=== block 1 ===
Fig. 1: block 1, PDN straps and rails
The bar under the picture is 20 um long. Pins as bars on the die edge.
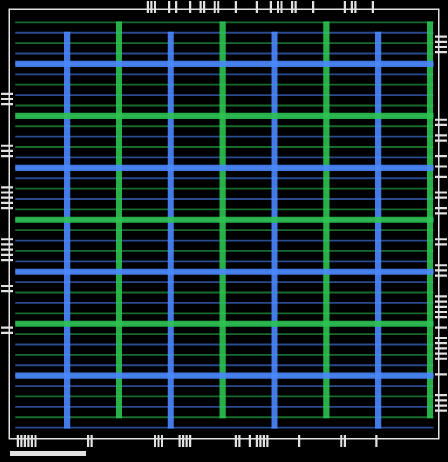

`config.mk`:
```
export PLATFORM = sky130hd
export DESIGN_NAME = writeback_queue
export DESIGN_NICKNAME = d
export VERILOG_FILES = /design/src/rtl/writeback_queue_pkg.sv /design/src/rtl/writeback_queue_fwd_match.sv /design/src/rtl/writeback_queue.sv
export SDC_FILE = /design/constraint.sdc
export NUM_CORES = 1
export LEC_CHECK = 0
export CAP_MARGIN = 40
export CELL_PAD_IN_SITES_DETAIL_PLACEMENT = 0
export CELL_PAD_IN_SITES_GLOBAL_PLACEMENT = 2
export CORE_UTILIZATION = 38
export CTS_CLUSTER_DIAMETER = 100
export DETAILED_ROUTE_END_ITERATION = 6
export GPL_TIMING_DRIVEN = 0
export PLACE_DENSITY = 0.93
export SETUP_SLACK_MARGIN = 0.3
export SYNTH_ARGS = -nofsm -noshare
export SYNTH_HDL_FRONTEND = slang
export SYNTH_SLANG_ARGS = --single-unit
```
`constraint.sdc`:
```
create_clock -name Clock -period 12.3 [get_ports Clock]
set_input_delay 1.23 -clock Clock [delete_from_list [all_inputs] [get_ports Clock]]
set_output_delay 1.23 -clock Clock [all_outputs]
set_load 0.02 [all_outputs]
```
`src/rtl/writeback_queue_pkg.sv`:
```
// rtl/writeback_queue_pkg.sv - shared widths and entry type for the writeback queue
package writeback_queue_pkg;

  localparam int REG_ADDR_W = 3;
  localparam int DATA_W     = 16;

  typedef struct packed {
    logic [REG_ADDR_W-1:0] rd;
    logic [DATA_W-1:0]     data;
  } wb_entry;

endpackage

```
`src/rtl/writeback_queue_fwd_match.sv`:
```
// rtl/writeback_queue_fwd_match.sv - youngest-match forwarding search (built only with WBQ_FORWARD_EN)
module wbq_fwd_match
  import writeback_queue_pkg::*;
#(
  parameter int DEPTH = 4
) (
  // index 0 is the oldest pending entry, DEPTH-1 the youngest slot
  input  wb_entry [DEPTH-1:0]   i_entries,
  input  logic [DEPTH-1:0]      i_valid,
  input  logic [REG_ADDR_W-1:0] i_addr,
  output logic                  o_hit,
  output logic [DATA_W-1:0]     o_data
);

`ifdef WBQ_FORWARD_EN
  // scan oldest to youngest so a younger match overrides an older one
  always_comb begin
    o_hit  = 1'b0;
    o_data = '0;
    for (int k = 0; k < DEPTH; k++) begin
      if (i_valid[k] && (i_entries[k].rd == i_addr)) begin
        o_hit  = 1'b1;
        o_data = i_entries[k].data;
      end
    end
  end
`else
  logic w_unused;
  assign w_unused = ^{i_entries, i_valid, i_addr};
  assign o_hit    = 1'b0;
  assign o_data   = '0;
`endif

endmodule

```
`src/rtl/writeback_queue.sv`:
```
// rtl/writeback_queue.sv - dual-producer register writeback FIFO with forwarding (WBQ_FORWARD_EN)
module writeback_queue
  import writeback_queue_pkg::*;
#(
  parameter int DEPTH = 4
) (
  input  logic                  Clock,
  input  logic                  Reset,
  input  logic                  alu_valid,
  input  logic [REG_ADDR_W-1:0] alu_rd,
  input  logic [DATA_W-1:0]     alu_data,
  input  logic                  mem_valid,
  input  logic [REG_ADDR_W-1:0] mem_rd,
  input  logic [DATA_W-1:0]     mem_data,
  output logic                  RegWrite,
  output logic [REG_ADDR_W-1:0] RD,
  output logic [DATA_W-1:0]     WriteData,
  input  logic [REG_ADDR_W-1:0] RS,
  input  logic [REG_ADDR_W-1:0] RT,
  output logic                  fwd_rs_hit,
  output logic                  fwd_rt_hit,
  output logic [DATA_W-1:0]     fwd_rs_data,
  output logic [DATA_W-1:0]     fwd_rt_data,
  output logic                  stall,
  output logic                  overflow
);

  localparam int PTR_W = $clog2(DEPTH);
  localparam int CNT_W = PTR_W + 1;
  localparam logic [CNT_W-1:0] DEPTH_C = CNT_W'(DEPTH);

  wb_entry           r_mem [DEPTH];
  logic [PTR_W-1:0]  r_head;
  logic [PTR_W-1:0]  r_tail;
  logic [CNT_W-1:0]  r_count;
  logic              r_overflow;

  logic              w_pop;
  logic [CNT_W-1:0]  w_free;
  logic              w_mem_acc;
  logic              w_alu_acc;
  logic              w_drop;
  logic [PTR_W-1:0]  w_alu_slot;
  wb_entry [DEPTH-1:0] w_ord;
  logic [DEPTH-1:0]  w_ord_vld;

  // the register file always accepts, so the head drains whenever anything is pending;
  // the slot freed by that pop is available to this edge's pushes, mem taking it first
  always_comb begin
    w_pop      = (r_count != '0);
    w_free     = DEPTH_C - r_count + CNT_W'(w_pop);
    w_mem_acc  = mem_valid && (w_free != '0);
    w_alu_acc  = alu_valid && (w_free > CNT_W'(w_mem_acc));
    w_drop     = (mem_valid && !w_mem_acc) || (alu_valid && !w_alu_acc);
    w_alu_slot = r_tail + PTR_W'(w_mem_acc);
  end

  // pointer, occupancy and sticky overflow state
  always_ff @(posedge Clock or posedge Reset) begin
    if (Reset) begin
      r_head     <= '0;
      r_tail     <= '0;
      r_count    <= '0;
      r_overflow <= 1'b0;
    end else begin
      r_head     <= r_head + PTR_W'(w_pop);
      r_tail     <= r_tail + PTR_W'(w_mem_acc) + PTR_W'(w_alu_acc);
      r_count    <= r_count + CNT_W'(w_mem_acc) + CNT_W'(w_alu_acc) - CNT_W'(w_pop);
      r_overflow <= r_overflow | w_drop;
    end
  end

  // entry storage; stale contents are harmless because occupancy gates every read
  always_ff @(posedge Clock) begin
    if (w_mem_acc) r_mem[r_tail]     <= '{rd: mem_rd, data: mem_data};
    if (w_alu_acc) r_mem[w_alu_slot] <= '{rd: alu_rd, data: alu_data};
  end

  // present the queue oldest-first so the search can resolve age by position
  always_comb begin
    for (int k = 0; k < DEPTH; k++) begin
      w_ord[k]     = r_mem[r_head + PTR_W'(k)];
      w_ord_vld[k] = (CNT_W'(k) < r_count);
    end
  end

  assign RegWrite  = w_pop;
  assign RD        = w_pop ? r_mem[r_head].rd   : '0;
  assign WriteData = w_pop ? r_mem[r_head].data : '0;
  assign stall     = (r_count > CNT_W'(DEPTH - 2));
  assign overflow  = r_overflow;

  wbq_fwd_match #(.DEPTH(DEPTH)) u_fwd_rs (
    .i_entries (w_ord),
    .i_valid   (w_ord_vld),
    .i_addr    (RS),
    .o_hit     (fwd_rs_hit),
    .o_data    (fwd_rs_data)
  );

  wbq_fwd_match #(.DEPTH(DEPTH)) u_fwd_rt (
    .i_entries (w_ord),
    .i_valid   (w_ord_vld),
    .i_addr    (RT),
    .o_hit     (fwd_rt_hit),
    .o_data    (fwd_rt_data)
  );

endmodule

```
=== block 2 ===
**config.mk**
```make
export PLATFORM = sky130hd
export DESIGN_NAME = bus_arbiter
export DESIGN_NICKNAME = d
export VERILOG_FILES = /design/src/rtl/bus_arbiter.sv
export SDC_FILE = /design/constraint.sdc
export NUM_CORES = 1
export LEC_CHECK = 0
export ABC_AREA = 1
export CAP_MARGIN = 10
export CORE_AREA = 2 2 128 130
export CTS_CLUSTER_SIZE = 14
export DETAILED_ROUTE_END_ITERATION = 8
export DIE_AREA = 0 0 130 132
export DONT_BUFFER_PORTS = 1
export GPL_ROUTABILITY_DRIVEN = 0
export SETUP_SLACK_MARGIN = 0.5
export SYNTH_ARGS = -nofsm -noshare
export SYNTH_HDL_FRONTEND = slang
export SYNTH_SLANG_ARGS = --single-unit
```
**constraint.sdc**
```tcl
create_clock -name clk -period 2.4 [get_ports clk]
set_input_delay 0.48 -clock clk [delete_from_list [all_inputs] [get_ports clk]]
set_output_delay 0.48 -clock clk [all_outputs]
set_load 0.02 [all_outputs]
```
**src/rtl/bus_arbiter.sv**
```systemverilog
// bus_arbiter: four-master shared-bus arbiter and master multiplexer.
// The arbiter is round-robin with parking. The current owner keeps the bus
// for as long as it holds its request. When the owner releases, the next
// requester is searched in the order owner+1, owner+2, owner+3 (mod 4).
// If no other master is requesting, the owner stays parked on the bus.
//
// Ports:
//   clk        system clock; all state changes on posedge
//   reset      asynchronous active-low reset; parks the bus on master 0
//   m_req_     per-master request, active-low (bit i = master i)
//   m_grnt_    per-master grant, active-low; exactly one bit is low at all times
//   m_addr     packed master word addresses, master i at [i*ADDR_W +: ADDR_W]
//   m_as_      per-master address strobe, active-low
//   m_rw       per-master read(1)/write(0)
//   m_wr_data  packed master write data, master i at [i*DATA_W +: DATA_W]
//   bus_owner  registered index of the current owner
//   s_addr, s_as_, s_rw, s_wr_data  the owner's fields, driven onto the shared bus
module bus_arbiter #(
  parameter int ADDR_W = 30,
  parameter int DATA_W = 32
) (
  input  logic                clk,
  input  logic                reset,
  input  logic [3:0]          m_req_,
  output logic [3:0]          m_grnt_,
  input  logic [4*ADDR_W-1:0] m_addr,
  input  logic [3:0]          m_as_,
  input  logic [3:0]          m_rw,
  input  logic [4*DATA_W-1:0] m_wr_data,
  output logic [1:0]          bus_owner,
  output logic [ADDR_W-1:0]   s_addr,
  output logic                s_as_,
  output logic                s_rw,
  output logic [DATA_W-1:0]   s_wr_data
);

  localparam int NUM_M = 4;

  logic [1:0]                   r_owner;
  logic [1:0]                   w_next;
  logic [1:0]                   w_c1, w_c2, w_c3;
  logic [NUM_M-1:0][ADDR_W-1:0] w_addr;
  logic [NUM_M-1:0][DATA_W-1:0] w_data;

  // View the flat port vectors as per-master arrays.
  // The packed widths match, so this is a plain reinterpretation of the bits.
  assign w_addr = m_addr;
  assign w_data = m_wr_data;

  // The round-robin candidates are 2-bit sums, so wrapping from 3 to 0 is free.
  assign w_c1 = r_owner + 2'd1;
  assign w_c2 = r_owner + 2'd2;
  assign w_c3 = r_owner + 2'd3;

  always_comb begin
    w_next = r_owner;
    // An owner whose request is still low keeps the bus. This also covers an
    // owner that releases and re-requests in the same cycle.
    if (m_req_[r_owner])  begin
      if      (!m_req_[w_c1]) w_next = w_c1;
      else if (!m_req_[w_c2]) w_next = w_c2;
      else if (!m_req_[w_c3]) w_next = w_c3;
    end
  end

  always_ff @(posedge clk or negedge reset) begin
    if (!reset) r_owner <= 2'd0;
    else        r_owner <= w_next;
  end

  assign bus_owner = r_owner;

  // The grant and the bus mux decode only the owner register. The async
  // reset clears that register, so both switch to master 0 at once, without
  // waiting for a clock edge.
  always_comb begin
    case (r_owner)
      2'd1:    m_grnt_ = 4'b1101;
      2'd2:    m_grnt_ = 4'b1011;
      2'd3:    m_grnt_ = 4'b0111;
      default: m_grnt_ = 4'b1110;
    endcase
  end

  always_comb begin
    case (r_owner)
      2'd1: begin
        s_addr = w_addr[1]; s_as_ = m_as_[1]; s_rw = m_rw[1]; s_wr_data = w_data[1];
      end
      2'd2: begin
        s_addr = w_addr[2]; s_as_ = m_as_[2]; s_rw = m_rw[2]; s_wr_data = w_data[2];
      end
      2'd3: begin
        s_addr = w_addr[3]; s_as_ = m_as_[3]; s_rw = m_rw[3]; s_wr_data = w_data[3];
      end
      default: begin
        s_addr = w_addr[0]; s_as_ = m_as_[0]; s_rw = m_rw[0]; s_wr_data = w_data[0];
      end
    endcase
  end

endmodule
```
=== block 3 ===
`src/rtl/noc_pkg.sv`:
```
// Shared constants and types for the router core's egress merge.
// Pure declarations: no logic, no latency, no flow control of its own.
// Imported by the merge_arbiter FSM and its round-robin arbiter.
package noc_pkg;

    localparam int ADDR_W    = 4;
    localparam int NUM_PORTS = 16;
    localparam int DATA_W    = 8;

    typedef enum logic [1:0] {
        IDLE,
        WAIT_ACK,
        WAIT_RTZ
    } state_t;

    typedef logic [ADDR_W-1:0] addr_t;

endpackage

```
`src/rtl/rr_arbiter.sv`:
```
// Round-robin pick of the first active request at or after ptr, mod NUM_PORTS.
// Purely combinational, zero latency.
// No backpressure: the caller decides when to consume the grant.
module rr_arbiter
    import noc_pkg::*;
(
    input  logic [NUM_PORTS-1:0] req,
    input  addr_t                ptr,
    output logic                 grant_valid,
    output addr_t                grant_idx
);

    // Scan from the farthest offset down so the nearest request to ptr wins.
    always_comb begin
        grant_valid = 1'b0;
        grant_idx   = ptr;
        for (int k = NUM_PORTS - 1; k >= 0; k--) begin
            if (req[ptr + addr_t'(k)]) begin
                grant_valid = 1'b1;
                grant_idx   = ptr + addr_t'(k);
            end
        end
    end

endmodule

```
`src/rtl/merge_arbiter.sv`:
```
// 16-to-1 4-phase merge: grants one input round-robin, forwards data plus source index.
// Latency: request sampled at edge N gives in_ack/out_req after edge N; all outputs registered.
// Backpressure: out_ack held low stalls in WAIT_ACK; other requests stay pending.
module merge_arbiter
    import noc_pkg::*;
(
    input  logic                              clk,
    input  logic                              rst_n,
    input  logic [NUM_PORTS-1:0]              in_req,
    input  logic [NUM_PORTS-1:0][DATA_W-1:0]  in_data,
    output logic [NUM_PORTS-1:0]              in_ack,
    output logic                              out_req,
    output logic [DATA_W-1:0]                 out_data,
    output addr_t                             out_src,
    input  logic                              out_ack,
    output logic                              proto_err
);

    state_t state;
    state_t state_nxt;
    addr_t  rr_ptr;
    logic   in_busy;
    logic   grant_valid;
    addr_t  grant_idx;
    logic   grant;
    logic   in_rtz;

    rr_arbiter u_rr_arbiter (
        .req         (in_req),
        .ptr         (rr_ptr),
        .grant_valid (grant_valid),
        .grant_idx   (grant_idx)
    );

    // out_src doubles as the granted index g for the input-side handshake.
    always_comb begin
        state_nxt = state;
        grant     = (state == IDLE) && grant_valid;
        in_rtz    = (state != IDLE) && in_busy && !in_req[out_src];
        case (state)
            IDLE:     if (grant_valid)           state_nxt = WAIT_ACK;
            WAIT_ACK: if (out_ack)               state_nxt = WAIT_RTZ;
            WAIT_RTZ: if (!out_ack && !in_busy)  state_nxt = IDLE;
            default:                             state_nxt = IDLE;
        endcase
    end

    always_ff @(posedge clk) begin
        if (!rst_n) begin
            state     <= IDLE;
            rr_ptr    <= '0;
            in_busy   <= 1'b0;
            in_ack    <= '0;
            out_req   <= 1'b0;
            out_data  <= '0;
            out_src   <= '0;
            proto_err <= 1'b0;
        end else begin
            state <= state_nxt;
            if (grant) begin
                out_data          <= in_data[grant_idx];
                out_src           <= grant_idx;
                out_req           <= 1'b1;
                in_ack[grant_idx] <= 1'b1;
                rr_ptr            <= grant_idx + addr_t'(1);
                in_busy           <= 1'b1;
            end
            if (in_rtz) begin
                in_ack[out_src] <= 1'b0;
                in_busy         <= 1'b0;
            end
            if ((state == WAIT_ACK) && out_ack) begin
                out_req <= 1'b0;
            end
            // An input dropping on the same edge the output acks is a clean finish.
            if (((state == IDLE) && out_ack) ||
                ((state == WAIT_ACK) && in_rtz && !out_ack)) begin
                proto_err <= 1'b1;
            end
        end
    end

endmodule

```
`config.mk`:
```
export PLATFORM = sky130hd
export DESIGN_NAME = merge_arbiter
export DESIGN_NICKNAME = d
export VERILOG_FILES = /design/src/rtl/noc_pkg.sv /design/src/rtl/rr_arbiter.sv /design/src/rtl/merge_arbiter.sv
export SDC_FILE = /design/constraint.sdc
export NUM_CORES = 1
export LEC_CHECK = 0
export CAP_MARGIN = 5
export CORE_UTILIZATION = 40
export DETAILED_ROUTE_END_ITERATION = 10
export GPL_TIMING_DRIVEN = 0
export PLACE_DENSITY = 0.79
export SLEW_MARGIN = 5
export SYNTH_ARGS = -nofsm -noshare
export SYNTH_HDL_FRONTEND = slang
export SYNTH_HIERARCHICAL = 1
export SYNTH_SLANG_ARGS = --single-unit
```
`constraint.sdc`:
```
create_clock -name clk -period 6.8 [get_ports clk]
set_input_delay 1.02 -clock clk [delete_from_list [all_inputs] [get_ports clk]]
set_output_delay 1.02 -clock clk [all_outputs]
set_load 0.01 [all_outputs]
```
=== block 4 ===
===== src/rtl/thumb_encoder.sv =====
// thumb_encoder: packs one abstract micro-operation per transaction into a
// 16-bit Thumb instruction, choosing the encoding form, range-checking the
// register/immediate fields and tagging each instruction with a halfword
// program address taken from an internal counter.
//
// Handshake: a transfer happens on a rising clk edge where valid and ready
// are both high. The producer holds its payload stable while valid is high
// and ready is low. On the output side out_valid/out_instr/out_addr stay
// stable until out_ready is seen high. Ready never depends on the same-side
// valid.
module thumb_encoder #(
    parameter int                ADDR_W     = 8,
    parameter logic [ADDR_W-1:0] RESET_ADDR = '0
) (
    input  logic              clk,
    input  logic              reset,
    input  logic              in_valid,
    output logic              in_ready,
    input  logic [3:0]        op,
    input  logic              use_imm,
    input  logic [2:0]        rd,
    input  logic [2:0]        rn,
    input  logic [2:0]        rm,
    input  logic [31:0]       imm,
    input  logic [3:0]        cond,
    input  logic              base_load,
    input  logic [ADDR_W-1:0] base_addr,
    output logic              out_valid,
    input  logic              out_ready,
    output logic [15:0]       out_instr,
    output logic [ADDR_W-1:0] out_addr,
    output logic              err_illegal,
    output logic [7:0]        err_count
);

    // Micro-operation codes
    localparam logic [3:0] OP_ADD = 4'd0;
    localparam logic [3:0] OP_SUB = 4'd1;
    localparam logic [3:0] OP_LSL = 4'd2;
    localparam logic [3:0] OP_MOV = 4'd3;
    localparam logic [3:0] OP_CMP = 4'd4;
    localparam logic [3:0] OP_EOR = 4'd5;
    localparam logic [3:0] OP_LDR = 4'd6;
    localparam logic [3:0] OP_STR = 4'd7;
    localparam logic [3:0] OP_B   = 4'd8;

    localparam logic [3:0] COND_AL  = 4'b1110;
    localparam logic [3:0] COND_BAD = 4'b1111;

    logic [ADDR_W-1:0] counter;
    logic [ADDR_W-1:0] take_addr;
    logic [15:0]       enc_instr;
    logic              enc_legal;
    logic              accept;
    logic              accept_legal;
    logic              accept_illegal;

    // Field range checks; unsigned forms treat imm as a 32-bit unsigned value,
    // branch offsets as signed (upper bits must be a pure sign extension).
    logic imm_lt8;
    logic imm_lt32;
    logic imm_lt256;
    logic br_long_ok;
    logic br_short_ok;
    logic sub_sel;

    assign imm_lt8     = (imm[31:3] == 29'd0);
    assign imm_lt32    = (imm[31:5] == 27'd0);
    assign imm_lt256   = (imm[31:8] == 24'd0);
    assign br_long_ok  = (imm[31:10] == 22'd0) || (imm[31:10] == {22{1'b1}});
    assign br_short_ok = (imm[31:7] == 25'd0) || (imm[31:7] == {25{1'b1}});
    assign sub_sel     = (op == OP_SUB);

    assign in_ready       = !reset && (!out_valid || out_ready);
    assign accept         = in_valid && in_ready;
    assign accept_legal   = accept && enc_legal;
    assign accept_illegal = accept && !enc_legal;

    // A base_load accompanying an accept re-bases the accepted instruction itself.
    assign take_addr = base_load ? base_addr : counter;

    // Encoder: pick the form and pack the fields; anything out of range is illegal.
    always_comb begin
        enc_instr = 16'h0000;
        enc_legal = 1'b0;
        case (op)
            OP_ADD, OP_SUB: begin
                if (!use_imm) begin
                    enc_instr = {6'b000110, sub_sel, rm, rn, rd};
                    enc_legal = 1'b1;
                end else if (imm_lt8) begin
                    enc_instr = {6'b000111, sub_sel, imm[2:0], rn, rd};
                    enc_legal = 1'b1;
                end else if ((rd == rn) && imm_lt256) begin
                    enc_instr = {4'b0011, sub_sel, rd, imm[7:0]};
                    enc_legal = 1'b1;
                end
            end
            OP_LSL: begin
                enc_instr = {5'b00000, imm[4:0], rm, rd};
                enc_legal = imm_lt32;
            end
            OP_MOV: begin
                enc_instr = {5'b00100, rd, imm[7:0]};
                enc_legal = imm_lt256;
            end
            OP_CMP: begin
                enc_instr = {5'b00101, rn, imm[7:0]};
                enc_legal = imm_lt256;
            end
            OP_EOR: begin
                enc_instr = {10'b0100000001, rm, rd};
                enc_legal = 1'b1;
            end
            OP_LDR: begin
                enc_instr = {5'b01101, imm[4:0], rn, rd};
                enc_legal = imm_lt32;
            end
            OP_STR: begin
                enc_instr = {5'b01100, imm[4:0], rn, rd};
                enc_legal = imm_lt32;
            end
            OP_B: begin
                if (cond == COND_AL) begin
                    enc_instr = {5'b11100, imm[10:0]};
                    enc_legal = br_long_ok;
                end else if (cond != COND_BAD) begin
                    enc_instr = {4'b1101, cond, imm[7:0]};
                    enc_legal = br_short_ok;
                end
            end
            default: begin
                enc_instr = 16'h0000;
                enc_legal = 1'b0;
            end
        endcase
    end

    // Output register and address counter: reload on a legal accept, drop
    // valid on a bare output handshake, otherwise hold.
    always_ff @(posedge clk or posedge reset) begin
        if (reset) begin
            out_valid <= 1'b0;
            out_instr <= 16'h0000;
            out_addr  <= '0;
            counter   <= RESET_ADDR;
        end else begin
            if (accept_legal) begin
                out_valid <= 1'b1;
                out_instr <= enc_instr;
                out_addr  <= take_addr;
                counter   <= take_addr + ADDR_W'(1);
            end else begin
                if (out_ready) begin
                    out_valid <= 1'b0;
                end
                if (base_load) begin
                    counter <= base_addr;
                end
            end
        end
    end

    // Error reporting: one-cycle pulse per rejected request plus a saturating tally.
    always_ff @(posedge clk or posedge reset) begin
        if (reset) begin
            err_illegal <= 1'b0;
            err_count   <= 8'd0;
        end else begin
            err_illegal <= accept_illegal;
            if (accept_illegal && (err_count != 8'hFF)) begin
                err_count <= err_count + 8'd1;
            end
        end
    end

endmodule


===== config.mk =====
export PLATFORM = sky130hd
export DESIGN_NAME = thumb_encoder
export DESIGN_NICKNAME = d
export VERILOG_FILES = /design/src/rtl/thumb_encoder.sv
export SDC_FILE = /design/constraint.sdc
export NUM_CORES = 1
export LEC_CHECK = 0
export CAP_MARGIN = 0
export CORE_UTILIZATION = 49
export CTS_CLUSTER_DIAMETER = 50
export DETAILED_ROUTE_END_ITERATION = 16
export GPL_TIMING_DRIVEN = 0
export PLACE_DENSITY = 0.94
export SETUP_SLACK_MARGIN = 0.05
export SLEW_MARGIN = 20
export SYNTH_ARGS = -nofsm -noshare
export SYNTH_HDL_FRONTEND = slang
export SYNTH_SLANG_ARGS = --single-unit

===== constraint.sdc =====
create_clock -name clk -period 4.06 [get_ports clk]
set_clock_uncertainty 0.15 [all_clocks]
set_input_delay 1.218 -clock clk [delete_from_list [all_inputs] [get_ports clk]]
set_output_delay 1.218 -clock clk [all_outputs]
set_load 0.05 [all_outputs]

Fig. 2: block 2, cells colored by class
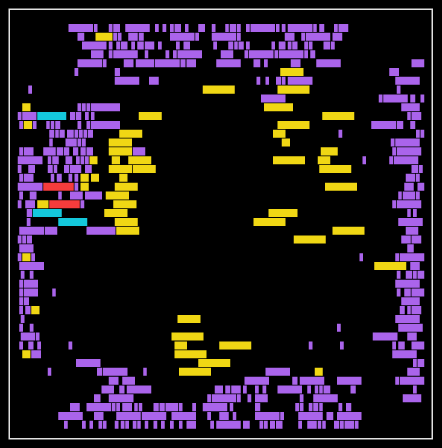
Key: remaining logic cells = purple [cells 377, share of their area 74%]; remaining buffers and delay cells = yellow [cells 52, share of their area 23%]; clock-net drivers = cyan [cells 3, share of their area 1.8%]; registers = red [cells 2, share of their area 1.3%]
final core occ: 0.280
FP Rows: 46

==> impl_metrics.yaml, block 2 <==
# implementation run metrics
critical_path:
  arrival_ns: 1.80
  cpMostUsedCell: "buf_12"
  worst_path_dominant_cell_family: "flip-flops"
  cp.depth: 7
  cp_max_fo: 8
  critPathCapture: "s_wr_data[24]"
  crit_buf_inv: 4
clocking:
  tritoncts: "done"
  clock.latency.late_pin_ns: 0.22
  htree_levels: 1
power:
  p_seq_frac: 0.013
  power_combinational_uw: 8720
  peakVddDrop_mv: 0.850
  p_sw_frac: 0.583
  power.internal_uw: 3800
  total_power_uw: 9100
drt:
  dr.pass1.iters: 4
  vias: 3404
  drt_iter0_drc: 215
  vias_per_cell: 5.23
sta:
  hold_violations: 0
  hold_slack_ns: 0.490
cells_and_area:
  final_cell_mix: "nand2_1, a31oi_4, nor2_1"
  clk_share: 0.0170
  n_all_buffers: 52
  largestClassByArea: "multi-input combinational cells"
synth:
  numSynthFlops: 2
  largest_area_cell: "nand2_1"
  mux_area_frac: 0
  ys_seq_share: 0.0253
  synthAdderAreaFrac: 0.0253
  ys_cells: 415
global_route:
  grt_start_max_net_pins: 36
die:
  die-area_um2: 17200
  die_w_um: 130
outcome:
  outcome: "complete, no violations"
hold_path:
  hp-class: "in -> async"
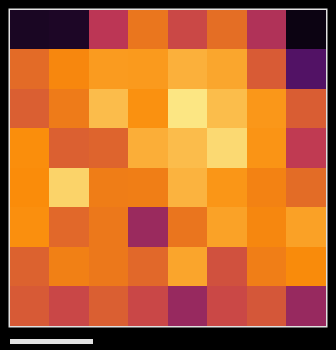
Fig. 3. Cell density map (block 4).
The bar under the picture is 20 um long. The die is cut into 8 by 8 equal tiles; black is low, pale yellow is high, 0 to 100% covered.
The fullest tile reaches 95%. The mean over all tiles is 65%. 34% of the tiles are over 75% full.

==> impl_metrics.yaml, block 4 <==
# implementation run metrics
outcome:
  outcome: "complete, no violations"
critical_path:
  arrival_ns: 3.94
  critPathCaptureType: "flip-flop"
  critical_path_class: "in -> reg"
clocking:
  clock.latency.late_pin_ns: 0.29
  cts_buffer_depth: 2
  cts_hold_buf: 0
  clk_pin_slew_ns: 0.08
  cts_resized: 3
  htree_levels: 2
  cts_sinks: 42
drt:
  drt_iter0_drc: 178
  routed.top_layer: "met4"
  dr.pass1.iters: 5
sta:
  drv_slew: 0
  hold_slack_ns: 0.341
  hold_violations: 0
  max_freq_ghz: 0.256
  tns_ns: 0
synth:
  fp_nets: 337
  ys_area_um2: 2680
  top_cells_by_count: "dfrtp_1, nand2_1, mux2_2"
  mux_area_frac: 0.124
  area_leaders: "dfrtp_1, mux2_2, mux2_1, xnor2_1, nand2_1"
  numSynthFlops: 42
power:
  power.leakage_uw: 0.00151
  powerDensity_nw_per_um2: 406
  power_switching_uw: 660
global_route:
  busiest_layer: "met2"
cells_and_area:
  nMultiInputCombCells: 213
  final_cell_mix: "clkdlybuf4s50_1, dfrtp_1, nand2_1"
  inverters_excl_clock: 4
  drive_gt1_frac: 0.119
  largest_register_ffs: 16
hold_path:
  min_to: "out_instr[7]$_DFFE_PP0P_"
die:
  core.rowCount: 26
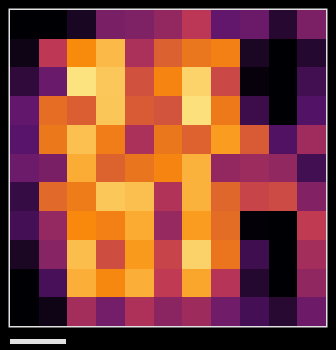
Fig. 4. Cell density map (block 1).
The bar under the picture is 20 um long. The die is cut into 11 by 11 equal tiles; black is low, pale yellow is high, 0 to 100% covered.
The densest ninth of the die: middle. 17% of the tiles are over 75% full. The mean over all tiles is 46%.

Notes on Fig. 1 above:
Key: VSS = blue; VDD = green
104 signal pins sit on the boundary. The core has 39 rows.
Max IR drop VDD: 0.156 mV
Die Ht: 112 um

==> impl_metrics.yaml, block 1 <==
# implementation run metrics
outcome:
  outcome: "complete, but fails checks"
  violations: "design-rule violations"
synth:
  asyncSetResetFlopFracSynth: 0.0952
  flop_cell: "edfxtp_1"
cells_and_area:
  n_all_buffers: 112
  syn_to_final_growth_pct: 28.5
  clk_share: 0.0559
  largestClassByArea: "registers"
  logic_area_um2: 1880
  seqCellArea_um2: 2480
critical_path:
  critPathCapture: "r_mem[0][5]$_DFFE_PP_"
  rrSetupSlack_ns: 7.97
  cp_max_fo: 19
global_route:
  use_met2: 0.256
run:
  drv_cap: 0
hold_path:
  hold_path_depth: 1
drt:
  drtAntennaViolNets: 0
  drc: 9
sta:
  finalCritPeriodShare: 0.352
power:
  p_sw_frac: 0.354
  total_power_uw: 1740
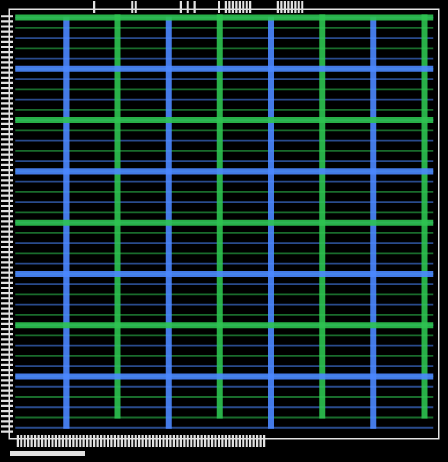
Fig. 5. PDN straps and rails (block 3).
The bar under the picture is 20 um long. Pins as bars on the die edge.
Key: VDD = green; VSS = blue
177 signal pins sit on the boundary. The core has 40 rows. 8 straps on met4. 8 straps on met5.
Die Ht: 114 um
Die Wd: 114 um
Max IR drop VDD: 0.595 mV
core area: 12,100 um^2

==> impl_metrics.yaml, block 3 <==
# implementation run metrics
outcome:
  outcome: "complete, no violations"
drt:
  wl_mm: 19.3
  drc: 0
cells_and_area:
  final_cell_mix: "clkdlybuf4s50_1, mux2i_1, mux4_2"
  buffer_area_frac: 0.273
  seqCellArea_um2: 741
  nClkBuffers: 5
  inverters_excl_clock: 16
  fillers: 1052
  nNetsFinal: 877
run:
  tool_warnings: 36
synth:
  ys_seq_share: 0.149
  flop_cell: "dfxtp_1"
  top_cell: "mux2i_1"
  synth.top_cell.area_share: 0.186
  numSynthFlops: 37
  yosys_warnings: 6
  postSynthCellCount: 536
  top_logic_kind: "multiplexers"
  ys_sh_aoi: 0.220
sta:
  finalSetupViolCount: 0
  hold_violations: 0
critical_path:
  crit_chain: "clkbuf_4 -> inv_1 -> ha_1 -> buf_4 -> mux4_2 -> mux2i_1 -> mux2i_1 -> a211oi_1 -> o211ai_1 -> a32oi_1 -> xnor2_1 -> buf_2 -> buf_2 -> buf_2 -> inv_1 -> ha_1 -> and3_1 -> o21ai_0 -> a21oi_1"
  critPathCapture: "in_ack[10]$_SDFF_PN0_"
  worst_path_dominant_cell_family: "buffers and inverters"
  arrival_ns: 6.62
  r2r_end: "in_ack[10]$_SDFF_PN0_"
clocking:
  clock.latency.late_pin_ns: 0.29
  cts_made_buffers: 5
global_route:
  grt_start_max_net_pins: 20
  met3_usage: 0.0409
power:
  p_seq_uw: 354
  total_power_uw: 4240
  power_switching_uw: 2180
placed_design:
  post-place-ws_ns: 0.0202

==> screenshots <==
Routing congestion map.
image #1
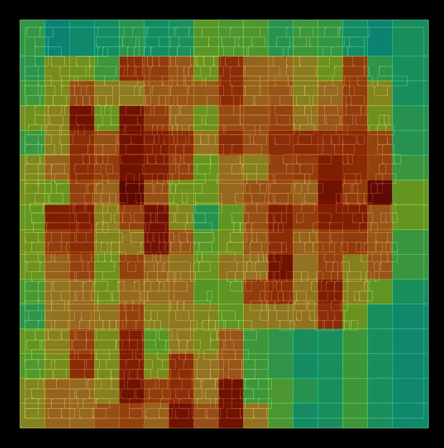
image #2
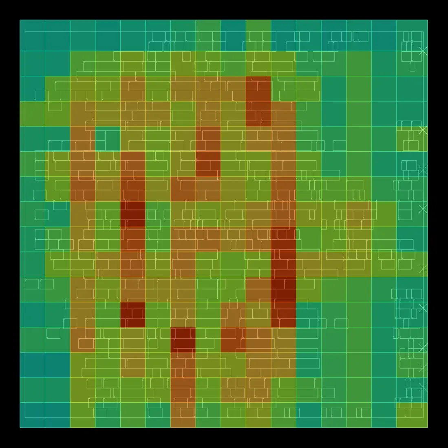
image #3
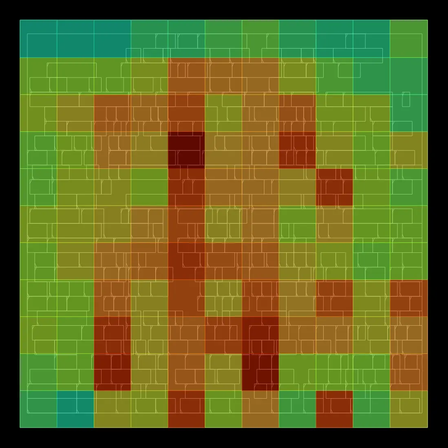
image #4
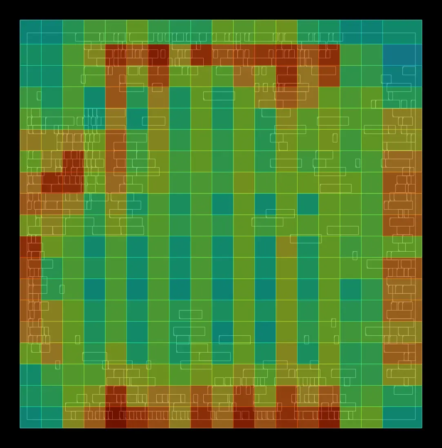
image #3: block 4
image #1: block 3
image #2: block 1
image #4: block 2
- highest utilization: image #3
- lowest utilization: image #4


=== block 5 ===
Fig. 6: block 5, I/O nets highlighted
The bar under the picture is 20 um long.
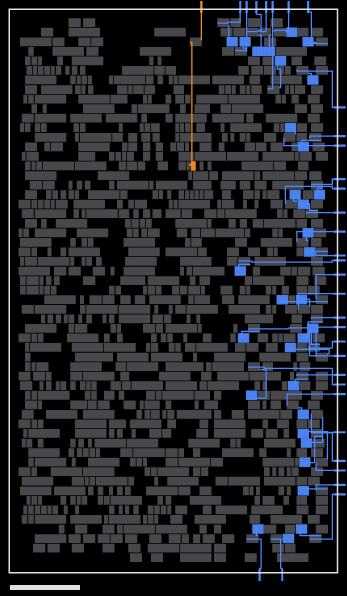

==> config.mk <==
export PLATFORM = sky130hd
export DESIGN_NAME = alu_selftest
export DESIGN_NICKNAME = d
export VERILOG_FILES = /design/src/rtl/alu_selftest.sv
export SDC_FILE = /design/constraint.sdc
export NUM_CORES = 1
export LEC_CHECK = 0
export CAP_MARGIN = 15
export CORE_AREA = 2 2 91 158
export CTS_CLUSTER_DIAMETER = 120
export DETAILED_ROUTE_END_ITERATION = 8
export DIE_AREA = 0 0 93 160
export PLACE_DENSITY_LB_ADDON = 0.05
export SYNTH_ARGS = -nofsm -noshare
export SYNTH_HDL_FRONTEND = slang
export SYNTH_SLANG_ARGS = --single-unit
==> constraint.sdc <==
create_clock -name clk -period 5.79 [get_ports clk]
set_input_delay 1.158 -clock clk [delete_from_list [all_inputs] [get_ports clk]]
set_output_delay 1.158 -clock clk [all_outputs]
set_load 0.005 [all_outputs]
==> src/rtl/alu_selftest.sv <==
// Self-test sequencer for the CPU ALU: sweeps LFSR operand pairs across all opcodes
// and compacts the responses into a 32-bit MISR signature checked against GOLDEN.
//
// state  | meaning
// IDLE   | waiting for start after reset
// APPLY  | operands/opcode driven, settle counter running
// SAMPLE | responses folded into the MISR, then advance opcode/pair
// DONE   | run finished, pass valid, waiting for a new start
module alu_selftest #(
    parameter int          N_VECTORS = 16,
    parameter int          OP_LAST   = 12,
    parameter int          SETTLE    = 1,
    parameter logic [31:0] SEED_X    = 32'h0000_0004,
    parameter logic [31:0] SEED_Y    = 32'h0000_0002,
    parameter logic [31:0] GOLDEN    = 32'h0000_0000
) (
    input  logic        clk,
    input  logic        rst,
    input  logic        start,
    output logic [31:0] x,
    output logic [31:0] y,
    output logic [3:0]  alu_op,
    input  logic [31:0] result,
    input  logic [31:0] result2,
    input  logic        of,
    input  logic        cf,
    input  logic        equal,
    output logic        busy,
    output logic        done,
    output logic        pass,
    output logic [31:0] signature,
    output logic [15:0] vec_count
);

    localparam int          SETTLE_EFF = (SETTLE < 1) ? 1 : SETTLE;
    localparam logic [15:0] SETTLE_TC  = 16'(SETTLE_EFF - 1);
    localparam logic [15:0] VEC_LAST   = 16'(N_VECTORS - 1);
    localparam logic [3:0]  OP_MAX     = 4'(OP_LAST);
    // A zero seed would lock the operand LFSRs at zero.
    localparam logic [31:0] SX = (SEED_X == 32'h0) ? 32'h1 : SEED_X;
    localparam logic [31:0] SY = (SEED_Y == 32'h0) ? 32'h1 : SEED_Y;

    typedef enum logic [1:0] {IDLE, APPLY, SAMPLE, DONE} state_t;

    state_t      state, state_nxt;
    logic [31:0] x_nxt, y_nxt, sig_nxt, misr_val;
    logic [3:0]  op_nxt;
    logic [15:0] vec_nxt, settle_cnt, settle_nxt;
    logic        fb;

    assign fb       = signature[31] ^ signature[21] ^ signature[1] ^ signature[0];
    assign misr_val = {signature[30:0], fb} ^ result ^ {result2[15:0], result2[31:16]}
                      ^ {29'b0, of, cf, equal};

    always_ff @(posedge clk or posedge rst) begin
        if (rst) begin
            state      <= IDLE;
            x          <= '0;
            y          <= '0;
            alu_op     <= '0;
            vec_count  <= '0;
            signature  <= '0;
            settle_cnt <= '0;
        end else begin
            state      <= state_nxt;
            x          <= x_nxt;
            y          <= y_nxt;
            alu_op     <= op_nxt;
            vec_count  <= vec_nxt;
            signature  <= sig_nxt;
            settle_cnt <= settle_nxt;
        end
    end

    always_comb begin
        state_nxt  = state;
        x_nxt      = x;
        y_nxt      = y;
        op_nxt     = alu_op;
        vec_nxt    = vec_count;
        sig_nxt    = signature;
        settle_nxt = settle_cnt;
        case (state)
            IDLE, DONE: begin
                if (start) begin
                    x_nxt      = SX;
                    y_nxt      = SY;
                    op_nxt     = '0;
                    vec_nxt    = '0;
                    sig_nxt    = '0;
                    settle_nxt = '0;
                    state_nxt  = APPLY;
                end
            end
            APPLY: begin
                if (settle_cnt == SETTLE_TC) begin
                    settle_nxt = '0;
                    state_nxt  = SAMPLE;
                end else begin
                    settle_nxt = settle_cnt + 16'd1;
                end
            end
            SAMPLE: begin
                sig_nxt = misr_val;
                if (alu_op < OP_MAX) begin
                    op_nxt    = alu_op + 4'd1;
                    state_nxt = APPLY;
                end else if (vec_count < VEC_LAST) begin
                    op_nxt    = '0;
                    vec_nxt   = vec_count + 16'd1;
                    x_nxt     = {x[30:0], x[31] ^ x[21] ^ x[1] ^ x[0]};
                    y_nxt     = {y[30:0], y[31] ^ y[21] ^ y[1] ^ y[0]};
                    state_nxt = APPLY;
                end else begin
                    state_nxt = DONE;
                end
            end
            default: state_nxt = IDLE;
        endcase
    end

    assign busy = (state == APPLY) || (state == SAMPLE);
    assign done = (state == DONE);
    assign pass = done && (signature == GOLDEN);

endmodule

=== block 6 ===
File: config.mk
export PLATFORM = sky130hd
export DESIGN_NAME = shift_arbiter_flat
export DESIGN_NICKNAME = d
export VERILOG_FILES = /design/src/rtl/shift_arbiter_if.sv /design/src/rtl/shift_arbiter.sv /design/src/flat_wrapper.sv
export SDC_FILE = /design/constraint.sdc
export NUM_CORES = 1
export LEC_CHECK = 0
export CAP_MARGIN = 10
export CORE_MARGIN = 1.5
export CORE_UTILIZATION = 45
export CTS_CLUSTER_DIAMETER = 80
export DETAILED_ROUTE_END_ITERATION = 10
export PLACE_DENSITY = 0.82
export SKIP_CTS_REPAIR_TIMING = 1
export SLEW_MARGIN = 20
export SYNTH_ARGS = -nofsm -noshare
export SYNTH_HDL_FRONTEND = slang
export SYNTH_SLANG_ARGS = --single-unit
File: constraint.sdc
create_clock -name clk -period 4.9 [get_ports clk]
set_clock_uncertainty 0.2 [all_clocks]
set_input_delay 0.49 -clock clk [delete_from_list [all_inputs] [get_ports clk]]
set_output_delay 0.49 -clock clk [all_outputs]
set_load 0.1 [all_outputs]
File: src/rtl/shift_arbiter_if.sv
// Request/response bundle for shift_arbiter: N_REQ request lanes packed into flat
// vectors plus a single registered response channel.
interface shift_arbiter_if #(
    parameter int unsigned N_REQ = 4,
    parameter int unsigned WIDTH = 16
);
    localparam int unsigned IDW = $clog2(N_REQ);

    // Request side, one lane per requester
    logic [N_REQ-1:0]       req_valid;
    logic [N_REQ-1:0]       req_ready;
    logic [N_REQ-1:0]       req_lr;
    logic [4*N_REQ-1:0]     req_shift;
    logic [WIDTH*N_REQ-1:0] req_data;

    // Response side
    logic                   rsp_valid;
    logic                   rsp_ready;
    logic [IDW-1:0]         rsp_id;
    logic [WIDTH-1:0]       rsp_data;
    logic                   busy;

    // Client side: drives requests, consumes responses
    modport master (
        output req_valid, req_lr, req_shift, req_data, rsp_ready,
        input  req_ready, rsp_valid, rsp_id, rsp_data, busy
    );

    // Arbiter side
    modport slave (
        input  req_valid, req_lr, req_shift, req_data, rsp_ready,
        output req_ready, rsp_valid, rsp_id, rsp_data, busy
    );
endinterface

File: src/rtl/shift_arbiter.sv
// Round-robin arbiter sharing one 16-bit logical barrel shifter between N_REQ
// requesters. The shifter result is captured in a single output register that
// acts as a one-entry response buffer with valid/ready flow control.
module shift_arbiter #(
    parameter int unsigned N_REQ = 4,
    parameter int unsigned WIDTH = 16
) (
    input logic          clk,
    input logic          rst,
    shift_arbiter_if.slave bus
);
    localparam int unsigned IDW = $clog2(N_REQ);
    // N_REQ in a width that can also hold rr_ptr + offset without overflow
    localparam logic [IDW:0] NREQ_W = (IDW + 1)'(N_REQ);

    typedef enum logic [0:0] {
        StEmpty,
        StFull
    } state_e;

    state_e           state;
    logic [IDW-1:0]   rr_ptr;
    logic [IDW-1:0]   rsp_id_q;
    logic [WIDTH-1:0] rsp_data_q;

    logic             found;
    logic [IDW-1:0]   winner;
    logic             can_accept;
    logic             fire;
    logic [N_REQ-1:0] grant;
    logic [IDW-1:0]   next_ptr;

    logic [WIDTH-1:0] sel_data;
    logic [3:0]       sel_shift;
    logic             sel_lr;
    logic [WIDTH-1:0] shift_out;

    // Round-robin search: first valid requester starting at rr_ptr, wrapping mod N_REQ
    always_comb begin
        logic [IDW:0] cand;
        found  = 1'b0;
        winner = '0;
        cand   = '0;
        for (int k = 0; k < N_REQ; k++) begin
            cand = {1'b0, rr_ptr} + (IDW + 1)'(k);
            if (cand >= NREQ_W) begin
                cand = cand - NREQ_W;
            end
            if (!found && bus.req_valid[cand[IDW-1:0]]) begin
                found  = 1'b1;
                winner = cand[IDW-1:0];
            end
        end
    end

    // Handshake qualification; reset blocks every grant
    always_comb begin
        can_accept = (state == StEmpty) || bus.rsp_ready;
        fire       = found && can_accept && !rst;
        grant      = '0;
        for (int i = 0; i < N_REQ; i++) begin
            grant[i] = fire && (winner == IDW'(i));
        end
    end

    // Pointer advances to the slot after the winner, wrapping at N_REQ
    always_comb begin
        logic [IDW:0] inc;
        inc = {1'b0, winner} + (IDW + 1)'(1);
        if (inc == NREQ_W) begin
            inc = '0;
        end
        next_ptr = inc[IDW-1:0];
    end

    // Route the winning requester's operands to the shifter
    always_comb begin
        sel_data  = '0;
        sel_shift = '0;
        sel_lr    = 1'b0;
        for (int i = 0; i < N_REQ; i++) begin
            if (winner == IDW'(i)) begin
                sel_data  = bus.req_data[i*WIDTH +: WIDTH];
                sel_shift = bus.req_shift[i*4 +: 4];
                sel_lr    = bus.req_lr[i];
            end
        end
    end

    // Shift_16bit: four-stage logical barrel shifter, zero fill, lr=1 shifts left
    always_comb begin
        logic [WIDTH-1:0] stage;
        stage = sel_data;
        for (int s = 0; s < 4; s++) begin
            if (sel_shift[s]) begin
                if (sel_lr) begin
                    stage = stage << (1 << s);
                end else begin
                    stage = stage >> (1 << s);
                end
            end
        end
        shift_out = stage;
    end

    // Response buffer FSM: a new transfer always overwrites, a drain alone empties it
    always_ff @(posedge clk) begin
        if (rst) begin
            state      <= StEmpty;
            rr_ptr     <= '0;
            rsp_id_q   <= '0;
            rsp_data_q <= '0;
        end else if (fire) begin
            state      <= StFull;
            rr_ptr     <= next_ptr;
            rsp_id_q   <= winner;
            rsp_data_q <= shift_out;
        end else if (state == StFull && bus.rsp_ready) begin
            state <= StEmpty;
        end
    end

    // Output drive
    always_comb begin
        bus.req_ready = grant;
        bus.rsp_valid = (state == StFull);
        bus.busy      = (state == StFull);
        bus.rsp_id    = rsp_id_q;
        bus.rsp_data  = rsp_data_q;
    end
endmodule

File: src/flat_wrapper.sv
// flat-port wrapper written by rule: the top's interface ports become plain ports
module shift_arbiter_flat 
#(
    parameter int unsigned N_REQ = 4,
    parameter int unsigned WIDTH = 16
)
  (clk, rst, bus_req_valid, bus_req_lr, bus_req_shift, bus_req_data, bus_rsp_ready, bus_req_ready, bus_rsp_valid, bus_rsp_id, bus_rsp_data, bus_busy);
  shift_arbiter_if #(.N_REQ(N_REQ), .WIDTH(WIDTH)) bus_i ();
  input logic clk;
  input logic rst;
  input wire logic [$bits(bus_i.req_valid)-1:0] bus_req_valid;
  input wire logic [$bits(bus_i.req_lr)-1:0] bus_req_lr;
  input wire logic [$bits(bus_i.req_shift)-1:0] bus_req_shift;
  input wire logic [$bits(bus_i.req_data)-1:0] bus_req_data;
  input wire logic [$bits(bus_i.rsp_ready)-1:0] bus_rsp_ready;
  output wire logic [$bits(bus_i.req_ready)-1:0] bus_req_ready;
  output wire logic [$bits(bus_i.rsp_valid)-1:0] bus_rsp_valid;
  output wire logic [$bits(bus_i.rsp_id)-1:0] bus_rsp_id;
  output wire logic [$bits(bus_i.rsp_data)-1:0] bus_rsp_data;
  output wire logic [$bits(bus_i.busy)-1:0] bus_busy;
  assign bus_i.req_valid = bus_req_valid;
  assign bus_i.req_lr = bus_req_lr;
  assign bus_i.req_shift = bus_req_shift;
  assign bus_i.req_data = bus_req_data;
  assign bus_i.rsp_ready = bus_rsp_ready;
  assign bus_req_ready = bus_i.req_ready;
  assign bus_rsp_valid = bus_i.rsp_valid;
  assign bus_rsp_id = bus_i.rsp_id;
  assign bus_rsp_data = bus_i.rsp_data;
  assign bus_busy = bus_i.busy;
  shift_arbiter #(.N_REQ(N_REQ), .WIDTH(WIDTH)) u_core (.clk(clk), .rst(rst), .bus(bus_i));
endmodule
=== block 7 ===
===== src/rtl/nemo_spi_slave_if.sv =====
// nemo_spi_slave_if -- SPI bus between the inertial interface (master) and
// the sensor model (slave).
//   SS_n  slave select, active low      SCLK  SPI clock, mode 3 (idles high)
//   MOSI  data master -> slave          MISO  data slave -> master
//   INT   data-ready interrupt, active high, slave -> master
interface nemo_spi_slave_if;
  logic SS_n;
  logic SCLK;
  logic MOSI;
  logic MISO;
  logic INT;

  modport master (output SS_n, output SCLK, output MOSI, input MISO, input INT);
  modport slave  (input SS_n, input SCLK, input MOSI, output MISO, output INT);
endinterface


===== src/rtl/nemo_spi_slave.sv =====
// nemo_spi_slave -- SPI responder modelling the inertial sensor end of the bus.
// 16-bit frames, MSB first: bit15 R/W (1=read), bits14:8 address, bits7:0 data.
//   0x00-0x1F  R/W config bytes
//   0x20-0x27  read-only sample bytes (ch n low at 0x20+2n, high at 0x21+2n)
//   others     writes dropped, reads return 0x00
// Ports:
//   clk, rst_n   system clock, synchronous active-low reset
//   spi          slave modport of nemo_spi_slave_if (SS_n/SCLK/MOSI in, MISO/INT out)
//   smpl_vld     one-clk strobe qualifying smpl_data
//   smpl_data    four 16-bit channels, ch0 in [15:0] .. ch3 in [63:48]
//   setup_done   sticky, set once INT_CFG_ADDR, 0x10 and 0x11 have been written
// Optional build macro: NEMO_BURST_EN -- after the 16th bit, every further
// 8 bits access the next address (wrapping 0x7F->0x00).
module nemo_spi_slave #(
  parameter int         SCLK_SYNC_STAGES = 2,
  parameter logic [6:0] INT_CFG_ADDR     = 7'h0D
) (
  input  logic                 clk,
  input  logic                 rst_n,
  nemo_spi_slave_if.slave      spi,
  input  logic                 smpl_vld,
  input  logic [63:0]          smpl_data,
  output logic                 setup_done
);

  typedef enum logic [1:0] {IDLE, CMD, DATA, DONE} state_t;

  localparam int N = (SCLK_SYNC_STAGES < 2) ? 2 : SCLK_SYNC_STAGES;

  // synchronizers; SS_n/SCLK reset to their idle-high level so no false
  // edge is seen when reset releases
  logic [N-1:0] ss_sync_q, sclk_sync_q, mosi_sync_q;
  logic         ss_prev_q, sclk_prev_q;

  always_ff @(posedge clk) begin
    if (!rst_n) begin
      ss_sync_q   <= '1;
      sclk_sync_q <= '1;
      mosi_sync_q <= '0;
      ss_prev_q   <= 1'b1;
      sclk_prev_q <= 1'b1;
    end else begin
      ss_sync_q   <= {ss_sync_q[N-2:0], spi.SS_n};
      sclk_sync_q <= {sclk_sync_q[N-2:0], spi.SCLK};
      mosi_sync_q <= {mosi_sync_q[N-2:0], spi.MOSI};
      ss_prev_q   <= ss_sync_q[N-1];
      sclk_prev_q <= sclk_sync_q[N-1];
    end
  end

  logic ss_s, sclk_s, mosi_s;
  logic ss_fall, ss_rise, sclk_rise, sclk_fall;
  assign ss_s      = ss_sync_q[N-1];
  assign sclk_s    = sclk_sync_q[N-1];
  assign mosi_s    = mosi_sync_q[N-1];
  assign ss_fall   =  ss_prev_q   & ~ss_s;
  assign ss_rise   = ~ss_prev_q   &  ss_s;
  assign sclk_rise = ~sclk_prev_q &  sclk_s;
  assign sclk_fall =  sclk_prev_q & ~sclk_s;

  // state
  state_t          state_q, state_d;
  logic [3:0]      cnt_q, cnt_d;
  logic [7:0]      rx_q, rx_d;
  logic [7:0]      tx_q, tx_d;
  logic            miso_q, miso_d;
  logic            rw_q, rw_d;
  logic [6:0]      addr_q, addr_d;
  logic [31:0][7:0] cfg_q, cfg_d;
  logic [7:0][7:0] data_q, data_d;
  logic            pend_q, pend_d;
  logic [63:0]     pend_data_q, pend_data_d;
  logic            int_q, int_d;
  logic            rd27_q, rd27_d;
  logic [2:0]      flags_q, flags_d;
  logic            setup_q, setup_d;

  always_ff @(posedge clk) begin
    if (!rst_n) begin
      state_q     <= IDLE;
      cnt_q       <= '0;
      rx_q        <= '0;
      tx_q        <= '0;
      miso_q      <= 1'b0;
      rw_q        <= 1'b0;
      addr_q      <= '0;
      cfg_q       <= '0;
      data_q      <= '0;
      pend_q      <= 1'b0;
      pend_data_q <= '0;
      int_q       <= 1'b0;
      rd27_q      <= 1'b0;
      flags_q     <= '0;
      setup_q     <= 1'b0;
    end else begin
      state_q     <= state_d;
      cnt_q       <= cnt_d;
      rx_q        <= rx_d;
      tx_q        <= tx_d;
      miso_q      <= miso_d;
      rw_q        <= rw_d;
      addr_q      <= addr_d;
      cfg_q       <= cfg_d;
      data_q      <= data_d;
      pend_q      <= pend_d;
      pend_data_q <= pend_data_d;
      int_q       <= int_d;
      rd27_q      <= rd27_d;
      flags_q     <= flags_d;
      setup_q     <= setup_d;
    end
  end

  // byte being completed by the current SCLK rise
  logic [7:0] shift_byte;
  assign shift_byte = {rx_q[6:0], mosi_s};

  // read lookup: the address about to be accessed (command decode or the
  // next burst address)
  logic [6:0] nxt_addr;
  logic [7:0] rd_byte;
  assign nxt_addr = (state_q == CMD) ? shift_byte[6:0] : addr_q + 7'd1;

  always_comb begin
    rd_byte = '0;
    if (nxt_addr[6:5] == 2'b00)        rd_byte = cfg_q[nxt_addr[4:0]];
    else if (nxt_addr[6:3] == 4'b0100) rd_byte = data_q[nxt_addr[2:0]];
  end

  logic wr_en, load_en;

  always_comb begin
    state_d     = state_q;
    cnt_d       = cnt_q;
    rx_d        = rx_q;
    tx_d        = tx_q;
    miso_d      = miso_q;
    rw_d        = rw_q;
    addr_d      = addr_q;
    cfg_d       = cfg_q;
    data_d      = data_q;
    pend_d      = pend_q;
    pend_data_d = pend_data_q;
    int_d       = int_q;
    rd27_d      = rd27_q;
    flags_d     = flags_q;
    setup_d     = setup_q;
    wr_en       = 1'b0;
    load_en     = 1'b0;

    case (state_q)
      IDLE: begin
        if (ss_fall) begin
          state_d = CMD;
          cnt_d   = '0;
          miso_d  = 1'b0;
          rd27_d  = 1'b0;
        end
      end
      CMD: begin
        if (sclk_rise && cnt_q < 4'd8) begin
          rx_d  = shift_byte;
          cnt_d = cnt_q + 4'd1;
          if (cnt_q == 4'd7) begin
            rw_d   = rx_q[6];
            addr_d = shift_byte[6:0];
            tx_d   = rd_byte;
          end
        end
        // MISO stays 0 in CMD; the first fall after the command byte
        // presents read-data bit7 and moves to DATA
        if (sclk_fall && cnt_q == 4'd8) begin
          state_d = DATA;
          miso_d  = tx_q[7];
          tx_d    = {tx_q[6:0], 1'b0};
        end
      end
      DATA: begin
        if (sclk_fall) begin
          miso_d = tx_q[7];
          tx_d   = {tx_q[6:0], 1'b0};
        end
        if (sclk_rise) begin
          rx_d  = shift_byte;
          cnt_d = cnt_q + 4'd1;
          if (cnt_q == 4'd15) begin
            if (!rw_q)                   wr_en  = 1'b1;
            else if (addr_q == 7'h27)    rd27_d = 1'b1;
`ifdef NEMO_BURST_EN
            addr_d = nxt_addr;
            tx_d   = rd_byte;
            cnt_d  = 4'd8;
`else
            state_d = DONE;
            miso_d  = 1'b0;
`endif
          end
        end
      end
      default: ;  // DONE: SCLK ignored until SS_n rises
    endcase

    if (ss_rise) begin
      state_d = IDLE;
      cnt_d   = '0;
      miso_d  = 1'b0;
    end

    // config write commit
    if (wr_en && addr_q[6:5] == 2'b00) begin
      cfg_d[addr_q[4:0]] = shift_byte;
      if (addr_q == INT_CFG_ADDR) flags_d[0] = 1'b1;
      if (addr_q == 7'h10)        flags_d[1] = 1'b1;
      if (addr_q == 7'h11)        flags_d[2] = 1'b1;
    end
    setup_d = setup_q | (&flags_d);

    // samples load immediately while the bus is idle; during a frame they
    // wait in the pending buffer so a read never sees a torn sample set
    if (smpl_vld && ss_s) begin
      load_en = 1'b1;
      data_d  = smpl_data;
    end else if (ss_rise && pend_q) begin
      load_en = 1'b1;
      data_d  = pend_data_q;
    end
    if (ss_rise) pend_d = 1'b0;
    if (smpl_vld && !ss_s) begin
      pend_d      = 1'b1;
      pend_data_d = smpl_data;
    end

    // INT: set has priority over both clear sources
    if (ss_rise && rd27_q) int_d = 1'b0;
    if (wr_en && addr_q == INT_CFG_ADDR && !shift_byte[1]) int_d = 1'b0;
    if (load_en && cfg_q[INT_CFG_ADDR[4:0]][1]) int_d = 1'b1;
  end

  assign spi.MISO   = miso_q;
  assign spi.INT    = int_q;
  assign setup_done = setup_q;

endmodule


===== src/flat_wrapper.sv =====
// flat-port wrapper written by rule: the top's interface ports become plain ports
module nemo_spi_slave_flat 
#(
  parameter int         SCLK_SYNC_STAGES = 2,
  parameter logic [6:0] INT_CFG_ADDR     = 7'h0D
)
  (clk, rst_n, smpl_vld, smpl_data, setup_done, spi_SS_n, spi_SCLK, spi_MOSI, spi_MISO, spi_INT);
  nemo_spi_slave_if spi_i ();
  input  logic clk;
  input  logic rst_n;
  input  logic smpl_vld;
  input  logic [63:0] smpl_data;
  output logic setup_done;
  input wire logic [$bits(spi_i.SS_n)-1:0] spi_SS_n;
  input wire logic [$bits(spi_i.SCLK)-1:0] spi_SCLK;
  input wire logic [$bits(spi_i.MOSI)-1:0] spi_MOSI;
  output wire logic [$bits(spi_i.MISO)-1:0] spi_MISO;
  output wire logic [$bits(spi_i.INT)-1:0] spi_INT;
  assign spi_i.SS_n = spi_SS_n;
  assign spi_i.SCLK = spi_SCLK;
  assign spi_i.MOSI = spi_MOSI;
  assign spi_MISO = spi_i.MISO;
  assign spi_INT = spi_i.INT;
  nemo_spi_slave #(.SCLK_SYNC_STAGES(SCLK_SYNC_STAGES), .INT_CFG_ADDR(INT_CFG_ADDR)) u_core (.clk(clk), .rst_n(rst_n), .spi(spi_i), .smpl_vld(smpl_vld), .smpl_data(smpl_data), .setup_done(setup_done));
endmodule

===== config.mk =====
export PLATFORM = sky130hd
export DESIGN_NAME = nemo_spi_slave_flat
export DESIGN_NICKNAME = d
export VERILOG_FILES = /design/src/rtl/nemo_spi_slave_if.sv /design/src/rtl/nemo_spi_slave.sv /design/src/flat_wrapper.sv
export SDC_FILE = /design/constraint.sdc
export NUM_CORES = 1
export LEC_CHECK = 0
export CORE_ASPECT_RATIO = 0.8
export CORE_MARGIN = 5
export CORE_UTILIZATION = 60
export CTS_CLUSTER_SIZE = 16
export DETAILED_ROUTE_END_ITERATION = 16
export PLACE_DENSITY = 0.79
export SETUP_SLACK_MARGIN = 0.02
export SYNTH_ARGS = -nofsm -noshare
export SYNTH_HDL_FRONTEND = slang
export SYNTH_SLANG_ARGS = --single-unit

===== constraint.sdc =====
create_clock -name clk -period 5.04 [get_ports clk]
set_input_delay 0.756 -clock clk [delete_from_list [all_inputs] [get_ports clk]]
set_output_delay 0.756 -clock clk [all_outputs]
set_load 0.005 [all_outputs]

=== block 8 ===
$ cat src/rtl/alarm_controller_if.sv
// Signal bundle between the clock core / front panel and the alarm controller.
// The master side supplies time, alarm setting and key; the slave side drives the buzzer and status.
interface alarm_controller_if;
  logic       ALARM_EN;
  logic       SNOOZE_KEY;
  logic [3:0] HOUR_TEN;
  logic [3:0] HOUR_ONE;
  logic [3:0] MIN_TEN;
  logic [3:0] MIN_ONE;
  logic [3:0] SEC_TEN;
  logic [3:0] SEC_ONE;
  logic [7:0] A_HOUR;
  logic [7:0] A_MIN;
  logic       BUZZER;
  logic       RINGING;
  logic       SNOOZED;

  modport master (
    output ALARM_EN, SNOOZE_KEY,
    output HOUR_TEN, HOUR_ONE, MIN_TEN, MIN_ONE, SEC_TEN, SEC_ONE,
    output A_HOUR, A_MIN,
    input  BUZZER, RINGING, SNOOZED
  );

  modport slave (
    input  ALARM_EN, SNOOZE_KEY,
    input  HOUR_TEN, HOUR_ONE, MIN_TEN, MIN_ONE, SEC_TEN, SEC_ONE,
    input  A_HOUR, A_MIN,
    output BUZZER, RINGING, SNOOZED
  );
endinterface

$ cat src/rtl/alarm_controller.sv
// Alarm controller: matches BCD time against the alarm setting, rings a square-wave buzzer,
// and handles ring timeout, debounced snooze and the per-event snooze limit.
module alarm_controller #(
  parameter int unsigned TONE_DIV        = 25000,
  parameter int unsigned DEBOUNCE_CYCLES = 1000000,
  parameter int unsigned RING_SECONDS    = 60,
  parameter int unsigned SNOOZE_MINUTES  = 5,
  parameter int unsigned MAX_SNOOZE      = 3
) (
  input logic               CLOCK_50,
  input logic               RESET,
  alarm_controller_if.slave bus
);

  localparam int unsigned SNZ_SECS = SNOOZE_MINUTES * 60;
  localparam int unsigned CNT_MAX  = (SNZ_SECS > RING_SECONDS) ? SNZ_SECS : RING_SECONDS;
  localparam int unsigned CNT_W    = $clog2(CNT_MAX + 1);
  localparam int unsigned TONE_W   = (TONE_DIV > 1) ? $clog2(TONE_DIV) : 1;
  localparam int unsigned DB_W     = (DEBOUNCE_CYCLES > 1) ? $clog2(DEBOUNCE_CYCLES) : 1;
  localparam int unsigned SN_W     = (MAX_SNOOZE > 0) ? $clog2(MAX_SNOOZE + 1) : 1;

  typedef enum logic [1:0] {
    IDLE   = 2'd0,
    RING   = 2'd1,
    SNOOZE = 2'd2
  } state_t;

  state_t state, state_n;

  logic              match, match_d, match_rise, sec_tick;
  logic [3:0]        sec_prev;
  logic              key_s1, key_s2, key_db, key_db_d, press;
  logic [DB_W-1:0]   db_cnt;
  logic [CNT_W-1:0]  ring_cnt, ring_cnt_n, snz_cnt, snz_cnt_n;
  logic [TONE_W-1:0] tone_cnt, tone_cnt_n;
  logic [SN_W-1:0]   snooze_num, snooze_num_n;
  logic              tone_wrap;
  logic              buzzer, buzzer_n, ringing, snoozed;

  assign match = ({bus.HOUR_TEN, bus.HOUR_ONE} == bus.A_HOUR) &&
                 ({bus.MIN_TEN, bus.MIN_ONE} == bus.A_MIN) &&
                 (bus.SEC_TEN == 4'd0) && (bus.SEC_ONE == 4'd0);
  assign match_rise = match & ~match_d;
  assign sec_tick   = (bus.SEC_ONE != sec_prev);
  assign press      = key_db_d & ~key_db;
  assign tone_wrap  = (tone_cnt == TONE_W'(TONE_DIV - 1));

  // Key synchronizer and stability filter; idle level is 1 (released).
  always_ff @(posedge CLOCK_50 or posedge RESET) begin
    if (RESET) begin
      key_s1   <= 1'b1;
      key_s2   <= 1'b1;
      key_db   <= 1'b1;
      key_db_d <= 1'b1;
      db_cnt   <= '0;
    end else begin
      key_s1   <= bus.SNOOZE_KEY;
      key_s2   <= key_s1;
      key_db_d <= key_db;
      if (key_s2 == key_db) begin
        db_cnt <= '0;
      end else if (db_cnt == DB_W'(DEBOUNCE_CYCLES - 1)) begin
        key_db <= key_s2;
        db_cnt <= '0;
      end else begin
        db_cnt <= db_cnt + DB_W'(1);
      end
    end
  end

  // Next-state and counter updates; ALARM_EN low overrides everything.
  always_comb begin
    state_n      = state;
    ring_cnt_n   = ring_cnt;
    snz_cnt_n    = snz_cnt;
    tone_cnt_n   = tone_cnt;
    snooze_num_n = snooze_num;
    buzzer_n     = 1'b0;

    if (!bus.ALARM_EN) begin
      state_n = IDLE;
    end else begin
      case (state)
        IDLE: begin
          if (match_rise) begin
            state_n      = RING;
            ring_cnt_n   = '0;
            snooze_num_n = '0;
            tone_cnt_n   = '0;
          end
        end
        RING: begin
          // A press wins over a timeout landing on the same cycle.
          if (press) begin
            if (snooze_num == SN_W'(MAX_SNOOZE)) begin
              state_n = IDLE;
            end else begin
              state_n      = SNOOZE;
              snooze_num_n = snooze_num + SN_W'(1);
              snz_cnt_n    = '0;
            end
          end else if (sec_tick && (ring_cnt == CNT_W'(RING_SECONDS - 1))) begin
            state_n = IDLE;
          end else begin
            if (sec_tick) ring_cnt_n = ring_cnt + CNT_W'(1);
            tone_cnt_n = tone_wrap ? '0 : tone_cnt + TONE_W'(1);
            buzzer_n   = buzzer ^ tone_wrap;
          end
        end
        SNOOZE: begin
          if (match_rise) begin
            state_n      = RING;
            ring_cnt_n   = '0;
            tone_cnt_n   = '0;
            snooze_num_n = '0;
          end else if (sec_tick) begin
            if (snz_cnt == CNT_W'(SNZ_SECS - 1)) begin
              state_n    = RING;
              ring_cnt_n = '0;
              tone_cnt_n = '0;
            end else begin
              snz_cnt_n = snz_cnt + CNT_W'(1);
            end
          end
        end
        default: state_n = IDLE;
      endcase
    end
  end

  always_ff @(posedge CLOCK_50 or posedge RESET) begin
    if (RESET) begin
      state      <= IDLE;
      ring_cnt   <= '0;
      snz_cnt    <= '0;
      tone_cnt   <= '0;
      snooze_num <= '0;
      match_d    <= 1'b0;
      sec_prev   <= 4'd0;
      buzzer     <= 1'b0;
      ringing    <= 1'b0;
      snoozed    <= 1'b0;
    end else begin
      state      <= state_n;
      ring_cnt   <= ring_cnt_n;
      snz_cnt    <= snz_cnt_n;
      tone_cnt   <= tone_cnt_n;
      snooze_num <= snooze_num_n;
      match_d    <= match;
      sec_prev   <= bus.SEC_ONE;
      buzzer     <= buzzer_n;
      ringing    <= (state_n == RING);
      snoozed    <= (state_n == SNOOZE);
    end
  end

  assign bus.BUZZER  = buzzer;
  assign bus.RINGING = ringing;
  assign bus.SNOOZED = snoozed;

endmodule

$ cat src/flat_wrapper.sv
// flat-port wrapper written by rule: the top's interface ports become plain ports
module alarm_controller_flat 
#(
  parameter int unsigned TONE_DIV        = 25000,
  parameter int unsigned DEBOUNCE_CYCLES = 1000000,
  parameter int unsigned RING_SECONDS    = 60,
  parameter int unsigned SNOOZE_MINUTES  = 5,
  parameter int unsigned MAX_SNOOZE      = 3
)
  (CLOCK_50, RESET, bus_ALARM_EN, bus_SNOOZE_KEY, bus_HOUR_TEN, bus_HOUR_ONE, bus_MIN_TEN, bus_MIN_ONE, bus_SEC_TEN, bus_SEC_ONE, bus_A_HOUR, bus_A_MIN, bus_BUZZER, bus_RINGING, bus_SNOOZED);
  alarm_controller_if bus_i ();
  input logic CLOCK_50;
  input logic RESET;
  input wire logic [$bits(bus_i.ALARM_EN)-1:0] bus_ALARM_EN;
  input wire logic [$bits(bus_i.SNOOZE_KEY)-1:0] bus_SNOOZE_KEY;
  input wire logic [$bits(bus_i.HOUR_TEN)-1:0] bus_HOUR_TEN;
  input wire logic [$bits(bus_i.HOUR_ONE)-1:0] bus_HOUR_ONE;
  input wire logic [$bits(bus_i.MIN_TEN)-1:0] bus_MIN_TEN;
  input wire logic [$bits(bus_i.MIN_ONE)-1:0] bus_MIN_ONE;
  input wire logic [$bits(bus_i.SEC_TEN)-1:0] bus_SEC_TEN;
  input wire logic [$bits(bus_i.SEC_ONE)-1:0] bus_SEC_ONE;
  input wire logic [$bits(bus_i.A_HOUR)-1:0] bus_A_HOUR;
  input wire logic [$bits(bus_i.A_MIN)-1:0] bus_A_MIN;
  output wire logic [$bits(bus_i.BUZZER)-1:0] bus_BUZZER;
  output wire logic [$bits(bus_i.RINGING)-1:0] bus_RINGING;
  output wire logic [$bits(bus_i.SNOOZED)-1:0] bus_SNOOZED;
  assign bus_i.ALARM_EN = bus_ALARM_EN;
  assign bus_i.SNOOZE_KEY = bus_SNOOZE_KEY;
  assign bus_i.HOUR_TEN = bus_HOUR_TEN;
  assign bus_i.HOUR_ONE = bus_HOUR_ONE;
  assign bus_i.MIN_TEN = bus_MIN_TEN;
  assign bus_i.MIN_ONE = bus_MIN_ONE;
  assign bus_i.SEC_TEN = bus_SEC_TEN;
  assign bus_i.SEC_ONE = bus_SEC_ONE;
  assign bus_i.A_HOUR = bus_A_HOUR;
  assign bus_i.A_MIN = bus_A_MIN;
  assign bus_BUZZER = bus_i.BUZZER;
  assign bus_RINGING = bus_i.RINGING;
  assign bus_SNOOZED = bus_i.SNOOZED;
  alarm_controller #(.TONE_DIV(TONE_DIV), .DEBOUNCE_CYCLES(DEBOUNCE_CYCLES), .RING_SECONDS(RING_SECONDS), .SNOOZE_MINUTES(SNOOZE_MINUTES), .MAX_SNOOZE(MAX_SNOOZE)) u_core (.CLOCK_50(CLOCK_50), .RESET(RESET), .bus(bus_i));
endmodule
$ cat config.mk
export PLATFORM = sky130hd
export DESIGN_NAME = alarm_controller_flat
export DESIGN_NICKNAME = d
export VERILOG_FILES = /design/src/rtl/alarm_controller_if.sv /design/src/rtl/alarm_controller.sv /design/src/flat_wrapper.sv
export SDC_FILE = /design/constraint.sdc
export NUM_CORES = 1
export LEC_CHECK = 0
export ABC_AREA = 1
export CAP_MARGIN = 25
export CORE_MARGIN = 2
export CORE_UTILIZATION = 40
export DETAILED_ROUTE_END_ITERATION = 8
export PLACE_DENSITY = 0.57
export SLEW_MARGIN = 20
export SYNTH_ARGS = -nofsm -noshare
export SYNTH_HDL_FRONTEND = slang
export SYNTH_SLANG_ARGS = --single-unit
$ cat constraint.sdc
create_clock -name CLOCK_50 -period 6.4 [get_ports CLOCK_50]
set_clock_uncertainty 0.2 [all_clocks]
set_input_delay 1.28 -clock CLOCK_50 [delete_from_list [all_inputs] [get_ports CLOCK_50]]
set_output_delay 1.28 -clock CLOCK_50 [all_outputs]
set_load 0.005 [all_outputs]

==> notes/layouts.md <==
Pictures saved along the way, in no particular order.

Routing congestion map.
Plate I
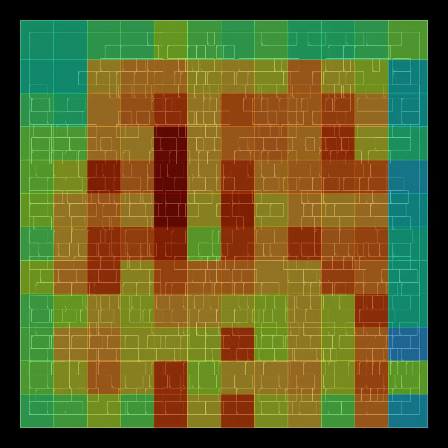
Plate II
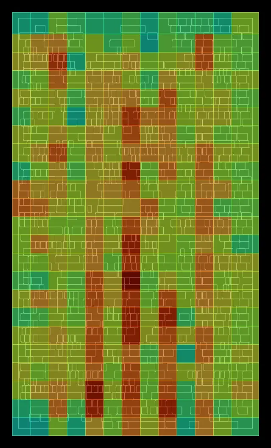
Plate III
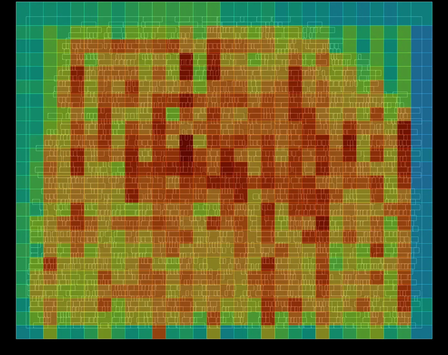
Plate IV
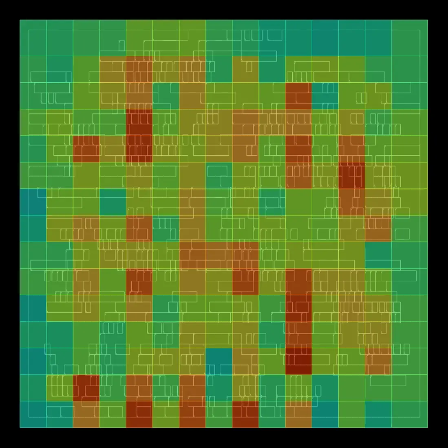
- Plate IV = block 8
- Plate II = block 5
- Plate I = block 6
- Plate III = block 7
Of these, least wire per cell: Plate IV
Of these, lowest utilization: Plate IV

Fig. 7: block 8, cells colored by class
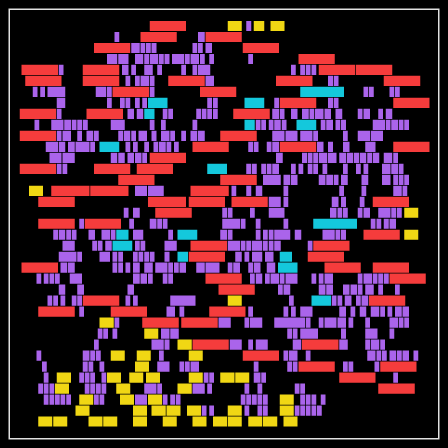
Key: remaining logic cells = purple [cells 495, share of their area 50%]; registers = red [cells 69, share of their area 36%]; clock drivers and dummy loads = cyan [cells 16, share of their area 4.7%]; remaining buffers and delay cells = yellow [cells 47, share of their area 9.7%]
fraction of area in registers: 0.348
FP Rows: 37
final instance area: 4970 um^2

==> impl_metrics.yaml, block 8 <==
# implementation run metrics
cells_and_area:
  largest_register_ffs: 20
  flops: 69
  final_cell_mix: "nand2_1, nor2_1, inv_1"
  fillers: 990
critical_path:
  critical_path_class: "in -> reg"
  r2r_end: "u_core.snz_cnt[7]$_DFFE_PP0P_"
  critPathCaptureType: "flip-flop"
  arrival_ns: 3.51
  worstReg2RegStart: "u_core.state[0]$_DFF_PP0_"
clocking:
  cts_hold_buf: 0
  clk_pin_slew_ns: 0.08
  cts_resized: 0
  tritoncts: "done"
  post-cts-setup-buffers: 0
global_route:
  grt_start_max_net_pins: 70
  met3_usage: 0.0405
power:
  power_top_consumer: "registers"
  power_combinational_uw: 67.1
  pwr-share-clk: 0.441
synth:
  synth-simple-area-share: 0.380
  fp_nets: 622
  top_cell: "nand2_1"
  yosys_warnings: 0
  asyncSetResetFlopFracSynth: 1.00
  area_leaders: "dfrtp_1, nand2_1, nor2_1, inv_1, nand3_1"
die:
  io_pins: 47
  fp_util: 0.407
hold_path:
  hp-start: "u_core.key_s1$_DFF_PP1_"
outcome:
  outcome: "complete, no violations"
run:
  tool_warnings: 26
drt:
  wl_per_cell_um: 11.7
sta:
  slew_headroom: 0.422
  tightest_slew_ns: 0.867
placed_design:
  post-place-ws_ns: 2.59
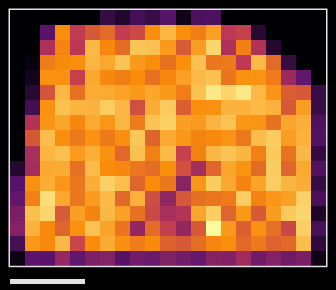
Fig. 8. Cell density map (block 7).
The bar under the picture is 50 um long. The die is cut into 21 by 17 equal tiles; black is low, pale yellow is high, 0 to 100% covered.
The emptiest ninth of the die: top right. The fullest tile reaches 99%. 42% of the tiles are over 75% full. 9.5% of the tiles are nearly empty. The mean over all tiles is 59%.

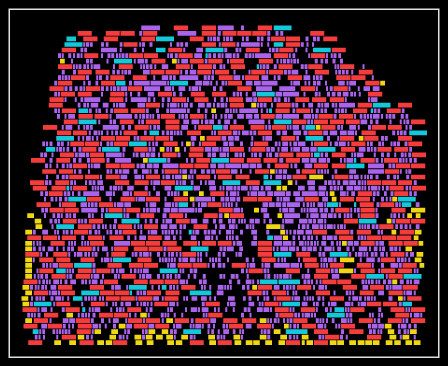
Fig. 9. Cells colored by class (block 7).
Key: remaining logic cells = purple [cells 1,752, share of their area 47%]; clock drivers and dummy loads = cyan [cells 78, share of their area 7.1%]; remaining buffers and delay cells = yellow [cells 117, share of their area 5.3%]; registers = red [cells 429, share of their area 41%]

==> impl_metrics.yaml, block 7 <==
# implementation run metrics
outcome:
  outcome: "complete, no violations"
critical_path:
  critical_path_class: "reg -> reg"
  cp_max_fo: 41
cells_and_area:
  nMultiInputCombCells: 1737
  diodes: 0
  clk_share: 0.0692
synth:
  ys_sh_aoi: 0.188
  numSynthFlops: 429
hold_path:
  hp-class: "reg -> reg"
clocking:
  cts_made_buffers: 43
power:
  power_switching_uw: 2220
  p_seq_uw: 3510
  peakVddDrop_mv: 0.258
placed_design:
  dpl.cell_count: 2718
global_route:
  grt_start_max_net_pins: 130
  use_met1: 0.487
  overflow: 0
drt:
  wl_met2_mm: 25.9
die:
  fp_util: 0.612
  die-area_um2: 36000
sta:
  slew_headroom: 0.204
  drv_slew: 0
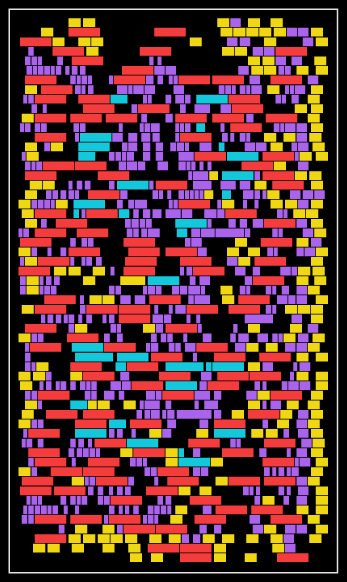
Fig. 10. Cells colored by class (block 5).
Key: registers = red [cells 134, share of their area 38%]; remaining logic cells = purple [cells 499, share of their area 33%]; clock drivers and dummy loads = cyan [cells 32, share of their area 6.8%]; remaining buffers and delay cells = yellow [cells 192, share of their area 22%]

## Picture notes: Fig. 6
Key: `busy` = orange [direction output, edge top, end cells 1, buffers 1, wire 45.7 um]; `result2` = blue [direction input, edge 23 right, 7 top, 2 bottom, end cells 32, buffers 32, wire 670 um]

==> impl_metrics.yaml, block 5 <==
# implementation run metrics
sta:
  finalSetupViolCount: 0
  hold_slack_ns: 0.513
  drv_slew: 0
  fin_crit_ns: 3.64
  skew_ns: 0.00720
critical_path:
  start_kind: "primary input"
  crit_buf_inv: 1
  critPathCaptureType: "flip-flop"
  cp_max_fo: 61
  critical_path.max_stage_delay_ns: 0.82
cells_and_area:
  seq_share: 0.372
  buffer_area_frac: 0.213
  drive_gt1_frac: 0.0537
  syn_to_final_growth_pct: 41.0
  top_regs: "signature (32), x (32), y (32)"
  nNetsFinal: 922
clocking:
  cts_resized: 0
  cts_hold_buf: 0
  cts_root_buf: "clkbuf_16"
hold_path:
  min_to: "vec_count[15]$_DFFE_PP0P_"
  hold_path_depth: 1
global_route:
  grt_pass1_vias: 5491
  busiest_layer: "met2"
  met3_usage: 0.0599
die:
  io_pins: 189
power:
  p_seq_uw: 1220
  power.leakage_uw: 0.00372
  total_power_uw: 3520
drt:
  wirelength_met1_mm: 6.89
outcome:
  outcome: "complete, no violations"
placed_design:
  port-buffer-count: 188
synth:
  area_leaders: "dfrtp_1, o21ai_0, nand2_1, xnor2_1, xor2_1"
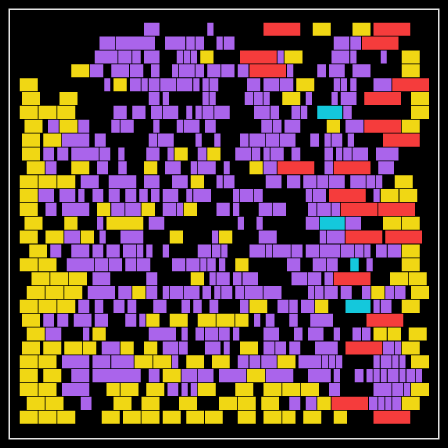
Fig. 11. Cells colored by class (block 6).
Key: registers = red [cells 21, share of their area 10%]; remaining buffers and delay cells = yellow [cells 143, share of their area 33%]; clock drivers and dummy loads = cyan [cells 4, share of their area 1.1%]; remaining logic cells = purple [cells 346, share of their area 56%]

==> impl_metrics.yaml, block 6 <==
# implementation run metrics
cells_and_area:
  stdcell_count: 591
  fin_util: 0.665
  drive_gt1_frac: 0.140
  clk_share: 0.0110
hold_path:
  min_to: "u_core.bus.rsp_id[0]$_SDFFE_PP0P_"
  hold_path_depth: 1
sta:
  hold_violations: 0
drt:
  wl_met3_um: 748
  vias: 3835
  vias_per_cell: 6.49
synth:
  top_cells_by_count: "nor2_1, nand2_1, dfxtp_1, o21ai_0, o22ai_1"
outcome:
  outcome: "complete, no violations"
power:
  power_combinational_uw: 2490
global_route:
  grt_pass1_wl_mm: 18.0
clocking:
  clk_pin_slew_ns: 0.07
die:
  die_y_um: 84.0
  core_um2: 6350
  fp_util: 0.465
critical_path:
  critPathCapture: "u_core.bus.rsp_data[8]$_SDFFE_PP0P_"


==> gallery <==
Cell density map.
panel A
The bar under the picture is 20 um long. The die is cut into 8 by 8 equal tiles; black is low, pale yellow is high, 0 to 100% covered.
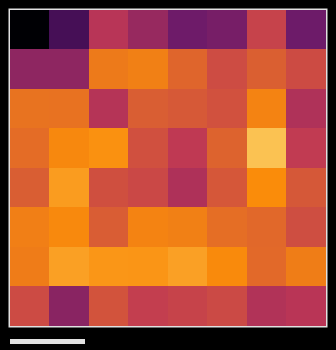
panel B
The bar under the picture is 20 um long. The die is cut into 11 by 11 equal tiles; black is low, pale yellow is high, 0 to 100% covered.
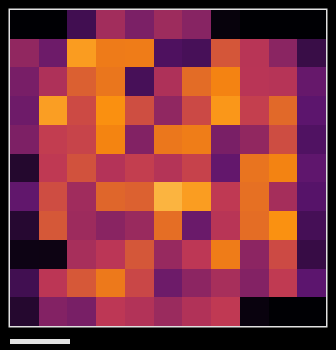
panel C
The bar under the picture is 20 um long. The die is cut into 9 by 16 equal tiles; black is low, pale yellow is high, 0 to 100% covered.
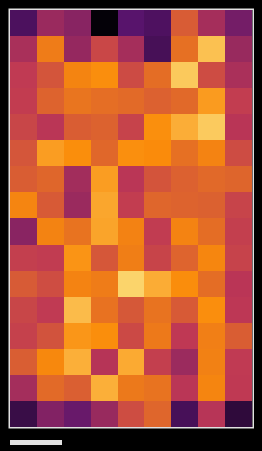
panel D
The bar under the picture is 20 um long. The die is cut into 11 by 11 equal tiles; black is low, pale yellow is high, 0 to 100% covered.
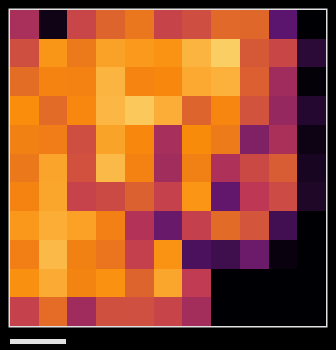
panel E
The bar under the picture is 50 um long. The die is cut into 13 by 13 equal tiles; black is low, pale yellow is high, 0 to 100% covered.
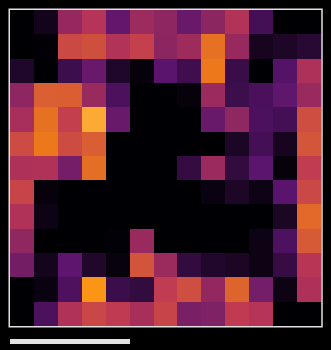
The one with the largest die is panel E.
The one with the lowest utilization is panel E.
| picture | from |
|---|---|
| panel B | block 8 |
| panel A | block 6 |
| panel C | block 5 |
| panel D | block 3 |
| panel E | block 2 |


==> screenshots <==
I/O nets highlighted.
picture 1
The bar under the picture is 20 um long.
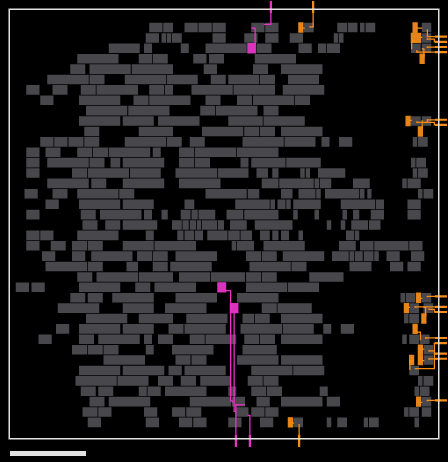
picture 2
The bar under the picture is 50 um long.
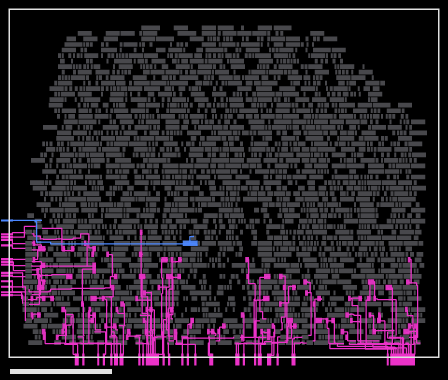
picture 3
The bar under the picture is 20 um long.
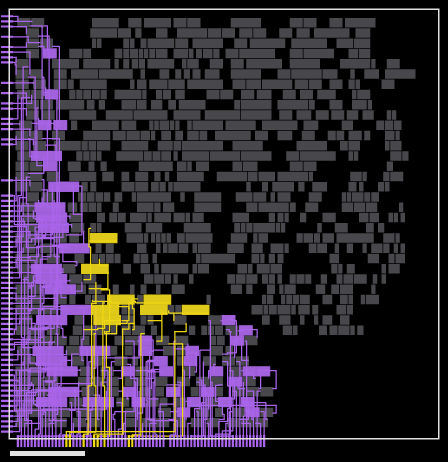
picture 4
The bar under the picture is 20 um long.
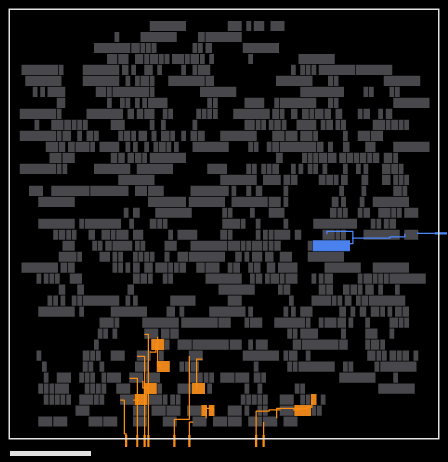
picture 5
The bar under the picture is 20 um long.
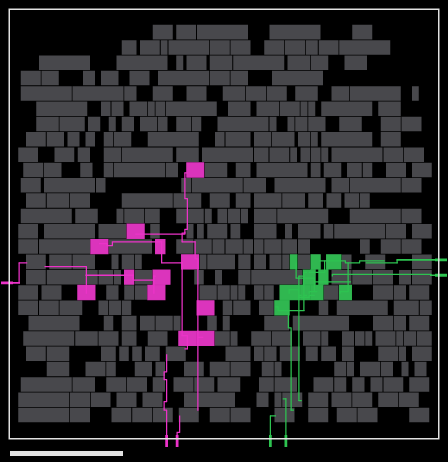
picture 6
The bar under the picture is 20 um long.
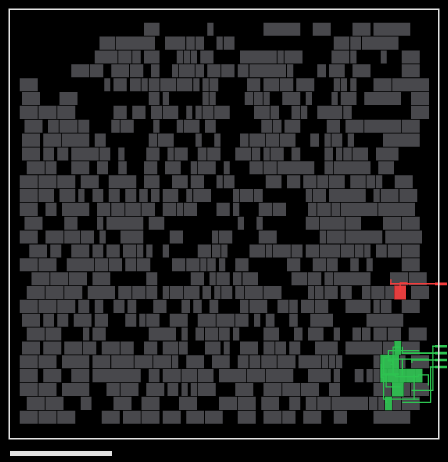
| from | picture |
|---|---|
| block 3 | picture 3 |
| block 6 | picture 6 |
| block 1 | picture 1 |
| block 8 | picture 4 |
| block 4 | picture 5 |
| block 7 | picture 2 |

Power and IR drop assume default switching activity.
